==================== design 1
Figure 1. Metal 3 (design 1).
Scale bar: 50 um. Cells faint in the background.
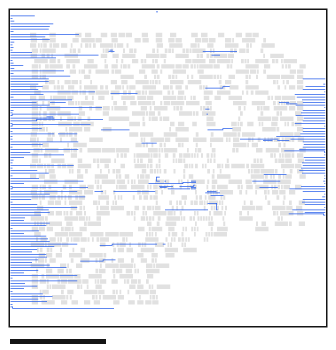
Figure 2. Signal wires on met2 (design 1).
Scale bar: 50 um. Cells faint in the background.
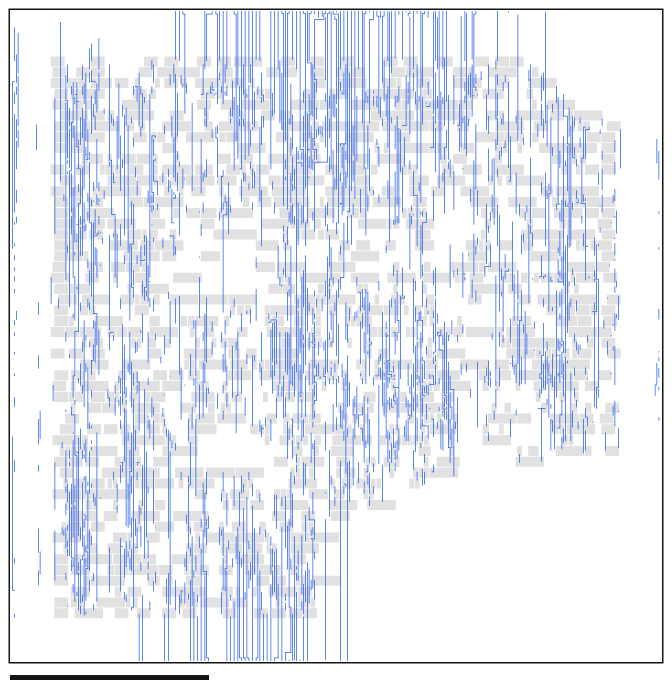
### config.mk
export PLATFORM = sky130hd
export DESIGN_NAME = mem_arbiter
export DESIGN_NICKNAME = d
export VERILOG_FILES = /design/src/rtl/mem_arbiter.sv
export SDC_FILE = /design/constraint.sdc
export NUM_CORES = 1
export LEC_CHECK = 0
export ABC_AREA = 1
export CELL_PAD_IN_SITES_DETAIL_PLACEMENT = 0
export CELL_PAD_IN_SITES_GLOBAL_PLACEMENT = 1
export CORE_MARGIN = 10
export CORE_UTILIZATION = 30
export CTS_BUF_LIST = sky130_fd_sc_hd__clkbuf_8
export CTS_CLUSTER_SIZE = 30
export DETAILED_ROUTE_END_ITERATION = 10
export GPL_ROUTABILITY_DRIVEN = 0
export PLACE_DENSITY = 0.8
export SLEW_MARGIN = 20
export SYNTH_ARGS = -nofsm -noshare
export SYNTH_HDL_FRONTEND = slang
export SYNTH_SLANG_ARGS = --single-unit
### constraint.sdc
create_clock -name CLK -period 2.15 [get_ports CLK]
set_clock_uncertainty 0.05 [all_clocks]
set_input_delay 0.43 -clock CLK [delete_from_list [all_inputs] [get_ports CLK]]
set_output_delay 0.43 -clock CLK [all_outputs]
set_load 0.005 [all_outputs]
### src/rtl/mem_arbiter.sv
// Single-ported RAM arbiter: one transaction at a time, data before instruction,
// with a grant watchdog that raises a sticky error when the RAM never answers.
module mem_arbiter #(
  parameter int unsigned TIMEOUT = 64
) (
  input  logic        CLK,
  input  logic        RST,
  input  logic        iREN,
  input  logic [31:0] iaddr,
  input  logic        dREN,
  input  logic        dWEN,
  input  logic [31:0] daddr,
  input  logic [31:0] dstore,
  output logic        ihit,
  output logic [31:0] iload,
  output logic        dhit,
  output logic [31:0] dload,
  output logic        ramREN,
  output logic        ramWEN,
  output logic [31:0] ramaddr,
  output logic [31:0] ramstore,
  input  logic [31:0] ramload,
  input  logic [1:0]  ramstate,
  output logic        memerr
);

  localparam int unsigned WDW = 16;
  localparam logic [1:0] RS_ACCESS = 2'd2;
  localparam logic [1:0] RS_ERROR  = 2'd3;
  localparam logic [WDW-1:0] WD_LAST = WDW'(TIMEOUT - 1);
  localparam logic [WDW-1:0] WD_MAX  = '1;

  typedef enum logic [1:0] {IDLE, IGRANT, DGRANT, RESP} state_t;

  state_t         state, state_n;
  logic [WDW-1:0] wdog, wdog_n;
  logic           ren_n, wen_n, ihit_n, dhit_n, memerr_n;
  logic [31:0]    addr_n, store_n, iload_n, dload_n;
  logic           grant_req;

  // Request that owns the current grant; dropping it aborts the transaction
  assign grant_req = (state == IGRANT) ? iREN : (dREN | dWEN);

  always_ff @(posedge CLK) begin
    if (RST) begin
      state    <= IDLE;
      wdog     <= '0;
      ramREN   <= 1'b0;
      ramWEN   <= 1'b0;
      ramaddr  <= '0;
      ramstore <= '0;
      ihit     <= 1'b0;
      dhit     <= 1'b0;
      iload    <= '0;
      dload    <= '0;
      memerr   <= 1'b0;
    end else begin
      state    <= state_n;
      wdog     <= wdog_n;
      ramREN   <= ren_n;
      ramWEN   <= wen_n;
      ramaddr  <= addr_n;
      ramstore <= store_n;
      ihit     <= ihit_n;
      dhit     <= dhit_n;
      iload    <= iload_n;
      dload    <= dload_n;
      memerr   <= memerr_n;
    end
  end

  // Next state plus next values of every registered output
  always_comb begin
    state_n  = state;
    wdog_n   = wdog;
    ren_n    = 1'b0;
    wen_n    = 1'b0;
    addr_n   = ramaddr;
    store_n  = ramstore;
    ihit_n   = 1'b0;
    dhit_n   = 1'b0;
    iload_n  = iload;
    dload_n  = dload;
    memerr_n = memerr;
    case (state)
      IDLE: begin
        if (dREN | dWEN) begin
          state_n = DGRANT;
          wdog_n  = '0;
          addr_n  = daddr;
          store_n = dstore;
          wen_n   = dWEN;
          ren_n   = ~dWEN;
        end else if (iREN) begin
          state_n = IGRANT;
          wdog_n  = '0;
          addr_n  = iaddr;
          ren_n   = 1'b1;
        end
      end
      IGRANT, DGRANT: begin
        ren_n = ramREN;
        wen_n = ramWEN;
        if (ramstate == RS_ACCESS) begin
          state_n = RESP;
          ren_n   = 1'b0;
          wen_n   = 1'b0;
          if (state == IGRANT) begin
            ihit_n  = 1'b1;
            iload_n = ramload;
          end else begin
            dhit_n = 1'b1;
            if (ramREN) dload_n = ramload;
          end
        end else if (ramstate == RS_ERROR) begin
          state_n  = IDLE;
          ren_n    = 1'b0;
          wen_n    = 1'b0;
          memerr_n = 1'b1;
        end else if (!grant_req) begin
          state_n = IDLE;
          ren_n   = 1'b0;
          wen_n   = 1'b0;
        end else if (wdog == WD_LAST) begin
          state_n  = IDLE;
          ren_n    = 1'b0;
          wen_n    = 1'b0;
          memerr_n = 1'b1;
        end else if (wdog != WD_MAX) begin
          wdog_n = wdog + 1'b1;
        end
      end
      RESP:    state_n = IDLE;
      default: state_n = IDLE;
    endcase
  end

endmodule
==> metrics.sh <==
LAYOUT.BUFFER.NONCLOCK.AREA_SHARE_PCT=30.59
GRT_ANTENNA_BEFORE_REPAIR=0
ROUTED-WL-MET2_MM=10.86
FLOORPLAN.DIE.WIDTH_UM=163.9
MET3_WIRELENGTH_MM=2.728
BUFFERS=297
OUTCOME='finished, final reports clean'
CRITICAL_PATH.ENDPOINT_TYPE='flop'
WORST_SLEW_MARGIN_REL_PCT=56.01
POST-LAYOUT-TOTAL-POWER_W=0.009331
AREA_FRACTION_IN_FULL_ADDERS_HALF_ADDERS_AND_MAJORITY_GATES_PCT=0.6044
YOSYS.STAT.SEQSHARE_PCT=48.67
TCRIT_TCLK_FINAL_PCT=91.04
HOLD_PATH.CLASS='flop to flop'
NETLIST_LOGIC_FAMILY_TOP='simple AND/OR/NAND/NOR gates'
WL_PER_CELL_UM=16.68
M1WIRELENGTH_MM=9.620
YOSYSCELLCOUNT=865
DRC=0
CRITICAL_PATH.N_BUFFERS_INVERTERS=3
PWR_DENS_mW_PER_MM2=956.5
CLKTRANSATPATHREGS_PS=90
LAYOUT-DRIVE-GT1-SHARE_PCT=7.388
FINALMAXSLEWVIOLATIONS=0
SHARE_OF_THE_FINAL_LAYOUT_CELL_AREA_IN_MULTI_INPUT_GATES_PCT=29.20
ANTENNADIODECOUNT=0
NUMPLACEDINSTANCES=1375
NUM-CLOCK-BUFFERS=17
CRIT_ARRIVAL_PS=2300
LAYOUT.CLOCK.CELL_AREA_SHARE_PCT=4.489
PORT_BUFFERS=267
CTS_POST_SETUP_BUFFERS_INSERTED=0
CRIT_PATH_MAX_FANOUT=32
CORE_AREA_MM2=0.02030
SYNTHDOMINANTCELLAREASHARE_PCT=48.67
GR-USAGE-ALL-LAYERS_PCT=16.92
TIMING.FINAL.CRIT_PERIOD_PS=1957
LAYOUT.COMB_GATES.MULTI_INPUT=624
LARGEST_CELL_CLASS='flip-flops and latches'
CTS_INSERTED_BUFFERS=17
CLK-INSERTION-DELAY-LATE_PS=460
SIMPLE_GATE_AREA_SHARE_PCT=28.00
POSTLAYOUTCOREUTIL_PCT=48.06
CTS_MAX_PATH_BUFFERS=2
POST_SYNTH_INSTANCE_AREA_MM2=0.006211
YS_SH_MUX_PCT=0
DP_HPWL_MM=16.89
FLOORPLAN.ROWS=52
SYN-INSTANCE-COUNT=865
VIAS_IN_THE_FIRST_GLOBAL_ROUTE=6424
TAPCELLCOUNT=270
VDD_IR_DROP_MAX_mV=0.4482
POSTLAYOUTCELLAREA_MM2=0.009756
FP.DIEH_UM=163.9
CLOCK_TREE.ROOT_CELL='sky130_fd_sc_hd__clkbuf_8'
CTS_TREE='yes'
ROUTE.ANTENNA.REMAINING_NETS=0
LEAKAGE_nW=3.735
FRACTION_OF_THE_CORE_AREA_OCCUPIED_BY_CELLS_AT_FLOORPLAN_PCT=30.60
About Figure 1:
nets with wire on the layer = 189
main direction = horizontal
share of all routed wire = 12%
overall via count from detail_route: 6602
Final Routed Wirelength: 23.47 mm
global-route track usage on met3: 8.135%

About Figure 2:
longest straight run = 57.8 um
wire length on this layer = 10900 um
nets with wire on the layer = 977
share of all routed wire = 46%

==> final timing paths <==
kind / start / endpoint / slack (ps) / cells after the start
worst min register to register: memerr / memerr / 410 / 2
worst max register to register: state[0] / dload[13] / 190 / 8
worst max-delay path: state[0] / dload[13] / 190 / 8
worst min-delay path: memerr / memerr / 410 / 2
==> cell usage after synthesis, drive strengths merged <==
| cell type | instances |
|---|---|
| ha | 3 |
| o21bai | 3 |
| nor2 | 186 |
| nor3 | 2 |
| a21oi | 51 |
| buf | 8 |
| nand4 | 11 |
| xor2 | 2 |
| a31oi | 32 |
| nand3 | 49 |
| nand2 | 177 |
| dfxtp | 151 |
| clkbuf | 49 |
| o21ai | 106 |
| nor3b | 1 |
| inv | 33 |
| o211ai | 1 |
==> routing by layer <==
metal,track usage [%],vias to the layer above
met2,26.74,244
met1,20.05,2984
met4,4.752,0
met5,0,-
li1,-,3359
met3,8.135,15
==> report_power, final <==
part           internal [W]  leakage [nW]  switching [W]
registers           0.00328          1.24       0.000258
clock network       0.00100         0.213        0.00136
logic               0.00166          2.29        0.00177
total               0.00594          3.74        0.00339
==> repair_timing <==
action                                  in CTS  in global routing
endpoints found under the setup margin       0                 11
hold buffers                                 0                  0
gates resized                                0                  2

==================== design 2
[src/rtl/debounce_sync_if.sv]
// debounce_sync_if: raw switch level in, debounced level and rise strobe out
interface debounce_sync_if;
    logic sw;
    logic db_level;
    logic db_tick;
    modport master (output sw, input db_level, input db_tick);
    modport slave (input sw, output db_level, output db_tick);
endinterface

[src/rtl/debounce_sync.sv]
// debounce_sync: synchronizes and debounces a bouncing switch into a clean level plus rise strobe
module debounce_sync #(
    parameter int CNT_W      = 4,
    parameter int STABLE_CNT = 10
) (
    input logic           clk,
    input logic           reset,
    debounce_sync_if.slave bus
);
    localparam logic [1:0] ZERO  = 2'd0;
    localparam logic [1:0] WAIT1 = 2'd1;
    localparam logic [1:0] ONE   = 2'd2;
    localparam logic [1:0] WAIT0 = 2'd3;
    localparam logic [CNT_W-1:0] RELOAD = CNT_W'(STABLE_CNT - 1);
    logic s1, s2;
    logic [1:0] state, state_nxt;
    logic [CNT_W-1:0] cnt, cnt_nxt;
    logic level_nxt, tick_nxt;
    // two-flop synchronizer; the FSM only ever looks at s2
    always_ff @(posedge clk or negedge reset) begin
        if (!reset) begin
            s1 <= 1'b0;
            s2 <= 1'b0;
        end else begin
            s1 <= bus.sw;
            s2 <= s1;
        end
    end
    // stability FSM: a level change is accepted only after an unbroken run of s2
    always_comb begin
        state_nxt = state;
        cnt_nxt   = cnt;
        tick_nxt  = 1'b0;
        case (state)
            ZERO: begin
                if (s2) begin
                    state_nxt = WAIT1;
                    cnt_nxt   = RELOAD;
                end
            end
            WAIT1: begin
                if (!s2) state_nxt = ZERO;
                else if (cnt == '0) begin
                    state_nxt = ONE;
                    tick_nxt  = 1'b1;
                end else cnt_nxt = cnt - 1'b1;
            end
            ONE: begin
                if (!s2) begin
                    state_nxt = WAIT0;
                    cnt_nxt   = RELOAD;
                end
            end
            WAIT0: begin
                if (s2) state_nxt = ONE;
                else if (cnt == '0) state_nxt = ZERO;
                else cnt_nxt = cnt - 1'b1;
            end
            default: state_nxt = ZERO;
        endcase
        level_nxt = (state_nxt == ONE) || (state_nxt == WAIT0);
    end
    // state, counter and registered outputs
    always_ff @(posedge clk or negedge reset) begin
        if (!reset) begin
            state        <= ZERO;
            cnt          <= '0;
            bus.db_level <= 1'b0;
            bus.db_tick  <= 1'b0;
        end else begin
            state        <= state_nxt;
            cnt          <= cnt_nxt;
            bus.db_level <= level_nxt;
            bus.db_tick  <= tick_nxt;
        end
    end
endmodule

[src/flat_wrapper.sv]
// flat-port wrapper written by rule: the top's interface ports become plain ports
module debounce_sync_flat 
#(
    parameter int CNT_W      = 4,
    parameter int STABLE_CNT = 10
)
  (clk, reset, bus_sw, bus_db_level, bus_db_tick);
  debounce_sync_if bus_i ();
  input logic clk;
  input logic reset;
  input wire logic [$bits(bus_i.sw)-1:0] bus_sw;
  output wire logic [$bits(bus_i.db_level)-1:0] bus_db_level;
  output wire logic [$bits(bus_i.db_tick)-1:0] bus_db_tick;
  assign bus_i.sw = bus_sw;
  assign bus_db_level = bus_i.db_level;
  assign bus_db_tick = bus_i.db_tick;
  debounce_sync #(.CNT_W(CNT_W), .STABLE_CNT(STABLE_CNT)) u_core (.clk(clk), .reset(reset), .bus(bus_i));
endmodule
[config.mk]
export PLATFORM = sky130hd
export DESIGN_NAME = debounce_sync_flat
export DESIGN_NICKNAME = d
export VERILOG_FILES = /design/src/rtl/debounce_sync_if.sv /design/src/rtl/debounce_sync.sv /design/src/flat_wrapper.sv
export SDC_FILE = /design/constraint.sdc
export NUM_CORES = 1
export LEC_CHECK = 0
export ABC_CLOCK_PERIOD_IN_PS = 1900
export CAP_MARGIN = 20
export CORE_AREA = 2 2 39 41
export DETAILED_ROUTE_END_ITERATION = 16
export DIE_AREA = 0 0 41 43
export SYNTH_ARGS = -nofsm -noshare
export SYNTH_HDL_FRONTEND = slang
export SYNTH_SLANG_ARGS = --single-unit
[constraint.sdc]
create_clock -name clk -period 1.9 [get_ports clk]
set_input_delay 0.38 -clock clk [delete_from_list [all_inputs] [get_ports clk]]
set_output_delay 0.38 -clock clk [all_outputs]
set_load 0.03 [all_outputs]
==> metrics.sh <==
TIGHTESTPINTRANSITION_PS=454.8
YOSYS_AREA_UM2=410.4
DIEAREA_MM2=0.001763
PORT_BUFFERS=4
LEAKAGE_nW=0.2160
SWITCHING_SHARE_PCT=33.90
FINALSETUPVIOLATIONS=0
TNS_PS=0
POSTLAYOUTCELLAREA_UM2=493.0
CTS.REPAIR.RESIZED=0
CRIT_REQUIRED_PS=1520
SYN-INSTANCE-COUNT=32
ROUTE.ANTENNA.REMAINING_NETS=0
P_CLK_W=0.000140
NETLIST_LOGIC_FAMILY_TOP='simple AND/OR/NAND/NOR gates'
GRT_PASS1_WL_MM=1.200
SYNTH_ASYNC_SR_FLOP_SHARE_PCT=100.0
POWERSEQ_W=0.000337
COMB-POWER_W=0.000255
INTERNAL_POWER_W=0.0004839
FLOORPLAN.ROWS=14
GP_CONGESTION=0.7816
FINALMAXSLEWVIOLATIONS=0
OUTCOME='finished, final reports clean'
YOSYSMOSTFREQUENTCELL='sky130_fd_sc_hd__dfrtp_1'
CORE_AREA_MM2=0.001384
CTS_HOLD_REPAIR.BUFFERS=0
XOR_AREA_SHARE_PCT=2.134
LAY_TOP_CELLS='10 x sky130_fd_sc_hd__dfrtp_1, 4 x sky130_fd_sc_hd__clkdlybuf4s50_1, 3 x sky130_fd_sc_hd__inv_1, 3 x sky130_fd_sc_hd__mux2_2, 3 x sky130_fd_sc_hd__clkbuf_4'
YOSYSCELLCOUNT=32
SIMPLE_GATE_AREA_SHARE_PCT=14.94
SWITCHINGPOWER_W=0.0002482
SYNTH_CELL_TYPES=16
CTS_POST_SETUP_BUFFERS_INSERTED=0
sequential cells by signal (all words and copies together) (netlist names):
signal               cells
u_core.bus.db_level      1
u_core.bus.db_tick       1
u_core.cnt               4
u_core.s1                1
u_core.s2                1
u_core.state             2
layer usage:
layer | GRT usage [%] | share of wire, % | vias to the layer above
met1 | 13.67 | 41 | 132
met2 | 13.44 | 48 | 10
li1 | - | - | 128
met4 | 10.00 | 3.1 | 0
met3 | 6.283 | 7.1 | 3
met5 | 0 | 0 | -
cell type report:
cell class / instances / area, um2
sequential: 10 / 250.2
tap: 16 / 20.02
timing repair buffer: 4 / 40.04
clock buffer: 3 / 22.52
multi-input combinational: 19 / 148.9
fill: 145 / 890.9
inverter: 3 / 11.26
final timing paths:
check / from / to / slack [ps]
max: u_core.bus.db_level / bus_db_level / 270
min: u_core.s1 / u_core.s2 / 350
max reg2reg: u_core.cnt[0] / u_core.cnt[0] / 290
min reg2reg: u_core.s1 / u_core.s2 / 350
max in group asynchronous: reset / u_core.cnt[2] / 1170
min in group asynchronous: reset / u_core.s2 / 430
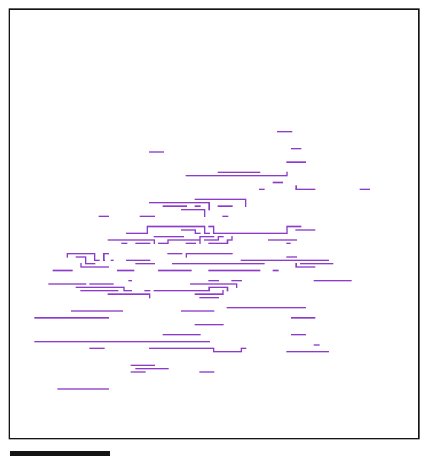
Figure 3: design 2, metal 1.
Scale bar: 10 um.
share of all routed wire = 41%
longest straight run = 17.5 um

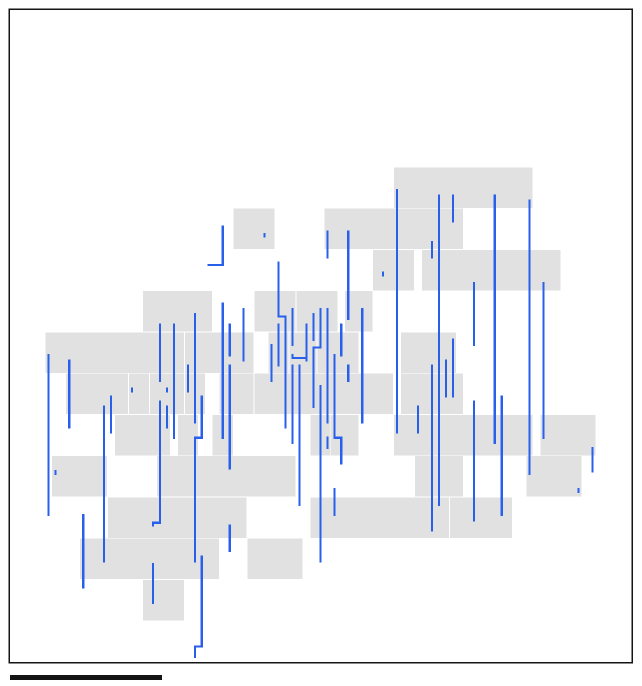
Figure 4: design 2, signal wires on met2.
Scale bar: 10 um. Cells faint in the background.
nets with wire on the layer = 39
longest straight run = 20.4 um
overall via count from detail_route: 273
Final Routed Wirelength: 676 um
met2 track demand over resource in global routing: 13.44%


==================== design 3
Figure 5. Signal wires on met2 (design 3).
Scale bar: 20 um. Cells faint in the background.
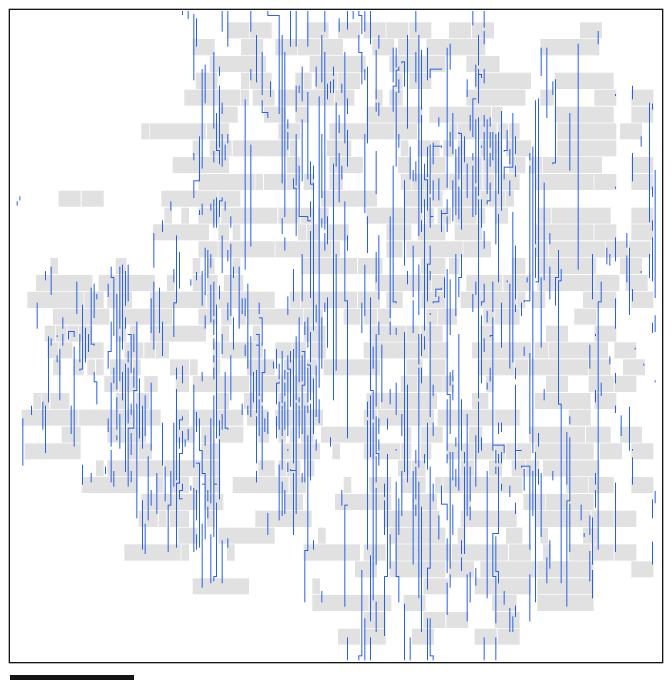
Figure 6. Metal 3 (design 3).
Scale bar: 20 um. Cells faint in the background.
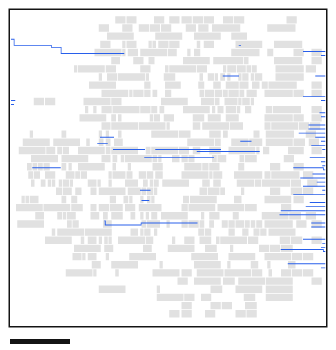
--- src/rtl/seven_segment_driver_if.sv ---
// Signal bundle between a display data source and the seven-segment scan driver.
//   display_val[31:0] : eight hex nibbles, digit 0 in [3:0] (rightmost digit)
//   dp_val[7:0]       : per-digit decimal point request, 1 = lit
//   digit_en[7:0]     : per-digit enable, 0 = digit blanked
//   segments[6:0]     : active-low segments, [6]=A .. [0]=G
//   dp                : active-low decimal point
//   anode[7:0]        : active-low digit selects, at most one low
//   frame_start       : one-cycle pulse when digit 0 becomes selected
interface seven_segment_driver_if;
  logic [31:0] display_val;
  logic [7:0]  dp_val;
  logic [7:0]  digit_en;
  logic [6:0]  segments;
  logic        dp;
  logic [7:0]  anode;
  logic        frame_start;

  modport master (
    output display_val, dp_val, digit_en,
    input  segments, dp, anode, frame_start
  );

  modport slave (
    input  display_val, dp_val, digit_en,
    output segments, dp, anode, frame_start
  );
endinterface

--- src/rtl/seven_segment_driver.sv ---
// Time-multiplexed driver for an 8-digit common-anode seven-segment display.
// Digits are scanned 0..7, one anode low at a time, each for DWELL clocks.
// Inputs are captured into shadow registers only at frame boundaries so a
// frame never shows a mix of old and new values.
//   clk : system clock, rising edge
//   rst : asynchronous active-low reset
//   bus : seven_segment_driver_if.slave (data inputs, display outputs)
module seven_segment_driver #(
  parameter int unsigned CLK_FREQUENCY          = 100_000_000,
  parameter int unsigned MIN_SEGMENT_DISPLAY_US = 10_000
) (
  input  logic                         clk,
  input  logic                         rst,
  seven_segment_driver_if.slave        bus
);

  localparam int unsigned DWELL = CLK_FREQUENCY / 1_000_000 * MIN_SEGMENT_DISPLAY_US;
  localparam int unsigned CW    = (DWELL > 2) ? $clog2(DWELL) : 1;
  localparam logic [CW-1:0] LAST = CW'(DWELL - 1);

  if (DWELL < 2) begin : g_dwell_check
    $error("seven_segment_driver: DWELL must be at least 2 clocks");
  end

  typedef enum logic {IDLE, SCAN} state_e;

  state_e        state_q,  state_d;
  logic [CW-1:0] cnt_q,    cnt_d;
  logic [2:0]    idx_q,    idx_d;
  logic [31:0]   sh_val_q, sh_val_d;
  logic [7:0]    sh_dp_q,  sh_dp_d;
  logic [7:0]    sh_en_q,  sh_en_d;
  logic [7:0]    anode_q,  anode_d;
  logic [6:0]    seg_q,    seg_d;
  logic          dp_q,     dp_d;
  logic          fs_q,     fs_d;

  function automatic logic [6:0] encode(input logic [3:0] nib);
    logic [6:0] s;
    case (nib)
      4'h0:    s = 7'b0000001;
      4'h1:    s = 7'b1001111;
      4'h2:    s = 7'b0010010;
      4'h3:    s = 7'b0000110;
      4'h4:    s = 7'b1001100;
      4'h5:    s = 7'b0100100;
      4'h6:    s = 7'b0100000;
      4'h7:    s = 7'b0001111;
      4'h8:    s = 7'b0000000;
      4'h9:    s = 7'b0000100;
      4'hA:    s = 7'b0001000;
      4'hB:    s = 7'b1100000;
      4'hC:    s = 7'b0110001;
      4'hD:    s = 7'b1000010;
      4'hE:    s = 7'b0110000;
      default: s = 7'b0111000;
    endcase
    return s;
  endfunction

  always_comb begin
    state_d  = state_q;
    cnt_d    = cnt_q;
    idx_d    = idx_q;
    sh_val_d = sh_val_q;
    sh_dp_d  = sh_dp_q;
    sh_en_d  = sh_en_q;
    fs_d     = 1'b0;

    case (state_q)
      IDLE: begin
        state_d  = SCAN;
        cnt_d    = '0;
        idx_d    = '0;
        sh_val_d = bus.display_val;
        sh_dp_d  = bus.dp_val;
        sh_en_d  = bus.digit_en;
        fs_d     = 1'b1;
      end
      default: begin
        if (cnt_q == LAST) begin
          cnt_d = '0;
          idx_d = idx_q + 3'd1;
          if (idx_q == 3'd7) begin
            sh_val_d = bus.display_val;
            sh_dp_d  = bus.dp_val;
            sh_en_d  = bus.digit_en;
            fs_d     = 1'b1;
          end
        end else begin
          cnt_d = cnt_q + 1'b1;
        end
      end
    endcase

    // Drive is derived from next-state index and shadows, so the outputs of
    // a new slot (including a freshly reloaded frame) appear on the same edge
    // the index changes; within a slot these terms are constant.
    if (sh_en_d[idx_d]) begin
      anode_d = ~(8'h01 << idx_d);
      seg_d   = encode(sh_val_d[{idx_d, 2'b00} +: 4]);
      dp_d    = ~sh_dp_d[idx_d];
    end else begin
      anode_d = '1;
      seg_d   = '1;
      dp_d    = 1'b1;
    end
  end

  always_ff @(posedge clk or negedge rst) begin
    if (!rst) begin
      state_q  <= IDLE;
      cnt_q    <= '0;
      idx_q    <= '0;
      sh_val_q <= '0;
      sh_dp_q  <= '0;
      sh_en_q  <= '0;
      anode_q  <= '1;
      seg_q    <= '1;
      dp_q     <= 1'b1;
      fs_q     <= 1'b0;
    end else begin
      state_q  <= state_d;
      cnt_q    <= cnt_d;
      idx_q    <= idx_d;
      sh_val_q <= sh_val_d;
      sh_dp_q  <= sh_dp_d;
      sh_en_q  <= sh_en_d;
      anode_q  <= anode_d;
      seg_q    <= seg_d;
      dp_q     <= dp_d;
      fs_q     <= fs_d;
    end
  end

  assign bus.anode       = anode_q;
  assign bus.segments    = seg_q;
  assign bus.dp          = dp_q;
  assign bus.frame_start = fs_q;

endmodule

--- src/flat_wrapper.sv ---
// flat-port wrapper written by rule: the top's interface ports become plain ports
module seven_segment_driver_flat 
#(
  parameter int unsigned CLK_FREQUENCY          = 100_000_000,
  parameter int unsigned MIN_SEGMENT_DISPLAY_US = 10_000
)
  (clk, rst, bus_display_val, bus_dp_val, bus_digit_en, bus_segments, bus_dp, bus_anode, bus_frame_start);
  seven_segment_driver_if bus_i ();
  input  logic clk;
  input  logic rst;
  input wire logic [$bits(bus_i.display_val)-1:0] bus_display_val;
  input wire logic [$bits(bus_i.dp_val)-1:0] bus_dp_val;
  input wire logic [$bits(bus_i.digit_en)-1:0] bus_digit_en;
  output wire logic [$bits(bus_i.segments)-1:0] bus_segments;
  output wire logic [$bits(bus_i.dp)-1:0] bus_dp;
  output wire logic [$bits(bus_i.anode)-1:0] bus_anode;
  output wire logic [$bits(bus_i.frame_start)-1:0] bus_frame_start;
  assign bus_i.display_val = bus_display_val;
  assign bus_i.dp_val = bus_dp_val;
  assign bus_i.digit_en = bus_digit_en;
  assign bus_segments = bus_i.segments;
  assign bus_dp = bus_i.dp;
  assign bus_anode = bus_i.anode;
  assign bus_frame_start = bus_i.frame_start;
  seven_segment_driver #(.CLK_FREQUENCY(CLK_FREQUENCY), .MIN_SEGMENT_DISPLAY_US(MIN_SEGMENT_DISPLAY_US)) u_core (.clk(clk), .rst(rst), .bus(bus_i));
endmodule
--- config.mk ---
export PLATFORM = sky130hd
export DESIGN_NAME = seven_segment_driver_flat
export DESIGN_NICKNAME = d
export VERILOG_FILES = /design/src/rtl/seven_segment_driver_if.sv /design/src/rtl/seven_segment_driver.sv /design/src/flat_wrapper.sv
export SDC_FILE = /design/constraint.sdc
export NUM_CORES = 1
export LEC_CHECK = 0
export CORE_UTILIZATION = 40
export CTS_BUF_LIST = sky130_fd_sc_hd__clkbuf_2
export DETAILED_ROUTE_END_ITERATION = 10
export PLACE_DENSITY = 0.64
export SLEW_MARGIN = 10
export SYNTH_ARGS = -nofsm -noshare
export SYNTH_HDL_FRONTEND = slang
export SYNTH_SLANG_ARGS = --single-unit
--- constraint.sdc ---
create_clock -name clk -period 5.6 [get_ports clk]
set_clock_uncertainty 0.1 [all_clocks]
set_input_delay 1.4 -clock clk [delete_from_list [all_inputs] [get_ports clk]]
set_output_delay 1.4 -clock clk [all_outputs]
set_load 0.005 [all_outputs]
==> metrics.sh <==
CLOCK_SINK_COUNT=89
WORSTREG2REGSTART='u_core.cnt_q[12]'
CTS.REPAIR.RESIZED=0
CRIT_PATH_MAX_FANOUT=10
IO_PINS=67
SLOWEST_DELAY_PS=670
TIGHTESTPINTRANSITION_PS=757.0
PWR_DENS_mW_PER_MM2=230.1
DRC=0
ROUTED-WL-MET2_MM=4.256
M1WIRELENGTH_MM=4.151
FINALMAXSLEWVIOLATIONS=0
CRITICAL_PATH.STARTPOINT='u_core.cnt_q[12]'
CRIT_REQUIRED_PS=5960
INTERNAL_POWER_W=0.0008609
YOSYSCELLCOUNT=374
CTS-HTREE-LEVELS=3
COUNT_OF_CELLS_ALONG_THE_WORST_REGISTER_TO_REGISTER_PATH=12
SYNTH-MAIN-FF-CELL='sky130_fd_sc_hd__dfrtp_1'
VDD_IR_DROP_MAX_mV=0.1274
LARGEST_CELL_CLASS='flip-flops and latches'
CTS_TREE='yes'
VIAS_IN_THE_FIRST_GLOBAL_ROUTE=2981
SEQ_AREA_SHARE_PCT=43.47
FIN_WORST_HOLD_SLACK_PS=410.9
POST_SYNTH_INSTANCE_AREA_MM2=0.004267
LAYOUT.BUFFER.NONCLOCK.AREA_SHARE_PCT=14.04
OUTCOME='finished, final reports clean'
TOP_LAYER='met4'
CLKTRANSATPATHREGS_PS=250
ENABLE_FLOP_CELLS=0
LAYOUT.COMB_GATES.MULTI_INPUT=236
GLOBALROUTEMET3UTIL_PCT=3.649
DETAIL_ROUTE.ITER0.VIOLATIONS=133
DP_HPWL_MM=6.420
AREA.COMBINATIONAL_MM2=0.001795
PORT_BUFFERS=66
POSTSYNTHAREAPERCELL_UM2=11.41
MET3_WIRELENGTH_UM=371
LARGEST_NET_DEGREE_AT_THE_START_OF_GLOBAL_ROUTING=57
CRIT_ARRIVAL_PS=4830
SYNTH_ASYNC_SR_FLOP_SHARE_PCT=100.0
NON_CLOCK_INVERTER_COUNT=36
LAYOUT.CELLS.NON_FILLER=588
HOLD_PATH.CLASS='flop to flop'
BUFFERS=75
CRITICAL_PATH.N_BUFFERS_INVERTERS=2
CORE_AREA_MM2=0.01032
LAYOUT_TOP_CELL_EXCL_FILL_TAP='sky130_fd_sc_hd__dfrtp_1'
DRT-PASS1-ITER-COUNT=4
GRT.BUSIEST_LAYER='met2'
TCRIT_TCLK_FINAL_PCT=79.79
WORST_SLEW_MARGIN_REL_PCT=49.30
SYNTHDOMINANTCELLAREASHARE_PCT=42.82
LAYOUT.CLOCK.CELL_AREA_SHARE_PCT=1.864
SYNTH_CELL_TYPES=61
FINALSETUPVIOLATIONS=0
OVERFLOW_AFTER_GRT=0
About Figure 5:
share of all routed wire = 48%
main direction = vertical
longest straight run = 49.3 um

About Figure 6:
wire length on this layer = 371 um
nets with wire on the layer = 48
longest straight run = 23.0 um
share of all routed wire = 4.2%

logic make-up (layout without fill, tap and decap cells):
family                   after synthesis  count (layout)  synth area share (%)
flip-flops                            89              89                 52.67
other                                  1               1               0.08789
buffers and inverters                 49             127                 5.249
AND/OR/NAND/NOR                      102             102                 13.26
multiplexers                          51              51                 12.76
AND-OR/OR-AND                         58              58                 10.26
adder cells (fa/ha/maj)                9               9                 2.639
XOR/XNOR                              15              15                 3.079
flip-flops by register name, indices dropped and copies added, names as in the netlist:
name and cells:
u_core.sh_val_q 32, u_core.cnt_q 20, u_core.bus.anode 8, u_core.sh_dp_q 8, u_core.sh_en_q 8, u_core.bus.segments 7, u_core.idx_q 3, u_core.bus.dp 1
u_core.bus.frame_start 1, u_core.state_q 1
worst min-delay path by stage:
stage	to	slack (ps)
after detailed placement	u_core.sh_val_q[6]	360
after CTS	u_core.cnt_q[0]	410
after floorplan	u_core.sh_val_q[16]	350
final	u_core.cnt_q[0]	410
after global placement	u_core.sh_val_q[6]	360
after global routing	u_core.sh_val_q[8]	430

==================== design 4
Figure 7. Metal 1 (design 4).
Scale bar: 50 um.
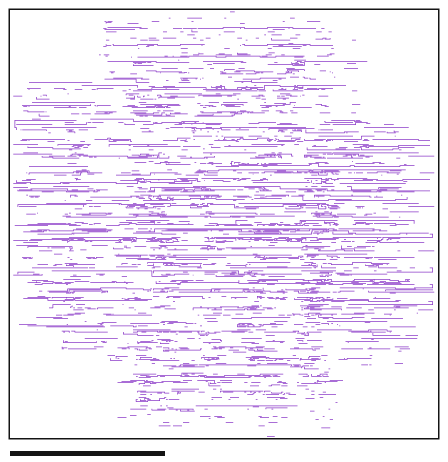
Figure 8. Signal wires on met2 (design 4).
Scale bar: 50 um. Cells faint in the background.
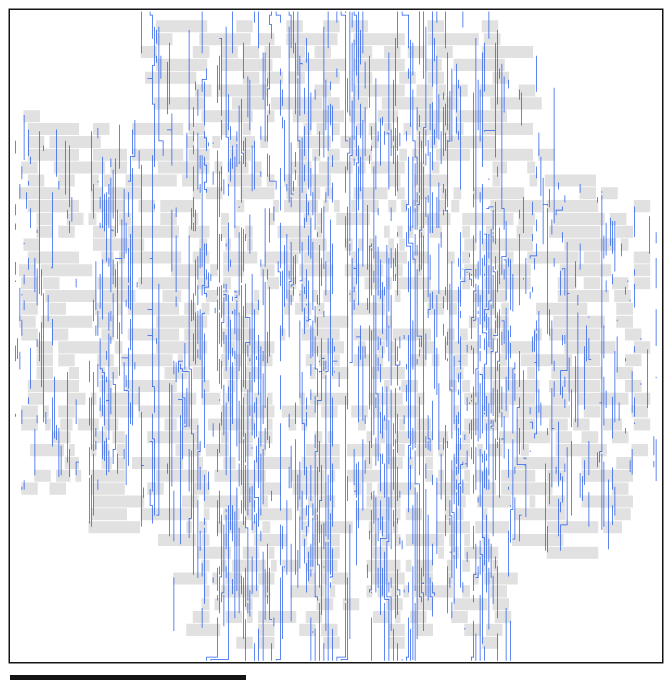
File: config.mk
export PLATFORM = sky130hd
export DESIGN_NAME = mem_wrb_stage
export DESIGN_NICKNAME = d
export VERILOG_FILES = /design/src/rtl/mem_wrb_pkg.sv /design/src/rtl/wrb_dec_pkg.sv /design/src/rtl/wrb_load_align.sv /design/src/rtl/mem_wrb_stage.sv
export SDC_FILE = /design/constraint.sdc
export NUM_CORES = 1
export LEC_CHECK = 0
export CELL_PAD_IN_SITES_DETAIL_PLACEMENT = 1
export CELL_PAD_IN_SITES_GLOBAL_PLACEMENT = 2
export CORE_MARGIN = 1.5
export CORE_UTILIZATION = 39
export CTS_BUF_LIST = sky130_fd_sc_hd__clkbuf_2
export DETAILED_ROUTE_END_ITERATION = 10
export HOLD_SLACK_MARGIN = 0.1
export PLACE_DENSITY = 0.92
export SLEW_MARGIN = 20
export SYNTH_ARGS = -nofsm -noshare
export SYNTH_HDL_FRONTEND = slang
export SYNTH_SLANG_ARGS = --single-unit
File: constraint.sdc
create_clock -name clk -period 7 [get_ports clk]
set_clock_uncertainty 0.1 [all_clocks]
set_input_delay 0.7 -clock clk [delete_from_list [all_inputs] [get_ports clk]]
set_output_delay 0.7 -clock clk [all_outputs]
set_load 0.01 [all_outputs]
File: src/rtl/mem_wrb_pkg.sv
// Memory->writeback channel types and load-size encoding.
package mem_wrb_pkg;

    localparam int XLEN = 32;

    typedef enum logic [1:0] {
        LD_B = 2'd0,
        LD_H = 2'd1,
        LD_W = 2'd2
    } ld_size_e;

    typedef struct packed {
        logic            we;
        logic [4:0]      rd;
        logic            is_load;
        ld_size_e        ld_size;
        logic            ld_signed;
        logic [1:0]      addr_lo;
        logic [XLEN-1:0] alu_data;
    } mem_wrb_pkt_t;

endpackage

File: src/rtl/wrb_dec_pkg.sv
// Writeback->decode channel types shared with the decode stage.
package wrb_dec_pkg;

    typedef struct packed {
        logic        we;
        logic [4:0]  rd;
        logic [31:0] data;
    } wrb_dec_pkt_t;

endpackage

File: src/rtl/wrb_load_align.sv
// Little-endian byte/half select and sign/zero extension of a returned load word.
module wrb_load_align
    import mem_wrb_pkg::*;
(
    input  logic [XLEN-1:0] rsp,
    input  ld_size_e        ld_size,
    input  logic [1:0]      addr_lo,
    input  logic            ld_signed,
    output logic [XLEN-1:0] data
);

    logic [7:0]  lane [4];
    logic [7:0]  byte_sel;
    logic [15:0] half_sel;

    genvar gi;
    generate
        for (gi = 0; gi < 4; gi++) begin : g_lane
            assign lane[gi] = rsp[8*gi +: 8];
        end
    endgenerate

    // Half select looks only at addr_lo[1]; odd half addresses never reach here.
    always_comb begin
        byte_sel = lane[addr_lo];
        half_sel = addr_lo[1] ? rsp[31:16] : rsp[15:0];
        case (ld_size)
            LD_B:    data = {{24{ld_signed & byte_sel[7]}}, byte_sel};
            LD_H:    data = {{16{ld_signed & half_sel[15]}}, half_sel};
            default: data = rsp;
        endcase
    end

endmodule

File: src/rtl/mem_wrb_stage.sv
// Writeback stage: in-order retire queue, load-response buffer, registered writeback to decode.
module mem_wrb_stage
    import mem_wrb_pkg::*;
    import wrb_dec_pkg::*;
#(
    parameter int DEPTH  = 2,
    parameter int DATA_W = 32
) (
    input  logic              clk,
    input  logic              reset,
    input  logic              mem_wrb_vld,
    input  mem_wrb_pkt_t      mem_wrb_pkt,
    output logic              mem_wrb_stall,
    input  logic              dmem_rsp_vld,
    input  logic [DATA_W-1:0] dmem_rsp_data,
    output logic              wrb_dec_vld,
    output wrb_dec_pkt_t      wrb_dec_pkt
);

    localparam int PTR_W = $clog2(DEPTH);
    localparam int CNT_W = $clog2(DEPTH + 1);

    mem_wrb_pkt_t      q_mem_reg [DEPTH];
    logic [PTR_W-1:0]  wr_ptr_reg, rd_ptr_reg;
    logic [CNT_W-1:0]  count_reg;
    logic              rsp_buf_vld_reg;
    logic [DATA_W-1:0] rsp_buf_data_reg;
    logic              wrb_dec_vld_reg;
    wrb_dec_pkt_t      wrb_dec_pkt_reg;

    mem_wrb_pkt_t      head;
    logic              head_vld, deq, enq, use_buf, bypass, capture;
    logic [DATA_W-1:0] ld_rsp, ld_data;

    assign mem_wrb_stall = (count_reg == CNT_W'(DEPTH));
    assign enq           = mem_wrb_vld & ~mem_wrb_stall;
    assign head          = q_mem_reg[rd_ptr_reg];
    assign head_vld      = (count_reg != '0);
    assign deq           = head_vld & (~head.is_load | rsp_buf_vld_reg | dmem_rsp_vld);

    // A buffered response is always older than one arriving now, so it is used first.
    assign use_buf = deq & head.is_load & rsp_buf_vld_reg;
    assign bypass  = deq & head.is_load & ~rsp_buf_vld_reg & dmem_rsp_vld;
    assign capture = dmem_rsp_vld & ~bypass;
    assign ld_rsp  = rsp_buf_vld_reg ? rsp_buf_data_reg : dmem_rsp_data;

    wrb_load_align u_align (
        .rsp       (ld_rsp),
        .ld_size   (head.ld_size),
        .addr_lo   (head.addr_lo),
        .ld_signed (head.ld_signed),
        .data      (ld_data)
    );

    always_ff @(posedge clk) begin
        if (enq) begin
            q_mem_reg[wr_ptr_reg] <= mem_wrb_pkt;
        end
    end

    always_ff @(posedge clk) begin
        if (reset) begin
            wr_ptr_reg       <= '0;
            rd_ptr_reg       <= '0;
            count_reg        <= '0;
            rsp_buf_vld_reg  <= 1'b0;
            rsp_buf_data_reg <= '0;
            wrb_dec_vld_reg  <= 1'b0;
            wrb_dec_pkt_reg  <= '0;
        end else begin
            if (enq) begin
                wr_ptr_reg <= wr_ptr_reg + PTR_W'(1);
            end
            if (deq) begin
                rd_ptr_reg <= rd_ptr_reg + PTR_W'(1);
            end
            case ({enq, deq})
                2'b10:   count_reg <= count_reg + CNT_W'(1);
                2'b01:   count_reg <= count_reg - CNT_W'(1);
                default: count_reg <= count_reg;
            endcase
            if (capture) begin
                rsp_buf_vld_reg  <= 1'b1;
                rsp_buf_data_reg <= dmem_rsp_data;
            end else if (use_buf) begin
                rsp_buf_vld_reg  <= 1'b0;
            end
            wrb_dec_vld_reg <= deq;
            if (deq) begin
                wrb_dec_pkt_reg.we   <= head.we;
                wrb_dec_pkt_reg.rd   <= head.rd;
                wrb_dec_pkt_reg.data <= head.is_load ? ld_data : head.alu_data;
            end
        end
    end

    assign wrb_dec_vld = wrb_dec_vld_reg;
    assign wrb_dec_pkt = wrb_dec_pkt_reg;

    // With one buffer slot, a new response may only land when the slot is being drained.
    a_rsp_overflow: assert property (@(posedge clk) disable iff (reset)
        (dmem_rsp_vld && rsp_buf_vld_reg) |-> use_buf);
    a_no_push_when_full: assert property (@(posedge clk) disable iff (reset)
        mem_wrb_vld |-> !mem_wrb_stall);

endmodule

==> metrics.sh <==
MAXCAPVIOLCOUNT=0
GRT.BUSIEST_LAYER='met2'
DRC=0
CLOCK_TREE.ROOT_CELL='sky130_fd_sc_hd__clkbuf_2'
SEQ_AREA_MM2=0.004187
LAY_TOP_CELLS='118 x sky130_fd_sc_hd__clkdlybuf4s50_1, 105 x sky130_fd_sc_hd__a21oi_1, 88 x sky130_fd_sc_hd__edfxtp_1, 79 x sky130_fd_sc_hd__nand2_1, 75 x sky130_fd_sc_hd__dfxtp_1'
TIMING.FMAX_GHz=0.3134
ENABLE_FLOP_CELLS=88
WORST_SLEW_MARGIN_REL_PCT=36.99
POST_SYNTH_INSTANCE_AREA_MM2=0.007118
CRIT_ARRIVAL_PS=3750
ROUTED-WL-MET2_MM=9.816
SLOWEST_DELAY_PS=630
OVERFLOW_AFTER_GRT=0
CTS_TREE='yes'
SIMPLE_GATE_AREA_SHARE_PCT=6.803
CRITICALPATHCATEGORY='flop to flop'
PWR_DENS_mW_PER_MM2=358.7
VDD_IR_DROP_MAX_mV=0.2533
CRITICAL_PATH.N_BUFFERS_INVERTERS=3
YOSYSCELLCOUNT=600
FINALSETUPVIOLATIONS=0
CTS_POST_SETUP_BUFFERS_INSERTED=0
POSTLAYOUTCOREUTIL_PCT=48.57
WL_PER_CELL_UM=20.56
XOR_AREA_SHARE_PCT=0.4922
HOLD_PATH.CLASS='flop to flop'
REPORT.FINAL.HOLD_VIOL_COUNT=0
SYNTH.CELLS.MOST_FREQUENT='105 x sky130_fd_sc_hd__a21oi_1, 88 x sky130_fd_sc_hd__edfxtp_1, 79 x sky130_fd_sc_hd__nand2_1'
YOSYSMOSTFREQUENTCELL='sky130_fd_sc_hd__a21oi_1'
LAYOUT.CELLS.NON_FILLER=946
ROUTE.ANTENNA.REMAINING_NETS=0
WORST_HOLD_PATH.NUM_CELLS=2
WORSTSETUPPATHDEPTH=8
DP_HPWL_MM=13.67
GR-USAGE-ALL-LAYERS_PCT=20.47
FINALMAXSLEWVIOLATIONS=0
VIAS_PER_INST=5.529
CRITICAL_PATH.ENDPOINT_TYPE='flop'
LARGEST_REGISTER_FF_COUNT=88
NUMPLACEDINSTANCES=914
OUTCOME='finished, final reports clean'
SYN2LAYOUT_AREA_GROWTH_PCT=22.17
CRIT_TOP_CELL='sky130_fd_sc_hd__buf_4'
FILLER_CELL_COUNT=1890
CRIT_END='count_reg[1]'
ANTENNADIODECOUNT=0
PORT_BUFFERS=119
TNS_PS=0
AREA.COMBINATIONAL_MM2=0.002740
R2R-END='count_reg[1]'
AREA_FRACTION_IN_FULL_ADDERS_HALF_ADDERS_AND_MAJORITY_GATES_PCT=0.1758
LARGEST_NET_DEGREE_AT_THE_START_OF_GLOBAL_ROUTING=65
SYNTH_AREA_LEADER_CELL='sky130_fd_sc_hd__edfxtp_1'
CLOCK_SINK_COUNT=165
About Figure 7:
share of all routed wire = 43%
wire length on this layer = 8310 um
met1 track demand over resource in global routing: 24.99%
Final Routed Wirelength: 19.45 mm
overall via count from detail_route: 5230

About Figure 8:
share of all routed wire = 50%
main direction = vertical
nets with wire on the layer = 710
longest straight run = 72.1 um
wire length on this layer = 9820 um
met2 track demand over resource in global routing: 35.24%

## per-stage QoR
stage	worst slack [ps]	hold WS [ps]	area [um2]	total power, W
2_1_floorplan	3813	332.9	7118	0.002172
4_1_cts	3802	336.4	8691	0.003144
5_1_grt	3625	303.6	8696	0.003293
3_3_place_gp	3579	339.3	8462	0.002588
3_5_place_dp	3526	355.0	8466	0.002647
6_report	3810	374.7	8696	0.003119
## cell families after synthesis
logic type,after synthesis
simple gates,123
compound gates,174
buf+inv,46
xor+xnor,4
fa+ha+maj,1
mux,87
flops,165
## final cells by class
| cell class | count | area share [%] |
|---|---|---|
| multi-input cells | 389 | 31.51 |
| repair buffers | 126 | 14.24 |
| inverters | 5 | 0.2158 |
| well taps | 229 | 3.295 |
| clock buffers | 18 | 1.036 |
| clock inverters | 14 | 1.554 |
| flip-flops and latches | 165 | 48.14 |
## report_power, final
| part | total, W | switching (W) | internal (W) |
|---|---|---|---|
| clock | 0.000495 | 0.000334 | 0.000161 |
| combinational | 0.00124 | 0.000704 | 0.000539 |
| sequential | 0.00138 | 0.000146 | 0.00124 |

==================== design 5
### src/rtl/pe_lif_array.sv
`default_nettype none
// ============================================================================
// Module      : pe_lif_array
// Description : Leaky integrate-and-fire processing element holding
//               N_NEURONS membrane potentials and a signed weight table
//               indexed by pre-synaptic address. Integrates one weight per
//               neuron per cycle while accum_en is high; on spike_done it
//               sweeps the neurons one per cycle (threshold, fire, leak,
//               refractory) and emits a registered spike vector.
// Options     : PE_SAT_EN - when defined, accumulation and leak saturate to
//               the signed V_WIDTH range; otherwise they wrap.
// Revision    : 1.0 - initial release
// ============================================================================
module pe_lif_array #(
  parameter int N_NEURONS  = 4,
  parameter int N_INPUTS   = 16,
  parameter int W_WIDTH    = 8,
  parameter int V_WIDTH    = 12,
  parameter int THRESH     = 100,
  parameter int LEAK_SHIFT = 3,
  parameter int REFRAC     = 2,
  localparam int AW = (N_INPUTS  > 1) ? $clog2(N_INPUTS)  : 1,
  localparam int NW = (N_NEURONS > 1) ? $clog2(N_NEURONS) : 1,
  localparam int RW = (REFRAC    > 0) ? $clog2(REFRAC + 1) : 1
) (
  input  logic                 clock,
  input  logic                 reset_n,
  input  logic                 accum_en,
  input  logic [AW-1:0]        pe_addr,
  input  logic                 spike_done,
  input  logic                 wr_en,
  input  logic [NW-1:0]        wr_neuron,
  input  logic [AW-1:0]        wr_addr,
  input  logic [W_WIDTH-1:0]   wr_data,
  input  logic [NW-1:0]        v_sel,
  output logic [V_WIDTH-1:0]   v_out,
  output logic                 busy,
  output logic                 spike_valid,
  output logic [N_NEURONS-1:0] spike_out
);

  typedef enum logic [0:0] {
    IDLE   = 1'b0,
    UPDATE = 1'b1
  } state_e;

  localparam logic signed [V_WIDTH-1:0] THRESH_V = V_WIDTH'(THRESH);
  localparam logic [RW-1:0]             REFRAC_V = RW'(REFRAC);

  state_e                      state_q, state_d;
  logic [NW-1:0]               idx_q, idx_d;
  logic signed [W_WIDTH-1:0]   w_q [N_NEURONS][N_INPUTS];
  logic signed [W_WIDTH-1:0]   w_d [N_NEURONS][N_INPUTS];
  logic signed [V_WIDTH-1:0]   v_q [N_NEURONS];
  logic signed [V_WIDTH-1:0]   v_d [N_NEURONS];
  logic [RW-1:0]               refrac_q [N_NEURONS];
  logic [RW-1:0]               refrac_d [N_NEURONS];
  logic [N_NEURONS-1:0]        spike_acc_q, spike_acc_d;
  logic [N_NEURONS-1:0]        spike_out_q, spike_out_d;
  logic                        spike_valid_q, spike_valid_d;
  logic                        busy_q, busy_d;
  logic [V_WIDTH-1:0]          v_out_q, v_out_d;

  // Reduce a V_WIDTH+1 intermediate back to V_WIDTH (saturate or wrap).
  function automatic logic signed [V_WIDTH-1:0] fit_v(input logic signed [V_WIDTH:0] x);
`ifdef PE_SAT_EN
    if (x[V_WIDTH] != x[V_WIDTH-1])
      fit_v = x[V_WIDTH] ? {1'b1, {(V_WIDTH-1){1'b0}}} : {1'b0, {(V_WIDTH-1){1'b1}}};
    else
      fit_v = x[V_WIDTH-1:0];
`else
    fit_v = x[V_WIDTH-1:0];
`endif
  endfunction

  function automatic logic signed [V_WIDTH-1:0] add_w(input logic signed [V_WIDTH-1:0] v,
                                                      input logic signed [W_WIDTH-1:0] w);
    logic signed [V_WIDTH:0] s;
    s = $signed({v[V_WIDTH-1], v}) + $signed({{(V_WIDTH+1-W_WIDTH){w[W_WIDTH-1]}}, w});
    add_w = fit_v(s);
  endfunction

  // Arithmetic shift floors, so negative potentials decay toward zero (-1 -> 0).
  function automatic logic signed [V_WIDTH-1:0] leak_v(input logic signed [V_WIDTH-1:0] v);
    logic signed [V_WIDTH:0] ve;
    logic signed [V_WIDTH:0] s;
    ve     = $signed({v[V_WIDTH-1], v});
    s      = ve - (ve >>> LEAK_SHIFT);
    leak_v = fit_v(s);
  endfunction

  // Next-state logic: weight writes, parallel integration, and the per-neuron sweep.
  always_comb begin
    w_d           = w_q;
    v_d           = v_q;
    refrac_d      = refrac_q;
    state_d       = state_q;
    idx_d         = idx_q;
    spike_acc_d   = spike_acc_q;
    spike_out_d   = spike_out_q;
    spike_valid_d = 1'b0;
    busy_d        = busy_q;
    v_out_d       = '0;

    for (int n = 0; n < N_NEURONS; n++) begin
      if (v_sel == NW'(n)) v_out_d = v_q[n];
      for (int a = 0; a < N_INPUTS; a++) begin
        if (wr_en && wr_neuron == NW'(n) && wr_addr == AW'(a)) w_d[n][a] = wr_data;
      end
    end

    case (state_q)
      IDLE: begin
        if (accum_en && int'(pe_addr) < N_INPUTS) begin
          for (int n = 0; n < N_NEURONS; n++) begin
            if (refrac_q[n] == '0) v_d[n] = add_w(v_q[n], w_q[n][pe_addr]);
            else                   v_d[n] = '0;
          end
        end
        if (spike_done) begin
          state_d     = UPDATE;
          idx_d       = '0;
          busy_d      = 1'b1;
          spike_acc_d = '0;
        end
      end
      UPDATE: begin
        for (int n = 0; n < N_NEURONS; n++) begin
          if (idx_q == NW'(n)) begin
            if (refrac_q[n] != '0) begin
              refrac_d[n] = refrac_q[n] - RW'(1);
              v_d[n]      = '0;
            end else if (v_q[n] >= THRESH_V) begin
              spike_acc_d[n] = 1'b1;
              v_d[n]         = '0;
              refrac_d[n]    = REFRAC_V;
            end else begin
              v_d[n] = leak_v(v_q[n]);
            end
          end
        end
        if (idx_q == NW'(N_NEURONS - 1)) begin
          state_d       = IDLE;
          busy_d        = 1'b0;
          spike_valid_d = 1'b1;
          spike_out_d   = spike_acc_d;
        end else begin
          idx_d = idx_q + NW'(1);
        end
      end
      default: state_d = IDLE;
    endcase
  end

  // State registers with asynchronous clear; reset also aborts any sweep.
  always_ff @(posedge clock or negedge reset_n) begin
    if (!reset_n) begin
      state_q       <= IDLE;
      idx_q         <= '0;
      w_q           <= '{default: '0};
      v_q           <= '{default: '0};
      refrac_q      <= '{default: '0};
      spike_acc_q   <= '0;
      spike_out_q   <= '0;
      spike_valid_q <= 1'b0;
      busy_q        <= 1'b0;
      v_out_q       <= '0;
    end else begin
      state_q       <= state_d;
      idx_q         <= idx_d;
      w_q           <= w_d;
      v_q           <= v_d;
      refrac_q      <= refrac_d;
      spike_acc_q   <= spike_acc_d;
      spike_out_q   <= spike_out_d;
      spike_valid_q <= spike_valid_d;
      busy_q        <= busy_d;
      v_out_q       <= v_out_d;
    end
  end

  assign v_out       = v_out_q;
  assign busy        = busy_q;
  assign spike_valid = spike_valid_q;
  assign spike_out   = spike_out_q;

endmodule
`default_nettype wire

### config.mk
export PLATFORM = sky130hd
export DESIGN_NAME = pe_lif_array
export DESIGN_NICKNAME = d
export VERILOG_FILES = /design/src/rtl/pe_lif_array.sv
export SDC_FILE = /design/constraint.sdc
export NUM_CORES = 1
export LEC_CHECK = 0
export ABC_AREA = 0
export CELL_PAD_IN_SITES_DETAIL_PLACEMENT = 1
export CELL_PAD_IN_SITES_GLOBAL_PLACEMENT = 2
export CORE_MARGIN = 5
export CORE_UTILIZATION = 45
export DETAILED_ROUTE_END_ITERATION = 10
export HOLD_SLACK_MARGIN = 0.02
export MAX_ROUTING_LAYER = met4
export PLACE_DENSITY_LB_ADDON = 0.05
export SYNTH_ARGS = -nofsm -noshare
export SYNTH_HDL_FRONTEND = slang
export SYNTH_SLANG_ARGS = --single-unit
export TNS_END_PERCENT = 10
### constraint.sdc
create_clock -name clock -period 4.1 [get_ports clock]
set_clock_uncertainty 0.15 [all_clocks]
set_input_delay 0.41 -clock clock [delete_from_list [all_inputs] [get_ports clock]]
set_output_delay 0.41 -clock clock [all_outputs]
set_load 0.1 [all_outputs]
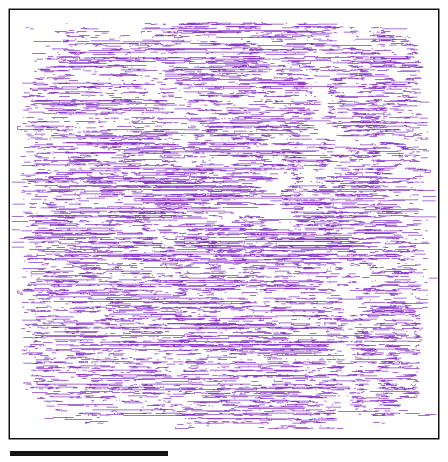
Figure 9: design 5, metal 1.
Scale bar: 100 um.
main direction = horizontal
longest straight run = 116 um

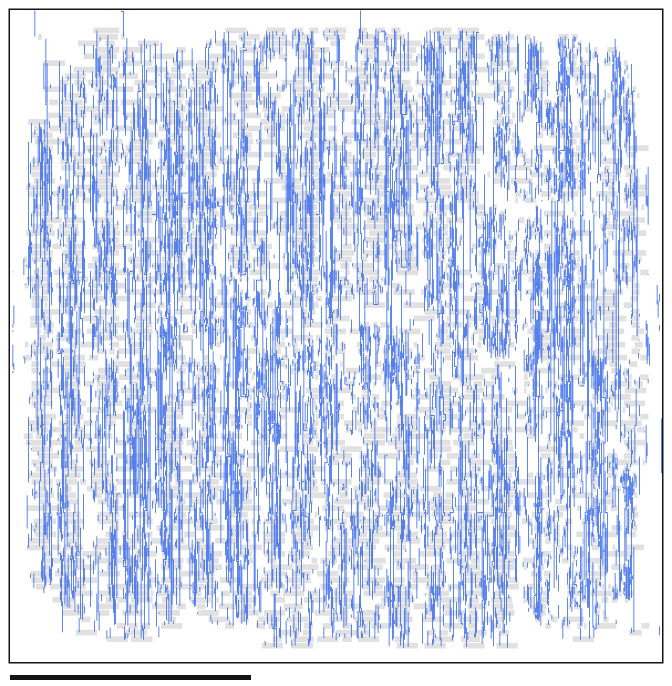
Figure 10: design 5, signal wires on met2.
Scale bar: 100 um. Cells faint in the background.
main direction = vertical
nets with wire on the layer = 2381
wire length on this layer = 42.4 mm
share of all routed wire = 48%

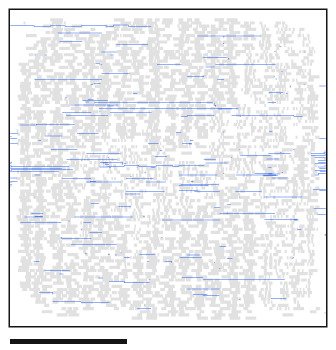
Figure 11: design 5, metal 3.
Scale bar: 100 um. Cells faint in the background.
share of all routed wire = 3.4%
main direction = horizontal
nets with wire on the layer = 126

==> metrics.sh <==
TCRIT_TCLK_FINAL_PCT=91.17
SYNTH_CELL_TYPES=69
LAYOUT-DRIVE-GT1-SHARE_PCT=40.16
CTS.REPAIR.RESIZED=0
WORST_PATH_DOMINANT_CELL_FAMILY='AND-OR/OR-AND gates'
INTERNAL_POWER_W=0.01413
LAYOUT_TOP_CELL_EXCL_FILL_TAP='sky130_fd_sc_hd__dfrtp_1'
ENABLE_FLOP_CELLS=0
GRT_PASS1_WL_MM=137.7
NETLIST_LOGIC_FAMILY_TOP='multiplexers'
FINALMAXSLEWVIOLATIONS=0
TOP_CELLS_BY_AREA='sky130_fd_sc_hd__dfrtp_1 48%, sky130_fd_sc_hd__mux2_2 19%, sky130_fd_sc_hd__mux4_2 12%, sky130_fd_sc_hd__ha_1 4.2%, sky130_fd_sc_hd__xnor2_1 1.3%'
PWR-SHARE-SEQ_PCT=35.8
LARGEST_NET_DEGREE_AT_THE_START_OF_GLOBAL_ROUTING=87
NUMPLACEDINSTANCES=3213
PORT_BUFFERS=42
OUTCOME='finished, final reports clean'
SYNTHDOMINANTCELLAREASHARE_PCT=48.44
CLOCK_TREE.ROOT_CELL='sky130_fd_sc_hd__clkbuf_16'
LAYOUT.CLOCK.CELL_AREA_SHARE_PCT=6.311
CTS_POST_SETUP_BUFFERS_INSERTED=0
CRIT_PATH_CELL_TRACE='mux4_2, mux4_2, ha_1, a211o_1, a21boi_0, o21ai_0, a221oi_1, xor2_1, or4_1, o211ai_2'
SEQ_AREA_SHARE_PCT=41.86
CTS_TREE='yes'
GRT_ANTENNA_BEFORE_REPAIR=5
SYN-INSTANCE-COUNT=2250
DIEAREA_MM2=0.07339
CRITICAL_PATH.N_BUFFERS_INVERTERS=0
SEQ_AREA_MM2=0.01484
SYNTH.CELLS.MOST_FREQUENT='593 x sky130_fd_sc_hd__dfrtp_1, 515 x sky130_fd_sc_hd__mux2_2, 167 x sky130_fd_sc_hd__mux4_2'
CLOCK_NETWORK_POWER_SHARE_PCT=27.3
## registers in the layout, indices dropped and copies added, names as in the netlist
signal / cells
busy: 1
idx_q: 2
refrac_q: 8
spike_acc_q: 4
spike_out: 4
spike_valid: 1
state_q: 1
v_out: 12
v_q: 48
w_q: 512
## power by group through the flow
| stage | Combinational [W] | Clock [W] | Sequential, W |
|---|---|---|---|
| 4_1_cts | 0.00827 | 0.00624 | 0.00797 |
| 2_1_floorplan | 0.00547 | 0 | 0.00809 |
| 3_5_place_dp | 0.00820 | 0 | 0.00807 |
| 6_report | 0.00822 | 0.00608 | 0.00797 |
| 5_1_grt | 0.00906 | 0.00650 | 0.00807 |
| 3_3_place_gp | 0.00796 | 0 | 0.00801 |
## stage by stage
stage | worst slack [ps] | TNS, ps
4_1_cts | 360.5 | 0
3_5_place_dp | -99.23 | -260.9
5_1_grt | 130.8 | 0
2_1_floorplan | -23.51 | -53.28
3_3_place_gp | -78.95 | -182.3
6_report | 362.2 | 0
## routing by layer
metal	GRT usage (%)	part of all wire, %
met5	-	0
met3	3.420	3.4
met1	33.35	45
met2	39.94	48
met4	7.279	2.7

==================== design 6
`config.mk`:
```
export PLATFORM = sky130hd
export DESIGN_NAME = mdu_hilo_flat
export DESIGN_NICKNAME = d
export VERILOG_FILES = /design/src/rtl/mdu_pkg.sv /design/src/rtl/mdu_hilo_if.sv /design/src/rtl/mdu_divstep.sv /design/src/rtl/mdu_hilo.sv /design/src/flat_wrapper.sv
export SDC_FILE = /design/constraint.sdc
export NUM_CORES = 1
export LEC_CHECK = 0
export ABC_AREA = 1
export CELL_PAD_IN_SITES_DETAIL_PLACEMENT = 0
export CELL_PAD_IN_SITES_GLOBAL_PLACEMENT = 1
export CORE_MARGIN = 2
export CORE_UTILIZATION = 45
export DETAILED_ROUTE_END_ITERATION = 12
export GPL_TIMING_DRIVEN = 1
export PLACE_DENSITY = 0.9
export SLEW_MARGIN = 20
export SYNTH_ARGS = -nofsm -noshare
export SYNTH_HDL_FRONTEND = slang
export SYNTH_SLANG_ARGS = --single-unit
```
`constraint.sdc`:
```
create_clock -name clk -period 4.25 [get_ports clk]
set_clock_uncertainty 0.05 [all_clocks]
set_input_delay 1.275 -clock clk [delete_from_list [all_inputs] [get_ports clk]]
set_output_delay 1.275 -clock clk [all_outputs]
set_load 0.05 [all_outputs]
```
`src/rtl/mdu_pkg.sv`:
```
// -----------------------------------------------------------------------------
// mdu_pkg
// Shared types and helpers for the multiply/divide unit (mdu_hilo).
//   mdu_op_t    : operation encoding as it arrives on the op port
//   mdu_state_t : sequencer states
//   MDU_ITER    : iteration cycles per operation (one per operand bit)
//   abs32       : two's-complement magnitude of a 32-bit value
// No ports (package).
// -----------------------------------------------------------------------------
package mdu_pkg;

    localparam int MDU_ITER = 32;

    typedef enum logic [1:0] {
        MDU_MULT  = 2'd0,
        MDU_MULTU = 2'd1,
        MDU_DIV   = 2'd2,
        MDU_DIVU  = 2'd3
    } mdu_op_t;

    typedef enum logic [1:0] {
        IDLE = 2'd0,
        CALC = 2'd1,
        FIX  = 2'd2
    } mdu_state_t;

    // Magnitude of a signed 32-bit value. 0x80000000 maps to itself, which is
    // the correct unsigned magnitude 2^31.
    function automatic logic [31:0] abs32(input logic [31:0] v);
        if (v[31]) begin
            abs32 = ~v + 32'd1;
        end else begin
            abs32 = v;
        end
    endfunction

endpackage

```
`src/rtl/mdu_hilo_if.sv`:
```
// -----------------------------------------------------------------------------
// mdu_hilo_if
// Request/result bundle between decode/execute and the multiply/divide unit.
//   start, op, rs_data, rt_data : operation launch and operands
//   mthi, mtlo                  : direct writes of rs_data into HI / LO
//   rd_req                      : decode holds MFHI/MFLO
//   hi, lo                      : architectural HI/LO
//   busy, done, stall           : status back to the pipeline
// master = pipeline side, slave = mdu_hilo.
// -----------------------------------------------------------------------------
interface mdu_hilo_if;
    logic        start;
    logic [1:0]  op;
    logic [31:0] rs_data;
    logic [31:0] rt_data;
    logic        mthi;
    logic        mtlo;
    logic        rd_req;
    logic [31:0] hi;
    logic [31:0] lo;
    logic        busy;
    logic        done;
    logic        stall;

    modport master (
        output start, op, rs_data, rt_data, mthi, mtlo, rd_req,
        input  hi, lo, busy, done, stall
    );

    modport slave (
        input  start, op, rs_data, rt_data, mthi, mtlo, rd_req,
        output hi, lo, busy, done, stall
    );
endinterface

```
`src/rtl/mdu_divstep.sv`:
```
// -----------------------------------------------------------------------------
// mdu_divstep
// One combinational restoring-division step: shift the next dividend bit into
// the partial remainder (33-bit trial value) and subtract the divisor if it
// fits.
//   part_rem : current partial remainder (always < divisor, so 32 bits)
//   next_bit : next dividend bit, MSB first
//   divisor  : divisor magnitude
//   new_rem  : updated partial remainder
//   quo_bit  : quotient bit produced by this step
// -----------------------------------------------------------------------------
module mdu_divstep (
    input  logic [31:0] part_rem,
    input  logic        next_bit,
    input  logic [31:0] divisor,
    output logic [31:0] new_rem,
    output logic        quo_bit
);

    logic [32:0] trial_s;

    // Trial subtraction; the difference fits in 32 bits whenever it is taken.
    always_comb begin
        trial_s = {part_rem, next_bit};
        quo_bit = (trial_s >= {1'b0, divisor});
        if (quo_bit) begin
            new_rem = trial_s[31:0] - divisor;
        end else begin
            new_rem = trial_s[31:0];
        end
    end

endmodule

```
`src/rtl/mdu_hilo.sv`:
```
// -----------------------------------------------------------------------------
// mdu_hilo
// Iterative multiply/divide unit with architectural HI/LO registers.
// MULT/MULTU use LSB-first shift-add, DIV/DIVU use MSB-first restoring
// division on operand magnitudes; signs are applied in a final FIX cycle.
// Result: mult HI:LO = product; div LO = quotient, HI = remainder.
// Ports: clk, rst (synchronous, active-high), bus (mdu_hilo_if.slave).
// Build option: define MDU_FAST_MULT_EN to compute MULT/MULTU in a single
// cycle (HI/LO written at the start edge, busy stays low); divides remain
// iterative.
// -----------------------------------------------------------------------------
module mdu_hilo
    import mdu_pkg::*;
#(
    parameter int ITER = MDU_ITER
) (
    input  logic       clk,
    input  logic       rst,
    mdu_hilo_if.slave  bus
);

    localparam int CW = $clog2(ITER);

    mdu_state_t  state_r;
    logic [CW-1:0] cnt_r;
    logic [31:0] mcand_r;     // multiplicand (mult) or divisor (div) magnitude
    logic [63:0] prod_r;      // mult: {partial sum, multiplier}; div: [31:0] dividend->quotient
    logic [31:0] rem_r;
    logic        is_div_r;
    logic        neg_res_r;
    logic        neg_rem_r;
    logic [31:0] hi_r;
    logic [31:0] lo_r;
    logic        busy_r;
    logic        done_r;

    mdu_op_t     op_s;
    logic        signed_s;
    logic        div_op_s;
    logic [31:0] mag_a_s;
    logic [31:0] mag_b_s;
    logic        launch_s;
    logic        fast_wr_s;
    logic [63:0] fast_prod_s;
    logic [32:0] mul_sum_s;
    logic [31:0] new_rem_s;
    logic        qbit_s;
    logic [31:0] fix_hi_s;
    logic [31:0] fix_lo_s;

    mdu_divstep u_divstep (
        .part_rem (rem_r),
        .next_bit (prod_r[31]),
        .divisor  (mcand_r),
        .new_rem  (new_rem_s),
        .quo_bit  (qbit_s)
    );

    // Decode the request and form operand magnitudes.
    always_comb begin
        op_s     = mdu_op_t'(bus.op);
        signed_s = (op_s == MDU_MULT) || (op_s == MDU_DIV);
        div_op_s = (op_s == MDU_DIV) || (op_s == MDU_DIVU);
        if (signed_s) begin
            mag_a_s = abs32(bus.rs_data);
            mag_b_s = abs32(bus.rt_data);
        end else begin
            mag_a_s = bus.rs_data;
            mag_b_s = bus.rt_data;
        end
    end

    // Choose between the single-cycle multiply and the iterative launch.
    always_comb begin
        fast_prod_s = 64'd0;
`ifdef MDU_FAST_MULT_EN
        if (signed_s) begin
            fast_prod_s = {{32{bus.rs_data[31]}}, bus.rs_data} * {{32{bus.rt_data[31]}}, bus.rt_data};
        end else begin
            fast_prod_s = {32'd0, bus.rs_data} * {32'd0, bus.rt_data};
        end
        fast_wr_s = (state_r == IDLE) && bus.start && !div_op_s;
`else
        fast_wr_s = 1'b0;
`endif
        launch_s = (state_r == IDLE) && bus.start && !fast_wr_s;
    end

    // Shift-add partial sum; the carry lands in bit 63 after the shift.
    always_comb begin
        if (prod_r[0]) begin
            mul_sum_s = {1'b0, prod_r[63:32]} + {1'b0, mcand_r};
        end else begin
            mul_sum_s = {1'b0, prod_r[63:32]};
        end
    end

    // Sign correction applied in FIX.
    always_comb begin
        fix_hi_s = 32'd0;
        fix_lo_s = 32'd0;
        if (is_div_r) begin
            if (neg_res_r) begin
                fix_lo_s = ~prod_r[31:0] + 32'd1;
            end else begin
                fix_lo_s = prod_r[31:0];
            end
            if (neg_rem_r) begin
                fix_hi_s = ~rem_r + 32'd1;
            end else begin
                fix_hi_s = rem_r;
            end
        end else begin
            if (neg_res_r) begin
                {fix_hi_s, fix_lo_s} = ~prod_r + 64'd1;
            end else begin
                {fix_hi_s, fix_lo_s} = prod_r;
            end
        end
    end

    // Sequencer, datapath registers and HI/LO.
    always_ff @(posedge clk) begin
        if (rst) begin
            state_r   <= IDLE;
            cnt_r     <= '0;
            mcand_r   <= 32'd0;
            prod_r    <= 64'd0;
            rem_r     <= 32'd0;
            is_div_r  <= 1'b0;
            neg_res_r <= 1'b0;
            neg_rem_r <= 1'b0;
            hi_r      <= 32'd0;
            lo_r      <= 32'd0;
            busy_r    <= 1'b0;
            done_r    <= 1'b0;
        end else begin
            done_r <= 1'b0;
            case (state_r)
                IDLE: begin
                    if (launch_s) begin
                        is_div_r  <= div_op_s;
                        neg_res_r <= signed_s & (bus.rs_data[31] ^ bus.rt_data[31]);
                        neg_rem_r <= signed_s & div_op_s & bus.rs_data[31];
                        rem_r     <= 32'd0;
                        cnt_r     <= CW'(ITER - 1);
                        busy_r    <= 1'b1;
                        state_r   <= CALC;
                        if (div_op_s) begin
                            mcand_r <= mag_b_s;
                            prod_r  <= {32'd0, mag_a_s};
                        end else begin
                            mcand_r <= mag_a_s;
                            prod_r  <= {32'd0, mag_b_s};
                        end
                    end else if (fast_wr_s) begin
                        {hi_r, lo_r} <= fast_prod_s;
                        done_r       <= 1'b1;
                    end else begin
                        if (bus.mthi) begin
                            hi_r <= bus.rs_data;
                        end
                        if (bus.mtlo) begin
                            lo_r <= bus.rs_data;
                        end
                    end
                end
                CALC: begin
                    if (is_div_r) begin
                        prod_r[31:0] <= {prod_r[30:0], qbit_s};
                        rem_r        <= new_rem_s;
                    end else begin
                        prod_r <= {mul_sum_s, prod_r[31:1]};
                    end
                    if (cnt_r == '0) begin
                        state_r <= FIX;
                    end else begin
                        cnt_r <= cnt_r - 1'b1;
                    end
                end
                FIX: begin
                    hi_r    <= fix_hi_s;
                    lo_r    <= fix_lo_s;
                    done_r  <= 1'b1;
                    busy_r  <= 1'b0;
                    state_r <= IDLE;
                end
                default: begin
                    busy_r  <= 1'b0;
                    state_r <= IDLE;
                end
            endcase
        end
    end

    assign bus.hi    = hi_r;
    assign bus.lo    = lo_r;
    assign bus.busy  = busy_r;
    assign bus.done  = done_r;
    assign bus.stall = bus.rd_req & busy_r;

endmodule

```
`src/flat_wrapper.sv`:
```
// flat-port wrapper written by rule: the top's interface ports become plain ports
module mdu_hilo_flat import mdu_pkg::*;
#(
    parameter int ITER = MDU_ITER
)
  (clk, rst, bus_start, bus_op, bus_rs_data, bus_rt_data, bus_mthi, bus_mtlo, bus_rd_req, bus_hi, bus_lo, bus_busy, bus_done, bus_stall);
  mdu_hilo_if bus_i ();
  input  logic clk;
  input  logic rst;
  input wire logic [$bits(bus_i.start)-1:0] bus_start;
  input wire logic [$bits(bus_i.op)-1:0] bus_op;
  input wire logic [$bits(bus_i.rs_data)-1:0] bus_rs_data;
  input wire logic [$bits(bus_i.rt_data)-1:0] bus_rt_data;
  input wire logic [$bits(bus_i.mthi)-1:0] bus_mthi;
  input wire logic [$bits(bus_i.mtlo)-1:0] bus_mtlo;
  input wire logic [$bits(bus_i.rd_req)-1:0] bus_rd_req;
  output wire logic [$bits(bus_i.hi)-1:0] bus_hi;
  output wire logic [$bits(bus_i.lo)-1:0] bus_lo;
  output wire logic [$bits(bus_i.busy)-1:0] bus_busy;
  output wire logic [$bits(bus_i.done)-1:0] bus_done;
  output wire logic [$bits(bus_i.stall)-1:0] bus_stall;
  assign bus_i.start = bus_start;
  assign bus_i.op = bus_op;
  assign bus_i.rs_data = bus_rs_data;
  assign bus_i.rt_data = bus_rt_data;
  assign bus_i.mthi = bus_mthi;
  assign bus_i.mtlo = bus_mtlo;
  assign bus_i.rd_req = bus_rd_req;
  assign bus_hi = bus_i.hi;
  assign bus_lo = bus_i.lo;
  assign bus_busy = bus_i.busy;
  assign bus_done = bus_i.done;
  assign bus_stall = bus_i.stall;
  mdu_hilo #(.ITER(ITER)) u_core (.clk(clk), .rst(rst), .bus(bus_i));
endmodule
```
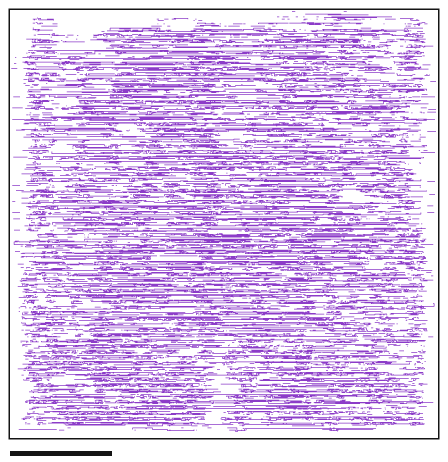
Figure 12: design 6, metal 1.
Scale bar: 50 um.
share of all routed wire = 42%
longest straight run = 81.0 um

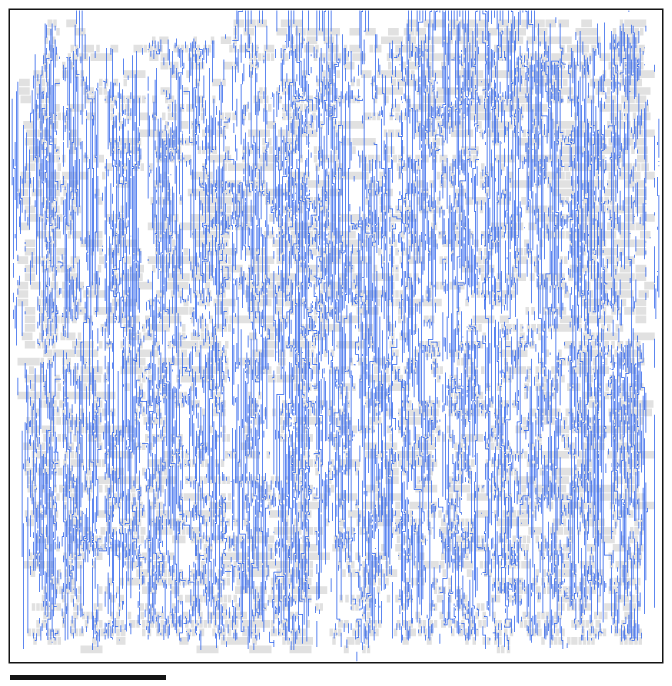
Figure 13: design 6, signal wires on met2.
Scale bar: 50 um. Cells faint in the background.
main direction = vertical
longest straight run = 83.0 um
nets with wire on the layer = 2848
share of all routed wire = 42%

==> metrics.sh <==
OUTCOME='finished, final reports clean'
LAY_TOP_CELLS='907 x sky130_fd_sc_hd__nand2_1, 385 x sky130_fd_sc_hd__nor2_1, 376 x sky130_fd_sc_hd__inv_1, 336 x sky130_fd_sc_hd__nand3_1, 291 x sky130_fd_sc_hd__a21oi_1'
USE_MET2_PCT=61.28
CRITICAL_PATH.ENDPOINT_TYPE='flop'
CLOCK_TREE.ROOT_CELL='sky130_fd_sc_hd__clkbuf_16'
CTS_MAX_PATH_BUFFERS=3
FINALSETUPVIOLATIONS=0
WL_PER_CELL_UM=23.51
GLOBALROUTEMET1UTIL_PCT=57.00
POST_SYNTH_INSTANCE_AREA_MM2=0.01903
SYNTH_CELL_TYPES=50
LAYOUT_TOP_CELL_EXCL_FILL_TAP='sky130_fd_sc_hd__nand2_1'
SLOWEST_DELAY_PS=780
POWERSEQ_W=0.00234
ANTENNADIODECOUNT=0
SYNTH-MAIN-FF-CELL='sky130_fd_sc_hd__dfxtp_1'
SYNTH.CELLS.MOST_FREQUENT='907 x sky130_fd_sc_hd__nand2_1, 390 x sky130_fd_sc_hd__nor2_1, 377 x sky130_fd_sc_hd__inv_1'
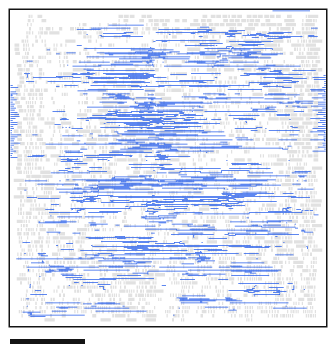
Figure 14: design 6, metal 3.
Scale bar: 50 um. Cells faint in the background.
longest straight run = 135 um
wire length on this layer = 10600 um
share of all routed wire = 11%
main direction = horizontal

[state kept, by name, indices dropped and copies added (netlist names)]
name              cells
u_core.state_r        2
u_core.is_div_r       1
u_core.bus.done       1
u_core.neg_rem_r      1
u_core.mcand_r       32
u_core.prod_r        64
u_core.bus.busy       1
u_core.bus.hi        32
u_core.rem_r         32
u_core.cnt_r          5
u_core.bus.lo        32
u_core.neg_res_r      1
[worst min-delay path by stage]
stage / startpoint / end / slack (ps) / cells past startpoint
after floorplan: u_core.cnt_r[4] / u_core.cnt_r[4] / 410 / 2
after global placement: u_core.cnt_r[4] / u_core.cnt_r[4] / 420 / 2
after detailed placement: u_core.cnt_r[4] / u_core.cnt_r[4] / 430 / 2
after CTS: u_core.cnt_r[4] / u_core.cnt_r[4] / 440 / 2
after global routing: u_core.rem_r[1] / u_core.rem_r[1] / 460 / 2
final: u_core.cnt_r[4] / u_core.cnt_r[4] / 440 / 2
[per-stage QoR]
stage               setup slack (ps)  hold WS, ps  std cells
CTS                            916.0        444.9       3946
floorplan                       1281        407.3       3313
global route                   719.3        461.6       3946
finish                         914.3        444.9       3946
detailed placement             449.6        434.9       3900
global placement               454.3        424.9       3900

==================== design 7
Figure 15. Metal 1 (design 7).
Scale bar: 20 um.
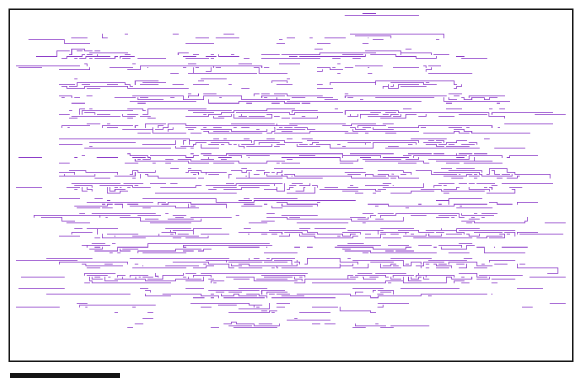
## config.mk

```make
export PLATFORM = sky130hd
export DESIGN_NAME = rom_stream_reader_flat
export DESIGN_NICKNAME = d
export VERILOG_FILES = /design/src/rtl/rom_stream_reader_pkg.sv /design/src/rtl/rom_stream_reader_if.sv /design/src/rtl/rom_stream_reader_wait_counter.sv /design/src/rtl/rom_stream_reader.sv /design/src/flat_wrapper.sv
export SDC_FILE = /design/constraint.sdc
export NUM_CORES = 1
export LEC_CHECK = 0
export ABC_CLOCK_PERIOD_IN_PS = 2300
export CORE_ASPECT_RATIO = 0.6
export CORE_MARGIN = 3
export CORE_UTILIZATION = 45
export CTS_BUF_LIST = sky130_fd_sc_hd__clkbuf_4 sky130_fd_sc_hd__clkbuf_8 sky130_fd_sc_hd__clkbuf_16
export CTS_CLUSTER_DIAMETER = 50
export DETAILED_ROUTE_END_ITERATION = 10
export PLACE_DENSITY = 0.77
export SYNTH_ARGS = -nofsm -noshare
export SYNTH_HDL_FRONTEND = slang
export SYNTH_HIERARCHICAL = 1
export SYNTH_SLANG_ARGS = --single-unit
```

## constraint.sdc

```tcl
create_clock -name clk -period 2.3 [get_ports clk]
set_clock_uncertainty 0.05 [all_clocks]
set_input_delay 0.46 -clock clk [delete_from_list [all_inputs] [get_ports clk]]
set_output_delay 0.46 -clock clk [all_outputs]
set_load 0.05 [all_outputs]
```

## src/rtl/rom_stream_reader_pkg.sv

```systemverilog
// Shared types and helpers for the ROM stream reader: FSM state encoding
// and wait-counter sizing.
package rom_stream_reader_pkg;

  localparam int STATE_W = 2;

  typedef enum logic [STATE_W-1:0] {
    ST_IDLE    = 2'd0,
    ST_ACCESS  = 2'd1,
    ST_PRESENT = 2'd2,
    ST_FIN     = 2'd3
  } state_t;

  // A zero-wait build still needs a 1-bit counter so the port widths stay legal.
  function automatic int wait_cnt_width(input int wait_states);
    return (wait_states < 1) ? 1 : $clog2(wait_states + 1);
  endfunction

endpackage

```

## src/rtl/rom_stream_reader_if.sv

```systemverilog
// ROM bus plus output valid/ready stream. The reader is the master; the ROM
// and the consumer together form the slave side.
interface rom_stream_reader_if #(
  parameter int AddressSize = 16,
  parameter int WordSize    = 8
);
  logic [AddressSize-1:0] rom_addr;
  logic                   rom_cs_n;
  logic                   rom_oe_n;
  logic [WordSize-1:0]    rom_data;
  logic [WordSize-1:0]    out_data;
  logic                   out_valid;
  logic                   out_ready;

  modport master (
    output rom_addr, rom_cs_n, rom_oe_n, out_data, out_valid,
    input  rom_data, out_ready
  );

  modport slave (
    input  rom_addr, rom_cs_n, rom_oe_n, out_data, out_valid,
    output rom_data, out_ready
  );
endinterface

```

## src/rtl/rom_stream_reader_wait_counter.sv

```systemverilog
// Loadable down-counter that times the ROM access; o_zero marks the sample cycle.
module rom_wait_counter #(
  parameter int Width = 1
) (
  input  logic             clk,
  input  logic             reset,
  input  logic             i_load,
  input  logic [Width-1:0] i_load_value,
  input  logic             i_dec,
  output logic             o_zero
);

  logic [Width-1:0] r_count;

  // NOTE: state registers use non-blocking (<=) so every flop samples pre-edge values.
  always_ff @(posedge clk) begin
    if (reset) begin
      r_count <= '0;
    end else if (i_load) begin
      r_count <= i_load_value;
    end else if (i_dec && !o_zero) begin
      r_count <= r_count - Width'(1);
    end
  end

  assign o_zero = (r_count == '0);

endmodule

```

## src/rtl/rom_stream_reader.sv

```systemverilog
// Block reader for an asynchronous CS/OE ROM: walks addresses, times each
// access, and hands every captured word to a valid/ready consumer.
module rom_stream_reader
  import rom_stream_reader_pkg::*;
#(
  parameter int AddressSize = 16,
  parameter int WordSize    = 8,
  parameter int WaitStates  = 1
) (
  input  logic                   clk,
  input  logic                   reset,
  input  logic                   i_start,
  input  logic [AddressSize-1:0] i_base_addr,
  input  logic [AddressSize:0]   i_length,
  output logic                   o_busy,
  output logic                   o_done,
  rom_stream_reader_if.master    bus
);

  localparam int CntW = wait_cnt_width(WaitStates);
  localparam logic [CntW-1:0] CntLoad = CntW'(WaitStates);

  state_t                 r_state;
  state_t                 w_next_state;
  logic [AddressSize-1:0] r_addr;
  logic [AddressSize:0]   r_remaining;
  logic [WordSize-1:0]    r_out_data;

  logic w_start_go;
  logic w_capture;
  logic w_accept;
  logic w_last;
  logic w_advance;
  logic w_cnt_zero;

  assign w_start_go = (r_state == ST_IDLE) && i_start && (i_length != '0);
  assign w_capture  = (r_state == ST_ACCESS) && w_cnt_zero;
  assign w_accept   = (r_state == ST_PRESENT) && bus.out_ready;
  assign w_last     = (r_remaining == (AddressSize+1)'(1));
  assign w_advance  = w_accept && !w_last;

  rom_wait_counter #(.Width(CntW)) u_wait_counter (
    .clk          (clk),
    .reset        (reset),
    .i_load       (w_start_go || w_advance),
    .i_load_value (CntLoad),
    .i_dec        (r_state == ST_ACCESS),
    .o_zero       (w_cnt_zero)
  );

  // NOTE: always_comb assigns a default first so no path leaves w_next_state latched.
  always_comb begin
    w_next_state = r_state;
    case (r_state)
      ST_IDLE:    if (i_start) w_next_state = (i_length == '0) ? ST_FIN : ST_ACCESS;
      ST_ACCESS:  if (w_cnt_zero) w_next_state = ST_PRESENT;
      ST_PRESENT: if (bus.out_ready) w_next_state = w_last ? ST_FIN : ST_ACCESS;
      ST_FIN:     w_next_state = ST_IDLE;
      default:    w_next_state = ST_IDLE;
    endcase
  end

  always_ff @(posedge clk) begin
    if (reset) begin
      r_state     <= ST_IDLE;
      r_addr      <= '0;
      r_remaining <= '0;
      r_out_data  <= '0;
    end else begin
      r_state <= w_next_state;
      if (w_start_go) begin
        r_addr      <= i_base_addr;
        r_remaining <= i_length;
      end
      if (w_capture) r_out_data <= bus.rom_data;
      // Address wraps naturally at the top of the ROM.
      if (w_advance) begin
        r_addr      <= r_addr + AddressSize'(1);
        r_remaining <= r_remaining - (AddressSize+1)'(1);
      end
    end
  end

  // CS and OE share one decode, so they can never disagree.
  assign bus.rom_addr  = r_addr;
  assign bus.rom_cs_n  = (r_state != ST_ACCESS);
  assign bus.rom_oe_n  = (r_state != ST_ACCESS);
  assign bus.out_data  = r_out_data;
  assign bus.out_valid = (r_state == ST_PRESENT);
  assign o_busy        = (r_state != ST_IDLE);
  assign o_done        = (r_state == ST_FIN);

endmodule
```

## src/flat_wrapper.sv

```systemverilog
// flat-port wrapper written by rule: the top's interface ports become plain ports
module rom_stream_reader_flat import rom_stream_reader_pkg::*;
#(
  parameter int AddressSize = 16,
  parameter int WordSize    = 8,
  parameter int WaitStates  = 1
)
  (clk, reset, i_start, i_base_addr, i_length, o_busy, o_done, bus_rom_addr, bus_rom_cs_n, bus_rom_oe_n, bus_out_data, bus_out_valid, bus_rom_data, bus_out_ready);
  rom_stream_reader_if #(.AddressSize(AddressSize), .WordSize(WordSize)) bus_i ();
  input  logic clk;
  input  logic reset;
  input  logic i_start;
  input  logic [AddressSize-1:0] i_base_addr;
  input  logic [AddressSize:0] i_length;
  output logic o_busy;
  output logic o_done;
  output wire logic [$bits(bus_i.rom_addr)-1:0] bus_rom_addr;
  output wire logic [$bits(bus_i.rom_cs_n)-1:0] bus_rom_cs_n;
  output wire logic [$bits(bus_i.rom_oe_n)-1:0] bus_rom_oe_n;
  output wire logic [$bits(bus_i.out_data)-1:0] bus_out_data;
  output wire logic [$bits(bus_i.out_valid)-1:0] bus_out_valid;
  input wire logic [$bits(bus_i.rom_data)-1:0] bus_rom_data;
  input wire logic [$bits(bus_i.out_ready)-1:0] bus_out_ready;
  assign bus_rom_addr = bus_i.rom_addr;
  assign bus_rom_cs_n = bus_i.rom_cs_n;
  assign bus_rom_oe_n = bus_i.rom_oe_n;
  assign bus_out_data = bus_i.out_data;
  assign bus_out_valid = bus_i.out_valid;
  assign bus_i.rom_data = bus_rom_data;
  assign bus_i.out_ready = bus_out_ready;
  rom_stream_reader #(.AddressSize(AddressSize), .WordSize(WordSize), .WaitStates(WaitStates)) u_core (.clk(clk), .reset(reset), .i_start(i_start), .i_base_addr(i_base_addr), .i_length(i_length), .o_busy(o_busy), .o_done(o_done), .bus(bus_i));
endmodule
```

==> metrics.sh <==
RSZ0062_AT_GRT='false'
TIMING.FMAX_GHz=0.4577
POSTSYNTHAREAPERCELL_UM2=8.108
MET3_WIRELENGTH_UM=578
HOLD_PATH.CLASS='flop to flop'
IO_PINS=74
REGISTER_BANK_WITH_THE_MOST_FLOPS='u_core/r_remaining'
ANTENNADIODECOUNT=0
WORSTREG2REGSTART='u_core/r_remaining[2]'
PORT_BUFFERS=73
POSTLAYOUTSETUPSLACKWORST_PS=115.2
PLACED_AREA_MM2=0.003512
M1WIRELENGTH_MM=3.778
OUTCOME='finished, final reports clean'
POST_SYNTH_INSTANCE_AREA_MM2=0.002497
CRIT_REQUIRED_PS=2440
VIAS_IN_THE_FIRST_GLOBAL_ROUTE=2472
MAXCAPVIOLCOUNT=0
PWR-SHARE-SEQ_PCT=37.0
GRT.BUSIEST_LAYER='met1'
ROUTED-WL-MET2_MM=3.122
CTS_INSERTED_BUFFERS=5
CRITICAL_PATH.STARTPOINT='i_length[15]'
R2R-END='u_core/u_wait_counter/r_count'
YOSYS.STAT.SEQSHARE_PCT=35.27
TNS_PS=0
POST_SYNTH_AO_OA_AREA_FRACTION_PCT=26.50
CLOCK_SINK_COUNT=44
CLKTRANSATPATHREGS_PS=90
YOSYS_WARNINGS=6
DRC=0
XOR_AREA_SHARE_PCT=0
SYNTH_ASYNC_SR_FLOP_SHARE_PCT=0
REPORT.FINAL.HOLD_VIOL_COUNT=0
LAYOUT.CELLS.NON_FILLER=475
GRT_PASS1_WL_MM=12.05
FINALSETUPVIOLATIONS=0
SYNTH_AREA_LEADER_CELL='sky130_fd_sc_hd__dfxtp_1'
P_CLK_W=0.000613
SIMPLE_GATE_AREA_SHARE_PCT=26.60
GP_CONGESTION=0.8339
PLACE_WS_PS=-251.5
About Figure 15:
nets with wire on the layer = 417
share of all routed wire = 50%
longest straight run = 24.4 um

==> repair_timing <==
item | in CTS | in global routing
setup buffers | 0 | 1
resized | 1 | 7
pin swaps | 0 | 1
hold buffers | 0 | 0
endpoints found under the setup margin | 2 | 9
==> cell type report <==
| type | instances | area [um2] | share of cell area, % |
|---|---|---|---|
| clock inverter | 2 | 35.03 | 0.9589 |
| sequential | 44 | 880.8 | 24.11 |
| clock buffer | 6 | 76.32 | 2.089 |
| tap | 66 | 82.58 | 2.260 |
| multi-input combinational | 230 | 1458 | 39.90 |
| timing repair buffer | 114 | 1072 | 29.35 |
| inverter | 13 | 48.80 | 1.336 |
==> layout by cell type, fill, tap and decap left out, drive strengths merged, types with 5 or more instances in the layout <==
cell | Yosys | routed
clkbuf | 13 | 6
nand3 | 22 | 22
nor3 | 5 | 5
inv | 13 | 13
or4 | 7 | 7
nand4 | 9 | 9
or3 | 9 | 9
a211oi | 7 | 7
nor2 | 17 | 17
o211ai | 5 | 5
a31oi | 14 | 14
o311ai | 11 | 11
a21oi | 19 | 19
nand2 | 43 | 43
dfxtp | 44 | 44
buf | 8 | 41
nor4 | 6 | 6
clkdlybuf4s50 | 0 | 68

==================== design 8
Figure 16. Metal 1 (design 8).
Scale bar: 50 um.
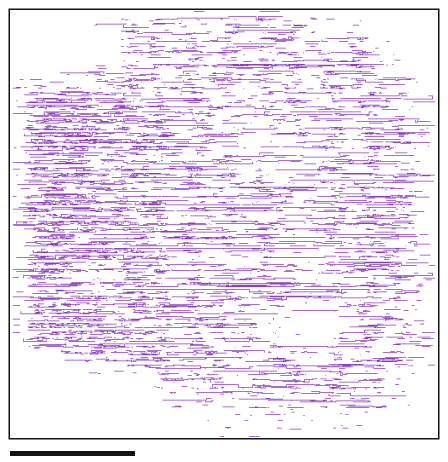
Figure 17. Signal wires on met2 (design 8).
Scale bar: 50 um. Cells faint in the background.
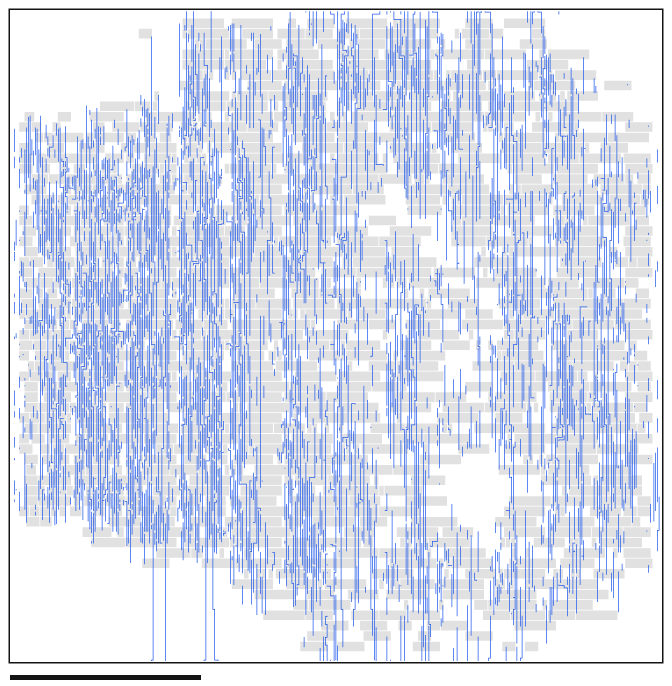
**src/rtl/fetch_queue.sv**
```systemverilog
`default_nettype none
// ============================================================================
// fetch_queue : sequential PC generator + prefetch queue feeding decode.
//   Optional FETCH_QUEUE_PERF_EN adds perf_fetched / perf_flushed.  Rev 1.0
// ============================================================================
module fetch_queue #(
  parameter int unsigned        ADDR_W   = 32,
  parameter int unsigned        DATA_W   = 32,
  parameter int unsigned        DEPTH    = 4,
  parameter int unsigned        PC_STEP  = 1,
  parameter logic [ADDR_W-1:0]  RESET_PC = '0
) (
  input  logic              clk,
  input  logic              rst,
  input  logic              redirect,
  input  logic [ADDR_W-1:0] redirect_pc,
  output logic              imem_req,
  output logic [ADDR_W-1:0] imem_addr,
  input  logic [DATA_W-1:0] imem_rdata,
  output logic              out_valid,
  input  logic              out_ready,
  output logic [ADDR_W-1:0] out_pc,
  output logic [DATA_W-1:0] out_instr
`ifdef FETCH_QUEUE_PERF_EN
  ,
  output logic [31:0]       perf_fetched,
  output logic [31:0]       perf_flushed
`endif
);

  localparam int unsigned PTR_W = $clog2(DEPTH);

  logic [ADDR_W-1:0] fetch_pc_q, fetch_pc_d;
  logic [ADDR_W-1:0] inflight_pc_q, inflight_pc_d;
  logic              inflight_q, inflight_d;
  logic [PTR_W:0]    count_q, count_d;
  logic [PTR_W-1:0]  rd_ptr_q, rd_ptr_d;
  logic [PTR_W-1:0]  wr_ptr_q, wr_ptr_d;
  logic [ADDR_W-1:0] pc_mem_q    [DEPTH];
  logic [DATA_W-1:0] instr_mem_q [DEPTH];
  logic              push;
  logic              pop;
  logic [PTR_W+1:0]  occupancy;

  // Reserve a slot for the outstanding request so a response never overflows.
  assign occupancy = {1'b0, count_q} + {{(PTR_W + 1){1'b0}}, inflight_q};
  assign imem_req  = !rst && !redirect && (occupancy < (PTR_W + 2)'(DEPTH));
  assign imem_addr = fetch_pc_q;
  assign out_valid = (count_q != '0);
  assign out_pc    = pc_mem_q[rd_ptr_q];
  assign out_instr = instr_mem_q[rd_ptr_q];
  assign pop       = out_valid && out_ready;
  assign push      = inflight_q && !redirect;

  always_comb begin
    fetch_pc_d    = fetch_pc_q;
    inflight_pc_d = inflight_pc_q;
    inflight_d    = 1'b0;
    count_d       = count_q;
    rd_ptr_d      = rd_ptr_q;
    wr_ptr_d      = wr_ptr_q;
    if (redirect) begin
      fetch_pc_d = redirect_pc;
      count_d    = '0;
      rd_ptr_d   = '0;
      wr_ptr_d   = '0;
    end else begin
      if (imem_req) begin
        fetch_pc_d    = fetch_pc_q + ADDR_W'(PC_STEP);
        inflight_d    = 1'b1;
        inflight_pc_d = fetch_pc_q;
      end
      if (pop) begin
        rd_ptr_d = rd_ptr_q + PTR_W'(1);
      end
      if (push) begin
        wr_ptr_d = wr_ptr_q + PTR_W'(1);
      end
      if (push && !pop) begin
        count_d = count_q + (PTR_W + 1)'(1);
      end else if (pop && !push) begin
        count_d = count_q - (PTR_W + 1)'(1);
      end
    end
  end

  always_ff @(posedge clk) begin
    if (rst) begin
      fetch_pc_q    <= RESET_PC;
      inflight_pc_q <= '0;
      inflight_q    <= 1'b0;
      count_q       <= '0;
      rd_ptr_q      <= '0;
      wr_ptr_q      <= '0;
      for (int i = 0; i < int'(DEPTH); i++) begin
        pc_mem_q[i]    <= '0;
        instr_mem_q[i] <= '0;
      end
    end else begin
      fetch_pc_q    <= fetch_pc_d;
      inflight_pc_q <= inflight_pc_d;
      inflight_q    <= inflight_d;
      count_q       <= count_d;
      rd_ptr_q      <= rd_ptr_d;
      wr_ptr_q      <= wr_ptr_d;
      if (push) begin
        pc_mem_q[wr_ptr_q]    <= inflight_pc_q;
        instr_mem_q[wr_ptr_q] <= imem_rdata;
      end
    end
  end

`ifdef FETCH_QUEUE_PERF_EN
  logic [31:0] perf_fetched_q;
  logic [31:0] perf_flushed_q;

  always_ff @(posedge clk) begin
    if (rst) begin
      perf_fetched_q <= '0;
      perf_flushed_q <= '0;
    end else begin
      if (pop) begin
        perf_fetched_q <= perf_fetched_q + 32'd1;
      end
      // Wrong-path work: queued entries not popped this cycle, plus the outstanding request.
      if (redirect) begin
        perf_flushed_q <= perf_flushed_q + 32'(count_q) - 32'(pop) + 32'(inflight_q);
      end
    end
  end

  assign perf_fetched = perf_fetched_q;
  assign perf_flushed = perf_flushed_q;
`else
  // Counters are compiled out; the fetch path is unaffected.
`endif

endmodule
`default_nettype wire

```
**config.mk**
```make
export PLATFORM = sky130hd
export DESIGN_NAME = fetch_queue
export DESIGN_NICKNAME = d
export VERILOG_FILES = /design/src/rtl/fetch_queue.sv
export SDC_FILE = /design/constraint.sdc
export NUM_CORES = 1
export LEC_CHECK = 0
export ABC_CLOCK_PERIOD_IN_PS = 2200
export CAP_MARGIN = 20
export CORE_MARGIN = 2
export CORE_UTILIZATION = 50
export DETAILED_ROUTE_END_ITERATION = 6
export PLACE_DENSITY = 0.86
export SETUP_SLACK_MARGIN = 0.5
export SYNTH_ARGS = -nofsm -noshare
export SYNTH_HDL_FRONTEND = slang
export SYNTH_SLANG_ARGS = --single-unit
```
**constraint.sdc**
```tcl
create_clock -name clk -period 2.2 [get_ports clk]
set_input_delay 0.33 -clock clk [delete_from_list [all_inputs] [get_ports clk]]
set_output_delay 0.33 -clock clk [all_outputs]
set_load 0.1 [all_outputs]
```
==> metrics.sh <==
COUNT_OF_CELLS_ALONG_THE_WORST_REGISTER_TO_REGISTER_PATH=8
SYNTH.NET_COUNT=1185
CRIT_PATH_CELL_TRACE='buf_12, mux4_2, buf_12'
YOSYS_AREA_MM2=0.01390
POSTLAYOUTSETUPSLACKWORST_PS=-113.0
CRITICALPATHCATEGORY='flop to primary output'
CRIT_TOP_CELL='sky130_fd_sc_hd__buf_12'
CRIT_REQUIRED_PS=1870
LEAKAGE_nW=7.396
MIN_DELAY_WORST_ENDPOINT='imem_addr[14]'
WORST_SLEW_MARGIN_REL_PCT=44.45
LARGEST_CELL_CLASS='flip-flops and latches'
LAYOUT_TOP_CELL_EXCL_FILL_TAP='sky130_fd_sc_hd__edfxtp_1'
IO_PINS=166
VIOLATIONS='setup timing'
FINALSETUPVIOLATIONS=64
SEQ_AREA_SHARE_PCT=48.28
POST-LAYOUT-TOTAL-POWER_W=0.01528
WORSTREG2REGSTART='count_q[2]'
CRIT_ARRIVAL_PS=1980
FIN_WORST_HOLD_SLACK_PS=310.5
SHARE_OF_THE_FINAL_LAYOUT_CELL_AREA_IN_MULTI_INPUT_GATES_PCT=24.70
TNS_PS=-4677
CTS_INSERTED_BUFFERS=34
POSTLAYOUTCELLAREA_MM2=0.01923
R2R-END='count_q[2]'
ENABLE_FLOP_CELLS=256
OUTCOME='finished, violations left'
SYNTHDOMINANTCELLAREASHARE_PCT=55.30
CRITPATHSLOWESTCELL='sky130_fd_sc_hd__mux4_2'
NUMPLACEDINSTANCES=1618
CLOCK_TREE.ROOT_CELL='sky130_fd_sc_hd__clkbuf_16'
FLOORPLAN.DIE.WIDTH_UM=170.7
PLACED_AREA_MM2=0.01696
YOSYS.STAT.SEQSHARE_PCT=65.96
## Picture notes: Figure 16
nets with wire on the layer = 1286
share of all routed wire = 38%
longest straight run = 50.6 um
wire length on this layer = 13700 um
main direction = horizontal
met1 track demand over resource in global routing: 29.89%
Final Routed Wirelength: 35.87 mm
overall via count from detail_route: 9844

## Picture notes: Figure 17
longest straight run = 65.6 um
main direction = vertical
nets with wire on the layer = 1262
share of all routed wire = 51%
wire length on this layer = 18400 um

==> per-layer routing <==
metal / global-route usage (%) / vias to the layer above / routed length, um
li1: - / 4368 / -
met1: 29.89 / 4886 / 13690
met2: 39.29 / 507 / 18400
met3: 3.192 / 83 / 2633
met4: 7.209 / 0 / 1141
met5: 0 / - / 0
==> logic make-up after synthesis <==
| kind of cell | Yosys count | synth area share (%) |
|---|---|---|
| compound gates | 111 | 4.734 |
| flops | 330 | 65.96 |
| simple gates | 443 | 13.24 |
| mux | 68 | 10.68 |
| xor+xnor | 15 | 0.9451 |
| buf+inv | 144 | 4.113 |
| fa+ha+maj | 3 | 0.3240 |
==> power by group <==
part / switching, W / internal [W]
logic: 0.00148 / 0.000838
clock network: 0.00232 / 0.00352
registers: 0.000172 / 0.00695
==> flip-flops by register name, summed over array words and instances (netlist names), named ones only <==
register and flops:
count_q 3, imem_addr 32, inflight_pc_q 32, inflight_q 1, instr_mem_q 128, pc_mem_q 128
rd_ptr_q 2, wr_ptr_q 2

==================== design 9
**config.mk**
```make
export PLATFORM = sky130hd
export DESIGN_NAME = decode_execute_register
export DESIGN_NICKNAME = d
export VERILOG_FILES = /design/src/rtl/decode_execute_register.sv
export SDC_FILE = /design/constraint.sdc
export NUM_CORES = 1
export LEC_CHECK = 0
export ABC_AREA = 1
export CAP_MARGIN = 20
export CORE_ASPECT_RATIO = 0.7
export CORE_MARGIN = 3
export CORE_UTILIZATION = 40
export DETAILED_ROUTE_END_ITERATION = 10
export GPL_ROUTABILITY_DRIVEN = 1
export PLACE_DENSITY_LB_ADDON = 0.25
export SKIP_CTS_REPAIR_TIMING = 1
export SLEW_MARGIN = 20
export SYNTH_ARGS = -nofsm -noshare
export SYNTH_HDL_FRONTEND = slang
export SYNTH_SLANG_ARGS = --single-unit
```
**constraint.sdc**
```tcl
create_clock -name clk -period 13.9 [get_ports clk]
set_input_delay 2.78 -clock clk [delete_from_list [all_inputs] [get_ports clk]]
set_output_delay 2.78 -clock clk [all_outputs]
set_load 0.005 [all_outputs]
```
**src/rtl/decode_execute_register.sv**
```systemverilog
// Decode/execute pipeline register: captures the decode-stage control word and operands each cycle.
// Latency: 1 cycle from the _D inputs to the _E outputs.
// Stall and flush: flush inserts an all-zero bubble; stall holds the contents; flush wins over stall.
//
// Ports:
//   clk, rst               rising-edge clock; asynchronous active-high reset
//   stall_E, flush_E       hold / bubble-insert controls for the execute stage
//   valid_D, *_D           decode-stage slot: control word, operands, PC, register indices
//   valid_E, *_E           registered copies seen by the execute stage
//   bubble_count           saturating count of bubbles inserted (flushes plus invalid loads)
module decode_execute_register #(
    parameter int XLEN  = 32,
    parameter int CNT_W = 16
) (
    input  logic             clk,
    input  logic             rst,
    input  logic             stall_E,
    input  logic             flush_E,
    input  logic             valid_D,
    input  logic             ctrl_register_file_WE_D,
    input  logic             ctrl_srcB_D,
    input  logic             ctrl_register_file_WA_D,
    input  logic             ctrl_data_memory_WE_D,
    input  logic             ctrl_result_D,
    input  logic [2:0]       ctrl_ALU_op_D,
    input  logic [XLEN-1:0]  rd1_D,
    input  logic [XLEN-1:0]  rd2_D,
    input  logic [XLEN-1:0]  sign_imm_D,
    input  logic [XLEN-1:0]  PC_D,
    input  logic [4:0]       rs1_D,
    input  logic [4:0]       rs2_D,
    input  logic [4:0]       rd_D,
    output logic             valid_E,
    output logic             ctrl_register_file_WE_E,
    output logic             ctrl_srcB_E,
    output logic             ctrl_register_file_WA_E,
    output logic             ctrl_data_memory_WE_E,
    output logic             ctrl_result_E,
    output logic [2:0]       ctrl_ALU_op_E,
    output logic [XLEN-1:0]  rd1_E,
    output logic [XLEN-1:0]  rd2_E,
    output logic [XLEN-1:0]  sign_imm_E,
    output logic [XLEN-1:0]  PC_E,
    output logic [4:0]       rs1_E,
    output logic [4:0]       rs2_E,
    output logic [4:0]       rd_E,
    output logic [CNT_W-1:0] bubble_count
);

    typedef struct packed {
        logic            valid;
        logic            rf_we;
        logic            srcb;
        logic            rf_wa;
        logic            dm_we;
        logic            result;
        logic [2:0]      alu_op;
        logic [XLEN-1:0] rd1;
        logic [XLEN-1:0] rd2;
        logic [XLEN-1:0] imm;
        logic [XLEN-1:0] pc;
        logic [4:0]      rs1;
        logic [4:0]      rs2;
        logic [4:0]      rd;
    } stage_t;

    stage_t           stage_d, stage_q;
    logic [CNT_W-1:0] bubble_d, bubble_q;
    logic             bubble_ins;

    always_comb begin
        stage_d    = stage_q;
        bubble_ins = 1'b0;
        if (flush_E) begin
            stage_d    = '0;
            bubble_ins = 1'b1;
        end else if (!stall_E) begin
            stage_d.valid  = valid_D;
            // Write enables are gated by valid so an empty slot can never
            // commit architectural state; the data fields still pass through.
            stage_d.rf_we  = ctrl_register_file_WE_D & valid_D;
            stage_d.dm_we  = ctrl_data_memory_WE_D & valid_D;
            stage_d.srcb   = ctrl_srcB_D;
            stage_d.rf_wa  = ctrl_register_file_WA_D;
            stage_d.result = ctrl_result_D;
            stage_d.alu_op = ctrl_ALU_op_D;
            stage_d.rd1    = rd1_D;
            stage_d.rd2    = rd2_D;
            stage_d.imm    = sign_imm_D;
            stage_d.pc     = PC_D;
            stage_d.rs1    = rs1_D;
            stage_d.rs2    = rs2_D;
            stage_d.rd     = rd_D;
            bubble_ins     = ~valid_D;
        end

        bubble_d = bubble_q;
        if (bubble_ins && (bubble_q != {CNT_W{1'b1}})) begin
            bubble_d = bubble_q + CNT_W'(1);
        end
    end

    always_ff @(posedge clk or posedge rst) begin
        if (rst) begin
            stage_q  <= '0;
            bubble_q <= '0;
        end else begin
            stage_q  <= stage_d;
            bubble_q <= bubble_d;
        end
    end

    assign valid_E                 = stage_q.valid;
    assign ctrl_register_file_WE_E = stage_q.rf_we;
    assign ctrl_srcB_E             = stage_q.srcb;
    assign ctrl_register_file_WA_E = stage_q.rf_wa;
    assign ctrl_data_memory_WE_E   = stage_q.dm_we;
    assign ctrl_result_E           = stage_q.result;
    assign ctrl_ALU_op_E           = stage_q.alu_op;
    assign rd1_E                   = stage_q.rd1;
    assign rd2_E                   = stage_q.rd2;
    assign sign_imm_E              = stage_q.imm;
    assign PC_E                    = stage_q.pc;
    assign rs1_E                   = stage_q.rs1;
    assign rs2_E                   = stage_q.rs2;
    assign rd_E                    = stage_q.rd;
    assign bubble_count            = bubble_q;

endmodule

```
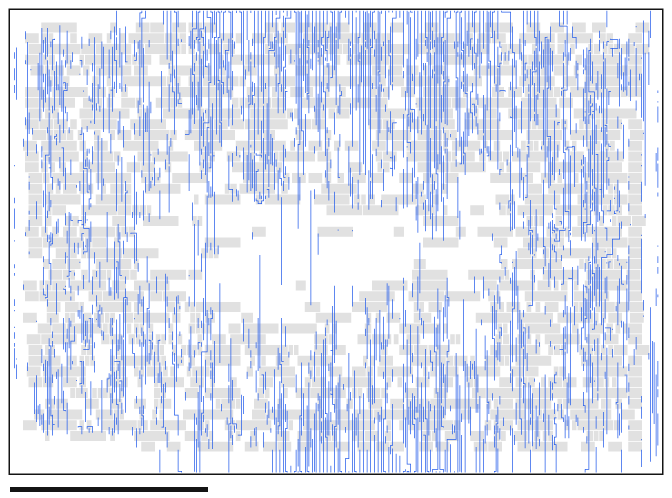
Figure 18: design 9, signal wires on met2.
Scale bar: 50 um. Cells faint in the background.
share of all routed wire = 48%
wire length on this layer = 10500 um

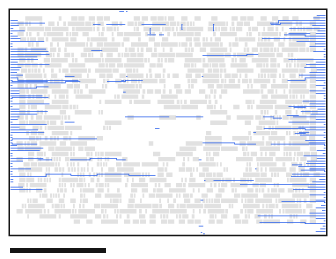
Figure 19: design 9, metal 3.
Scale bar: 50 um. Cells faint in the background.
longest straight run = 44.3 um
nets with wire on the layer = 171
main direction = horizontal
share of all routed wire = 8.5%
wire length on this layer = 1850 um

==> metrics.sh <==
LAYOUT.BUFFER.NONCLOCK.AREA_SHARE_PCT=29.71
YOSYSCELLCOUNT=817
TCRIT_TCLK_FINAL_PCT=34.72
MET3_WIRELENGTH_MM=1.850
DRT-PASS1-ITER-COUNT=5
DIEAREA_MM2=0.01936
LAYOUT-DRIVE-GT1-SHARE_PCT=4.122
OUTCOME='finished, final reports clean'
TNS_PS=0
CORE_AREA_MM2=0.01727
P_CLK_W=0.000487
PLACE_WS_PS=8685
CRIT_ARRIVAL_PS=5170
CRIT_REQUIRED_PS=14240
CLK-INSERTION-DELAY-LATE_PS=420
FINALMAXSLEWVIOLATIONS=0
NUMPLACEDINSTANCES=1315
SYNTH.NET_COUNT=974
WL_PER_CELL_UM=16.19
SYN-INSTANCE-COUNT=817
PORT_BUFFERS=323
WARNING_COUNT=34
CRITPATHSLOWESTCELL='sky130_fd_sc_hd__buf_4'
LAYOUT.CELLS.NON_FILLER=1347
CRITICALPATHCATEGORY='input port to flop'
CLOCK_NETWORK_POWER_SHARE_PCT=39.3
LARGEST_NET_DEGREE_AT_THE_START_OF_GLOBAL_ROUTING=121
POSTLAYOUTCOREUTIL_PCT=63.63
OVERFLOW_AFTER_GRT=0
POWERSEQ_W=0.000547
TOP_LAYER='met4'
FRACTION_OF_THE_CORE_AREA_OCCUPIED_BY_CELLS_AT_FLOORPLAN_PCT=41.01
FLOORPLAN.DIE.WIDTH_UM=165.0
TIGHTESTPINTRANSITION_PS=955.4
CLKTRANSATPATHREGS_PS=60
LAYOUT.COMB_GATES.MULTI_INPUT=575
SEQ_AREA_SHARE_PCT=38.26
GRT.BUSIEST_LAYER='met2'
VIAS_PER_INST=4.948
ROUTED_WIRELENGTH_MM=21.81
YOSYS_AREA_MM2=0.007082
[kinds of logic after synthesis]
| family | count (synthesis) | synth area share (%) |
|---|---|---|
| fa+ha+maj | 1 | 0.1767 |
| xor+xnor | 8 | 0.9894 |
| simple gates | 485 | 29.12 |
| flops | 168 | 59.36 |
| compound gates | 81 | 5.883 |
| buf+inv | 74 | 4.470 |
[final timing paths]
| kind | startpoint | endpoint | slack, ps | cells past startpoint |
|---|---|---|---|---|
| min in group asynchronous | rst | rd1_E[31] | 2910 | 2 |
| worst min-delay path | rd2_E[18] | rd2_E[18] | 510 | 2 |
| max in group asynchronous | rst | rd2_E[19] | 9550 | 3 |
| worst min register to register | rd2_E[18] | rd2_E[18] | 510 | 2 |
| worst max register to register | bubble_count[0] | bubble_count[10] | 11990 | 8 |
| worst max-delay path | flush_E | rd2_E[18] | 9070 | 5 |
[sequential cells by signal, indices dropped and copies added (netlist names)]
register,flops
ctrl_srcB_E,1
rd1_E,32
bubble_count,16
valid_E,1
ctrl_ALU_op_E,3
PC_E,32
rd2_E,32
ctrl_register_file_WE_E,1
rd_E,5
rs2_E,5
rs1_E,5
ctrl_register_file_WA_E,1
ctrl_result_E,1
ctrl_data_memory_WE_E,1
sign_imm_E,32

==================== design 10
Figure 20. Metal 1 (design 10).
Scale bar: 20 um.
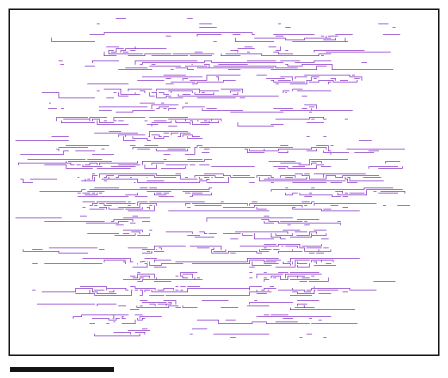
Figure 21. Signal wires on met2 (design 10).
Scale bar: 20 um. Cells faint in the background.
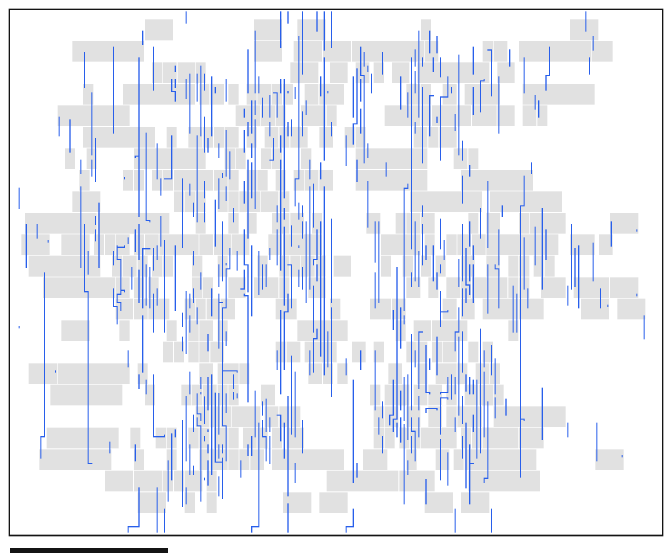
Figure 22. Metal 3 (design 10).
Scale bar: 20 um. Cells faint in the background.
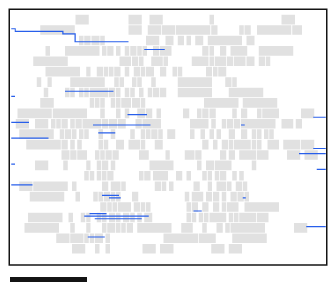
`src/rtl/clock_pkg.sv`:
```
// Shared definitions for the mm:ss countdown timer: FSM state encoding,
// BCD digit limits and a two-digit BCD increment helper.
package clock_pkg;

    typedef enum logic [1:0] {
        ST_IDLE  = 2'd0,
        ST_RUN   = 2'd1,
        ST_PAUSE = 2'd2,
        ST_ALARM = 2'd3
    } state_t;

    localparam logic [3:0] BCD_MAX1  = 4'd9;
    localparam logic [3:0] BCD_MAX10 = 4'd5;

    // Increment a {tens, ones} BCD pair in the 00..59 range; 59 wraps to 00.
    function automatic logic [7:0] bcd_inc_wrap(input logic [7:0] pair);
        logic [7:0] res;
        if (pair[3:0] == BCD_MAX1) begin
            if (pair[7:4] == BCD_MAX10) begin
                res = 8'h00;
            end else begin
                res = {pair[7:4] + 4'd1, 4'd0};
            end
        end else begin
            res = {pair[7:4], pair[3:0] + 4'd1};
        end
        return res;
    endfunction

endpackage

```
`src/rtl/bcd_mmss_updown.sv`:
```
// Four-digit mm:ss BCD register with clear, borrow-chained decrement and
// independent no-carry increments of the seconds and minutes fields.
module bcd_mmss_updown
    import clock_pkg::*;
(
    input  logic       clk,
    input  logic       reset_n,
    input  logic       clr,
    input  logic       dec,
    input  logic       inc_sec,
    input  logic       inc_min,
    output logic [3:0] sec1,
    output logic [3:0] sec10,
    output logic [3:0] min1,
    output logic [3:0] min10,
    output logic       zero_next
);

    logic [3:0] sec1_r, sec10_r, min1_r, min10_r;
    logic [3:0] sec1_s, sec10_s, min1_s, min10_s;

    // Next-digit selection: clear beats decrement beats the increments.
    always_comb begin
        sec1_s  = sec1_r;
        sec10_s = sec10_r;
        min1_s  = min1_r;
        min10_s = min10_r;
        if (clr) begin
            sec1_s  = 4'd0;
            sec10_s = 4'd0;
            min1_s  = 4'd0;
            min10_s = 4'd0;
        end else if (dec) begin
            if (sec1_r != 4'd0) begin
                sec1_s = sec1_r - 4'd1;
            end else begin
                sec1_s = BCD_MAX1;
                if (sec10_r != 4'd0) begin
                    sec10_s = sec10_r - 4'd1;
                end else begin
                    sec10_s = BCD_MAX10;
                    if (min1_r != 4'd0) begin
                        min1_s = min1_r - 4'd1;
                    end else begin
                        min1_s = BCD_MAX1;
                        if (min10_r != 4'd0) begin
                            min10_s = min10_r - 4'd1;
                        end else begin
                            min10_s = BCD_MAX10;
                        end
                    end
                end
            end
        end else begin
            if (inc_sec) begin
                {sec10_s, sec1_s} = bcd_inc_wrap({sec10_r, sec1_r});
            end else begin
                {sec10_s, sec1_s} = {sec10_r, sec1_r};
            end
            if (inc_min) begin
                {min10_s, min1_s} = bcd_inc_wrap({min10_r, min1_r});
            end else begin
                {min10_s, min1_s} = {min10_r, min1_r};
            end
        end
    end

    // Digit registers.
    always_ff @(posedge clk or negedge reset_n) begin
        if (!reset_n) begin
            sec1_r  <= 4'd0;
            sec10_r <= 4'd0;
            min1_r  <= 4'd0;
            min10_r <= 4'd0;
        end else begin
            sec1_r  <= sec1_s;
            sec10_r <= sec10_s;
            min1_r  <= min1_s;
            min10_r <= min10_s;
        end
    end

    assign sec1  = sec1_r;
    assign sec10 = sec10_r;
    assign min1  = min1_r;
    assign min10 = min10_r;

    // A decrement from 00:01 is the only one that lands on 00:00.
    assign zero_next = (min10_r == 4'd0) && (min1_r == 4'd0) &&
                       (sec10_r == 4'd0) && (sec1_r == 4'd1);

endmodule

```
`src/rtl/countdown_timer_ctrl.sv`:
```
// Kitchen-timer controller: sequences the mm:ss register through set, run,
// pause and alarm phases from button pulses and a 1 s tick.
module countdown_timer_ctrl
    import clock_pkg::*;
#(
    parameter int ALARM_SEC = 10,
    parameter int TICK_W    = 8
) (
    input  logic       clk,
    input  logic       reset_n,
    input  logic       clk_sec,
    input  logic       btn_start,
    input  logic       btn_inc_sec,
    input  logic       btn_inc_min,
    input  logic       btn_clear,
    output logic [3:0] sec1,
    output logic [3:0] sec10,
    output logic [3:0] min1,
    output logic [3:0] min10,
    output logic       running,
    output logic       alarm,
    output logic [1:0] state
);

    localparam logic [TICK_W-1:0] ALARM_LAST = TICK_W'(ALARM_SEC - 1);

    state_t            state_r, state_s;
    logic [TICK_W-1:0] cnt_r, cnt_s;
    logic              running_r, alarm_r;
    logic              clr_s, dec_s, inc_sec_s, inc_min_s;
    logic              zero_next_s, time_zero_s;

    bcd_mmss_updown u_digits (
        .clk       (clk),
        .reset_n   (reset_n),
        .clr       (clr_s),
        .dec       (dec_s),
        .inc_sec   (inc_sec_s),
        .inc_min   (inc_min_s),
        .sec1      (sec1),
        .sec10     (sec10),
        .min1      (min1),
        .min10     (min10),
        .zero_next (zero_next_s)
    );

    assign time_zero_s = (sec1 == 4'd0) && (sec10 == 4'd0) &&
                         (min1 == 4'd0) && (min10 == 4'd0);

    // Next state, alarm counter and digit-register commands.
    always_comb begin
        state_s   = state_r;
        cnt_s     = cnt_r;
        clr_s     = 1'b0;
        dec_s     = 1'b0;
        inc_sec_s = 1'b0;
        inc_min_s = 1'b0;
        case (state_r)
            ST_IDLE: begin
                if (btn_clear) begin
                    clr_s = 1'b1;
                end else if (btn_start) begin
                    if (!time_zero_s) begin
                        state_s = ST_RUN;
                    end else begin
                        state_s = ST_IDLE;
                    end
                end else begin
                    inc_sec_s = btn_inc_sec;
                    inc_min_s = btn_inc_min;
                end
            end
            ST_RUN: begin
                if (btn_clear) begin
                    clr_s   = 1'b1;
                    state_s = ST_IDLE;
                end else if (clk_sec) begin
                    // The tick is applied even alongside start; reaching zero wins.
                    dec_s = 1'b1;
                    if (zero_next_s) begin
                        state_s = ST_ALARM;
                        cnt_s   = {TICK_W{1'b0}};
                    end else if (btn_start) begin
                        state_s = ST_PAUSE;
                    end else begin
                        state_s = ST_RUN;
                    end
                end else if (btn_start) begin
                    state_s = ST_PAUSE;
                end else begin
                    state_s = ST_RUN;
                end
            end
            ST_PAUSE: begin
                if (btn_clear) begin
                    clr_s   = 1'b1;
                    state_s = ST_IDLE;
                end else if (btn_start) begin
                    state_s = ST_RUN;
                end else begin
                    state_s = ST_PAUSE;
                end
            end
            ST_ALARM: begin
                if (btn_clear || btn_start || btn_inc_sec || btn_inc_min) begin
                    clr_s   = btn_clear;
                    state_s = ST_IDLE;
                end else if (clk_sec) begin
                    if (cnt_r == ALARM_LAST) begin
                        state_s = ST_IDLE;
                    end else begin
                        cnt_s = cnt_r + {{(TICK_W-1){1'b0}}, 1'b1};
                    end
                end else begin
                    state_s = ST_ALARM;
                end
            end
            default: begin
                state_s = ST_IDLE;
                clr_s   = 1'b1;
            end
        endcase
    end

    // State, alarm counter and flag registers; flags track the next state so
    // they change on the same edge as the state itself.
    always_ff @(posedge clk or negedge reset_n) begin
        if (!reset_n) begin
            state_r   <= ST_IDLE;
            cnt_r     <= {TICK_W{1'b0}};
            running_r <= 1'b0;
            alarm_r   <= 1'b0;
        end else begin
            state_r   <= state_s;
            cnt_r     <= cnt_s;
            running_r <= (state_s == ST_RUN);
            alarm_r   <= (state_s == ST_ALARM);
        end
    end

    assign running = running_r;
    assign alarm   = alarm_r;
    assign state   = state_r;

endmodule

```
`config.mk`:
```
export PLATFORM = sky130hd
export DESIGN_NAME = countdown_timer_ctrl
export DESIGN_NICKNAME = d
export VERILOG_FILES = /design/src/rtl/clock_pkg.sv /design/src/rtl/bcd_mmss_updown.sv /design/src/rtl/countdown_timer_ctrl.sv
export SDC_FILE = /design/constraint.sdc
export NUM_CORES = 1
export LEC_CHECK = 0
export ABC_AREA = 1
export CORE_ASPECT_RATIO = 0.8
export CORE_UTILIZATION = 40
export CTS_CLUSTER_SIZE = 25
export DETAILED_ROUTE_END_ITERATION = 6
export GPL_ROUTABILITY_DRIVEN = 0
export PLACE_DENSITY = 0.62
export SLEW_MARGIN = 20
export SYNTH_ARGS = -nofsm -noshare
export SYNTH_HDL_FRONTEND = slang
export SYNTH_SLANG_ARGS = --single-unit
```
`constraint.sdc`:
```
create_clock -name clk -period 2.7 [get_ports clk]
set_clock_uncertainty 0.1 [all_clocks]
set_input_delay 0.27 -clock clk [delete_from_list [all_inputs] [get_ports clk]]
set_output_delay 0.27 -clock clk [all_outputs]
set_load 0.01 [all_outputs]
```
==> metrics.sh <==
ANTENNADIODECOUNT=0
LARGEST_NET_DEGREE_AT_THE_START_OF_GLOBAL_ROUTING=29
TOP_CELLS_BY_AREA='sky130_fd_sc_hd__dfrtp_1 34%, sky130_fd_sc_hd__nand2_1 15%, sky130_fd_sc_hd__nor2_1 6.9%, sky130_fd_sc_hd__nand3_1 6.5%, sky130_fd_sc_hd__inv_1 6.1%'
POST_SYNTH_INSTANCE_AREA_MM2=0.002076
FINALSETUPVIOLATIONS=0
SYNTH-MAIN-FF-CELL='sky130_fd_sc_hd__dfrtp_1'
SYNTHDOMINANTCELLAREASHARE_PCT=33.76
WL_PER_CELL_UM=11.82
LEAKAGE_nW=1.203
VDD_IR_DROP_MAX_mV=0.5173
CLOCK_SINK_COUNT=28
POSTSYNTHAREAPERCELL_UM2=6.806
CRIT_TOP_CELL='sky130_fd_sc_hd__nand2_2'
CTS_INSERTED_BUFFERS=3
FINALMAXSLEWVIOLATIONS=0
CRITICAL_PATH.ENDPOINT_TYPE='flop'
YOSYSMOSTFREQUENTCELL='sky130_fd_sc_hd__nand2_1'
OVERFLOW_AFTER_GRT=0
POSTLAYOUTCOREUTIL_PCT=49.15
LAY_TOP_CELLS='81 x sky130_fd_sc_hd__nand2_1, 38 x sky130_fd_sc_hd__nor2_1, 34 x sky130_fd_sc_hd__inv_1, 28 x sky130_fd_sc_hd__dfrtp_1, 27 x sky130_fd_sc_hd__nand3_1'
YOSYS.STAT.SEQSHARE_PCT=33.76
PORT_BUFFERS=26
LAYOUT_TOP_CELL_EXCL_FILL_TAP='sky130_fd_sc_hd__nand2_1'
IO_PINS=27
USE_MET2_PCT=26.03
CRITPATHSLOWESTCELL='sky130_fd_sc_hd__clkdlybuf4s50_1'
POSTLAYOUTSETUPSLACKWORST_PS=666.0
ENABLE_FLOP_CELLS=0
YOSYSCELLCOUNT=305
PLACED_AREA_MM2=0.002406
SYNTH_CELL_TYPES=26
R2R-END='cnt_r[5]'
TIGHTESTPINTRANSITION_PS=362.6
TIMING.FMAX_GHz=0.4916
YS_SH_MUX_PCT=0
CRIT_REQUIRED_PS=2760
DETAIL_ROUTE.ITER0.VIOLATIONS=126
YOSYS_WARNINGS=0
RSZ0062_AT_GRT='false'
CTS-HTREE-LEVELS=1
CTS_HOLD_REPAIR.BUFFERS=0
GRT_ANTENNA_BEFORE_REPAIR=0
REPORT.FINAL.HOLD_VIOL_COUNT=0
POST_SYNTH_AO_OA_AREA_FRACTION_PCT=12.24
VIAS_IN_THE_FIRST_GLOBAL_ROUTE=1683
AREA_FRACTION_IN_FULL_ADDERS_HALF_ADDERS_AND_MAJORITY_GATES_PCT=6.028
FRACTION_OF_THE_CORE_AREA_OCCUPIED_BY_CELLS_AT_FLOORPLAN_PCT=41.45
GRT.BUSIEST_LAYER='met1'
CRIT_PATH_CELL_TRACE='clkdlybuf4s50_1, inv_2, nand2_2, inv_1, nand2_2, nand2_1, o21ai_0, nor2_2, nor2_1, a21oi_1'
POSTLAYOUTCELLAREA_MM2=0.002461
GR-USAGE-ALL-LAYERS_PCT=18.59
SYNTH_AREA_LEADER_CELL='sky130_fd_sc_hd__dfrtp_1'
CTS_POST_SETUP_BUFFERS_INSERTED=0
OUTCOME='finished, final reports clean'
GRT_PASS1_WL_MM=7.741
FLOORPLAN.DIE.WIDTH_UM=82.54
FINAL_NETS=351
DIEAREA_MM2=0.005483
HOLD_PATH.CLASS='input port to asynchronous set/reset pin'
FP.DIEH_UM=66.43
MET3_WIRELENGTH_UM=161
PWR_DENS_mW_PER_MM2=787.7
CORE_AREA_MM2=0.005007
MAXCAPVIOLCOUNT=0
ROUTE.ANTENNA.REMAINING_NETS=0
DRC=0
VIAS_PER_INST=4.965
NUMPLACEDINSTANCES=391
About Figure 20:
nets with wire on the layer = 309
main direction = horizontal
wire length on this layer = 2600 um
met1 track demand over resource in global routing: 29.19%
overall via count from detail_route: 1961
Final Routed Wirelength: 4.668 mm

About Figure 21:
nets with wire on the layer = 260
longest straight run = 34.3 um

About Figure 22:
nets with wire on the layer = 23
main direction = horizontal
longest straight run = 16.6 um
share of all routed wire = 3.5%

kinds of logic (layout without fill, tap and decap cells):
kind of cell,after synthesis,in the layout
XOR/XNOR,12,12
adder cells (fa/ha/maj),10,10
AND/OR/NAND/NOR,169,169
AND-OR/OR-AND,47,47
buffers and inverters,39,67
flip-flops,28,28
flip-flops by register name, summed over array words and instances, names as in the netlist:
name            flops
running             1
alarm               1
cnt_r               8
u_digits.sec10      4
u_digits.sec1       4
state               2
u_digits.min10      4
u_digits.min1       4
power by group:
part / total [W] / internal (W) / switching, W / leakage (nW)
Sequential: 0.000707 / 0.000540 / 0.000167 / 0.365
Combinational: 0.000969 / 0.000398 / 0.000571 / 0.810
Clock: 0.000263 / 0.000131 / 0.000132 / 0.0288
final cells by class:
| cell class | count | share of cell area (%) |
|---|---|---|
| sequential | 28 | 28.47 |
| multi-input combinational | 238 | 49.62 |
| inverter | 35 | 5.338 |
| tap | 62 | 3.152 |
| clock buffer | 4 | 2.237 |
| timing repair buffer | 28 | 11.18 |
critical path, delay by kind of cell:
kind	cells	cell delay, ps
buffers and inverters	3	870
and+or+nand+nor	5	690
AOI/OAI and AO/OA	2	270


==> gallery <==
Track usage over the die.
(a)
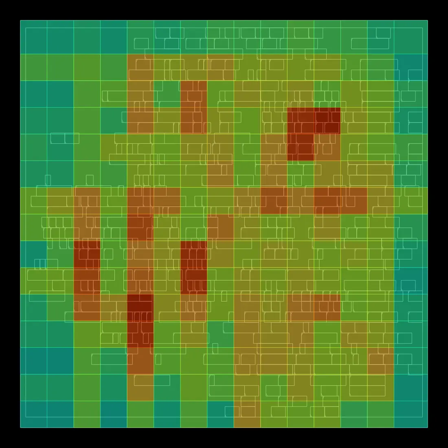
(b)
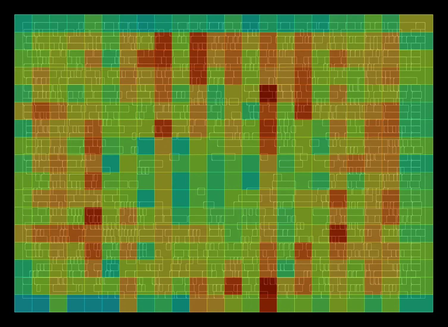
(c)
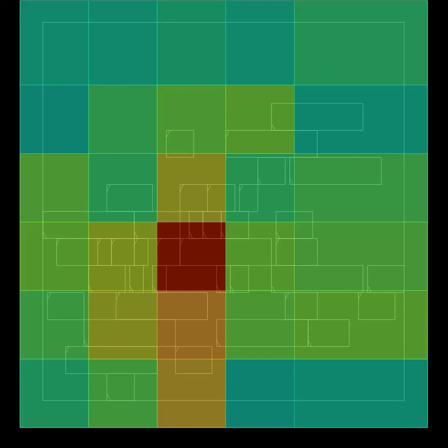
(d)
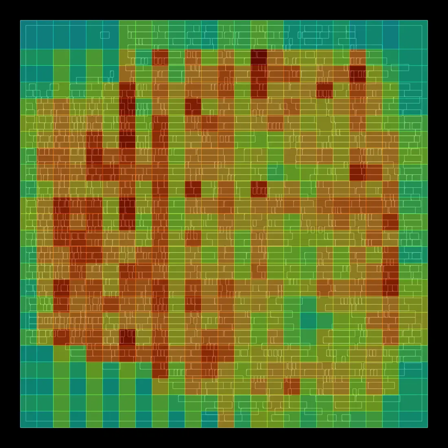
(e)
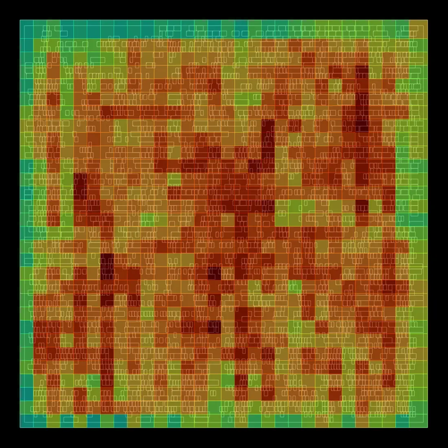
(f)
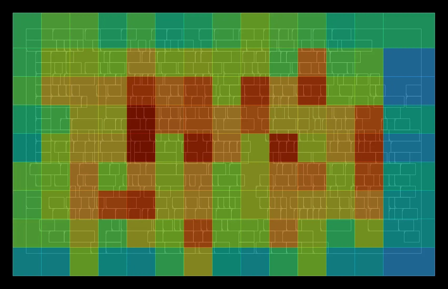
| picture | from |
|---|---|
| (c) | design 2 |
| (b) | design 9 |
| (a) | design 3 |
| (e) | design 6 |
| (d) | design 8 |
| (f) | design 7 |
The one with the lowest utilization is (c).


==> gallery <==
Metal 1.
picture 1
Scale bar: 20 um.
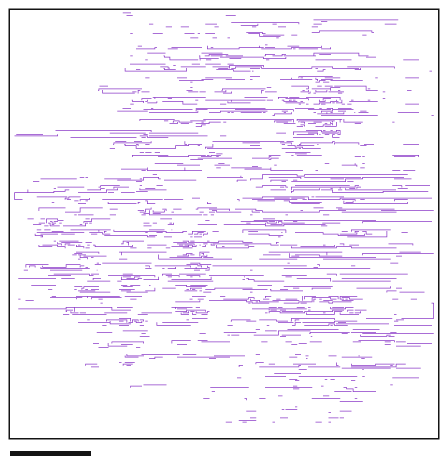
picture 2
Scale bar: 50 um.
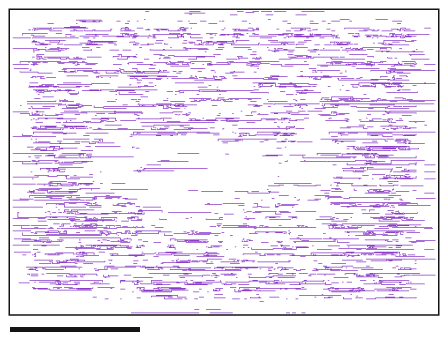
picture 3
Scale bar: 50 um.
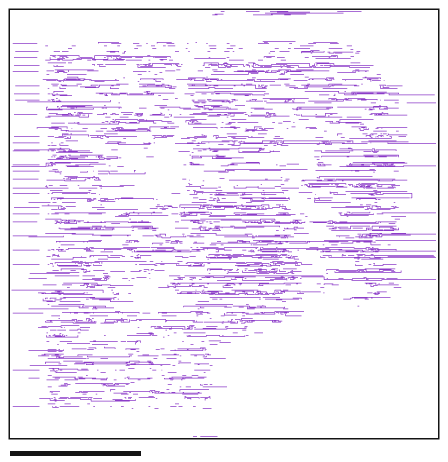
picture 3: design 1
picture 2: design 9
picture 1: design 3
- smallest die: picture 1
- largest die: picture 3

Power and IR drop assume default switching activity.
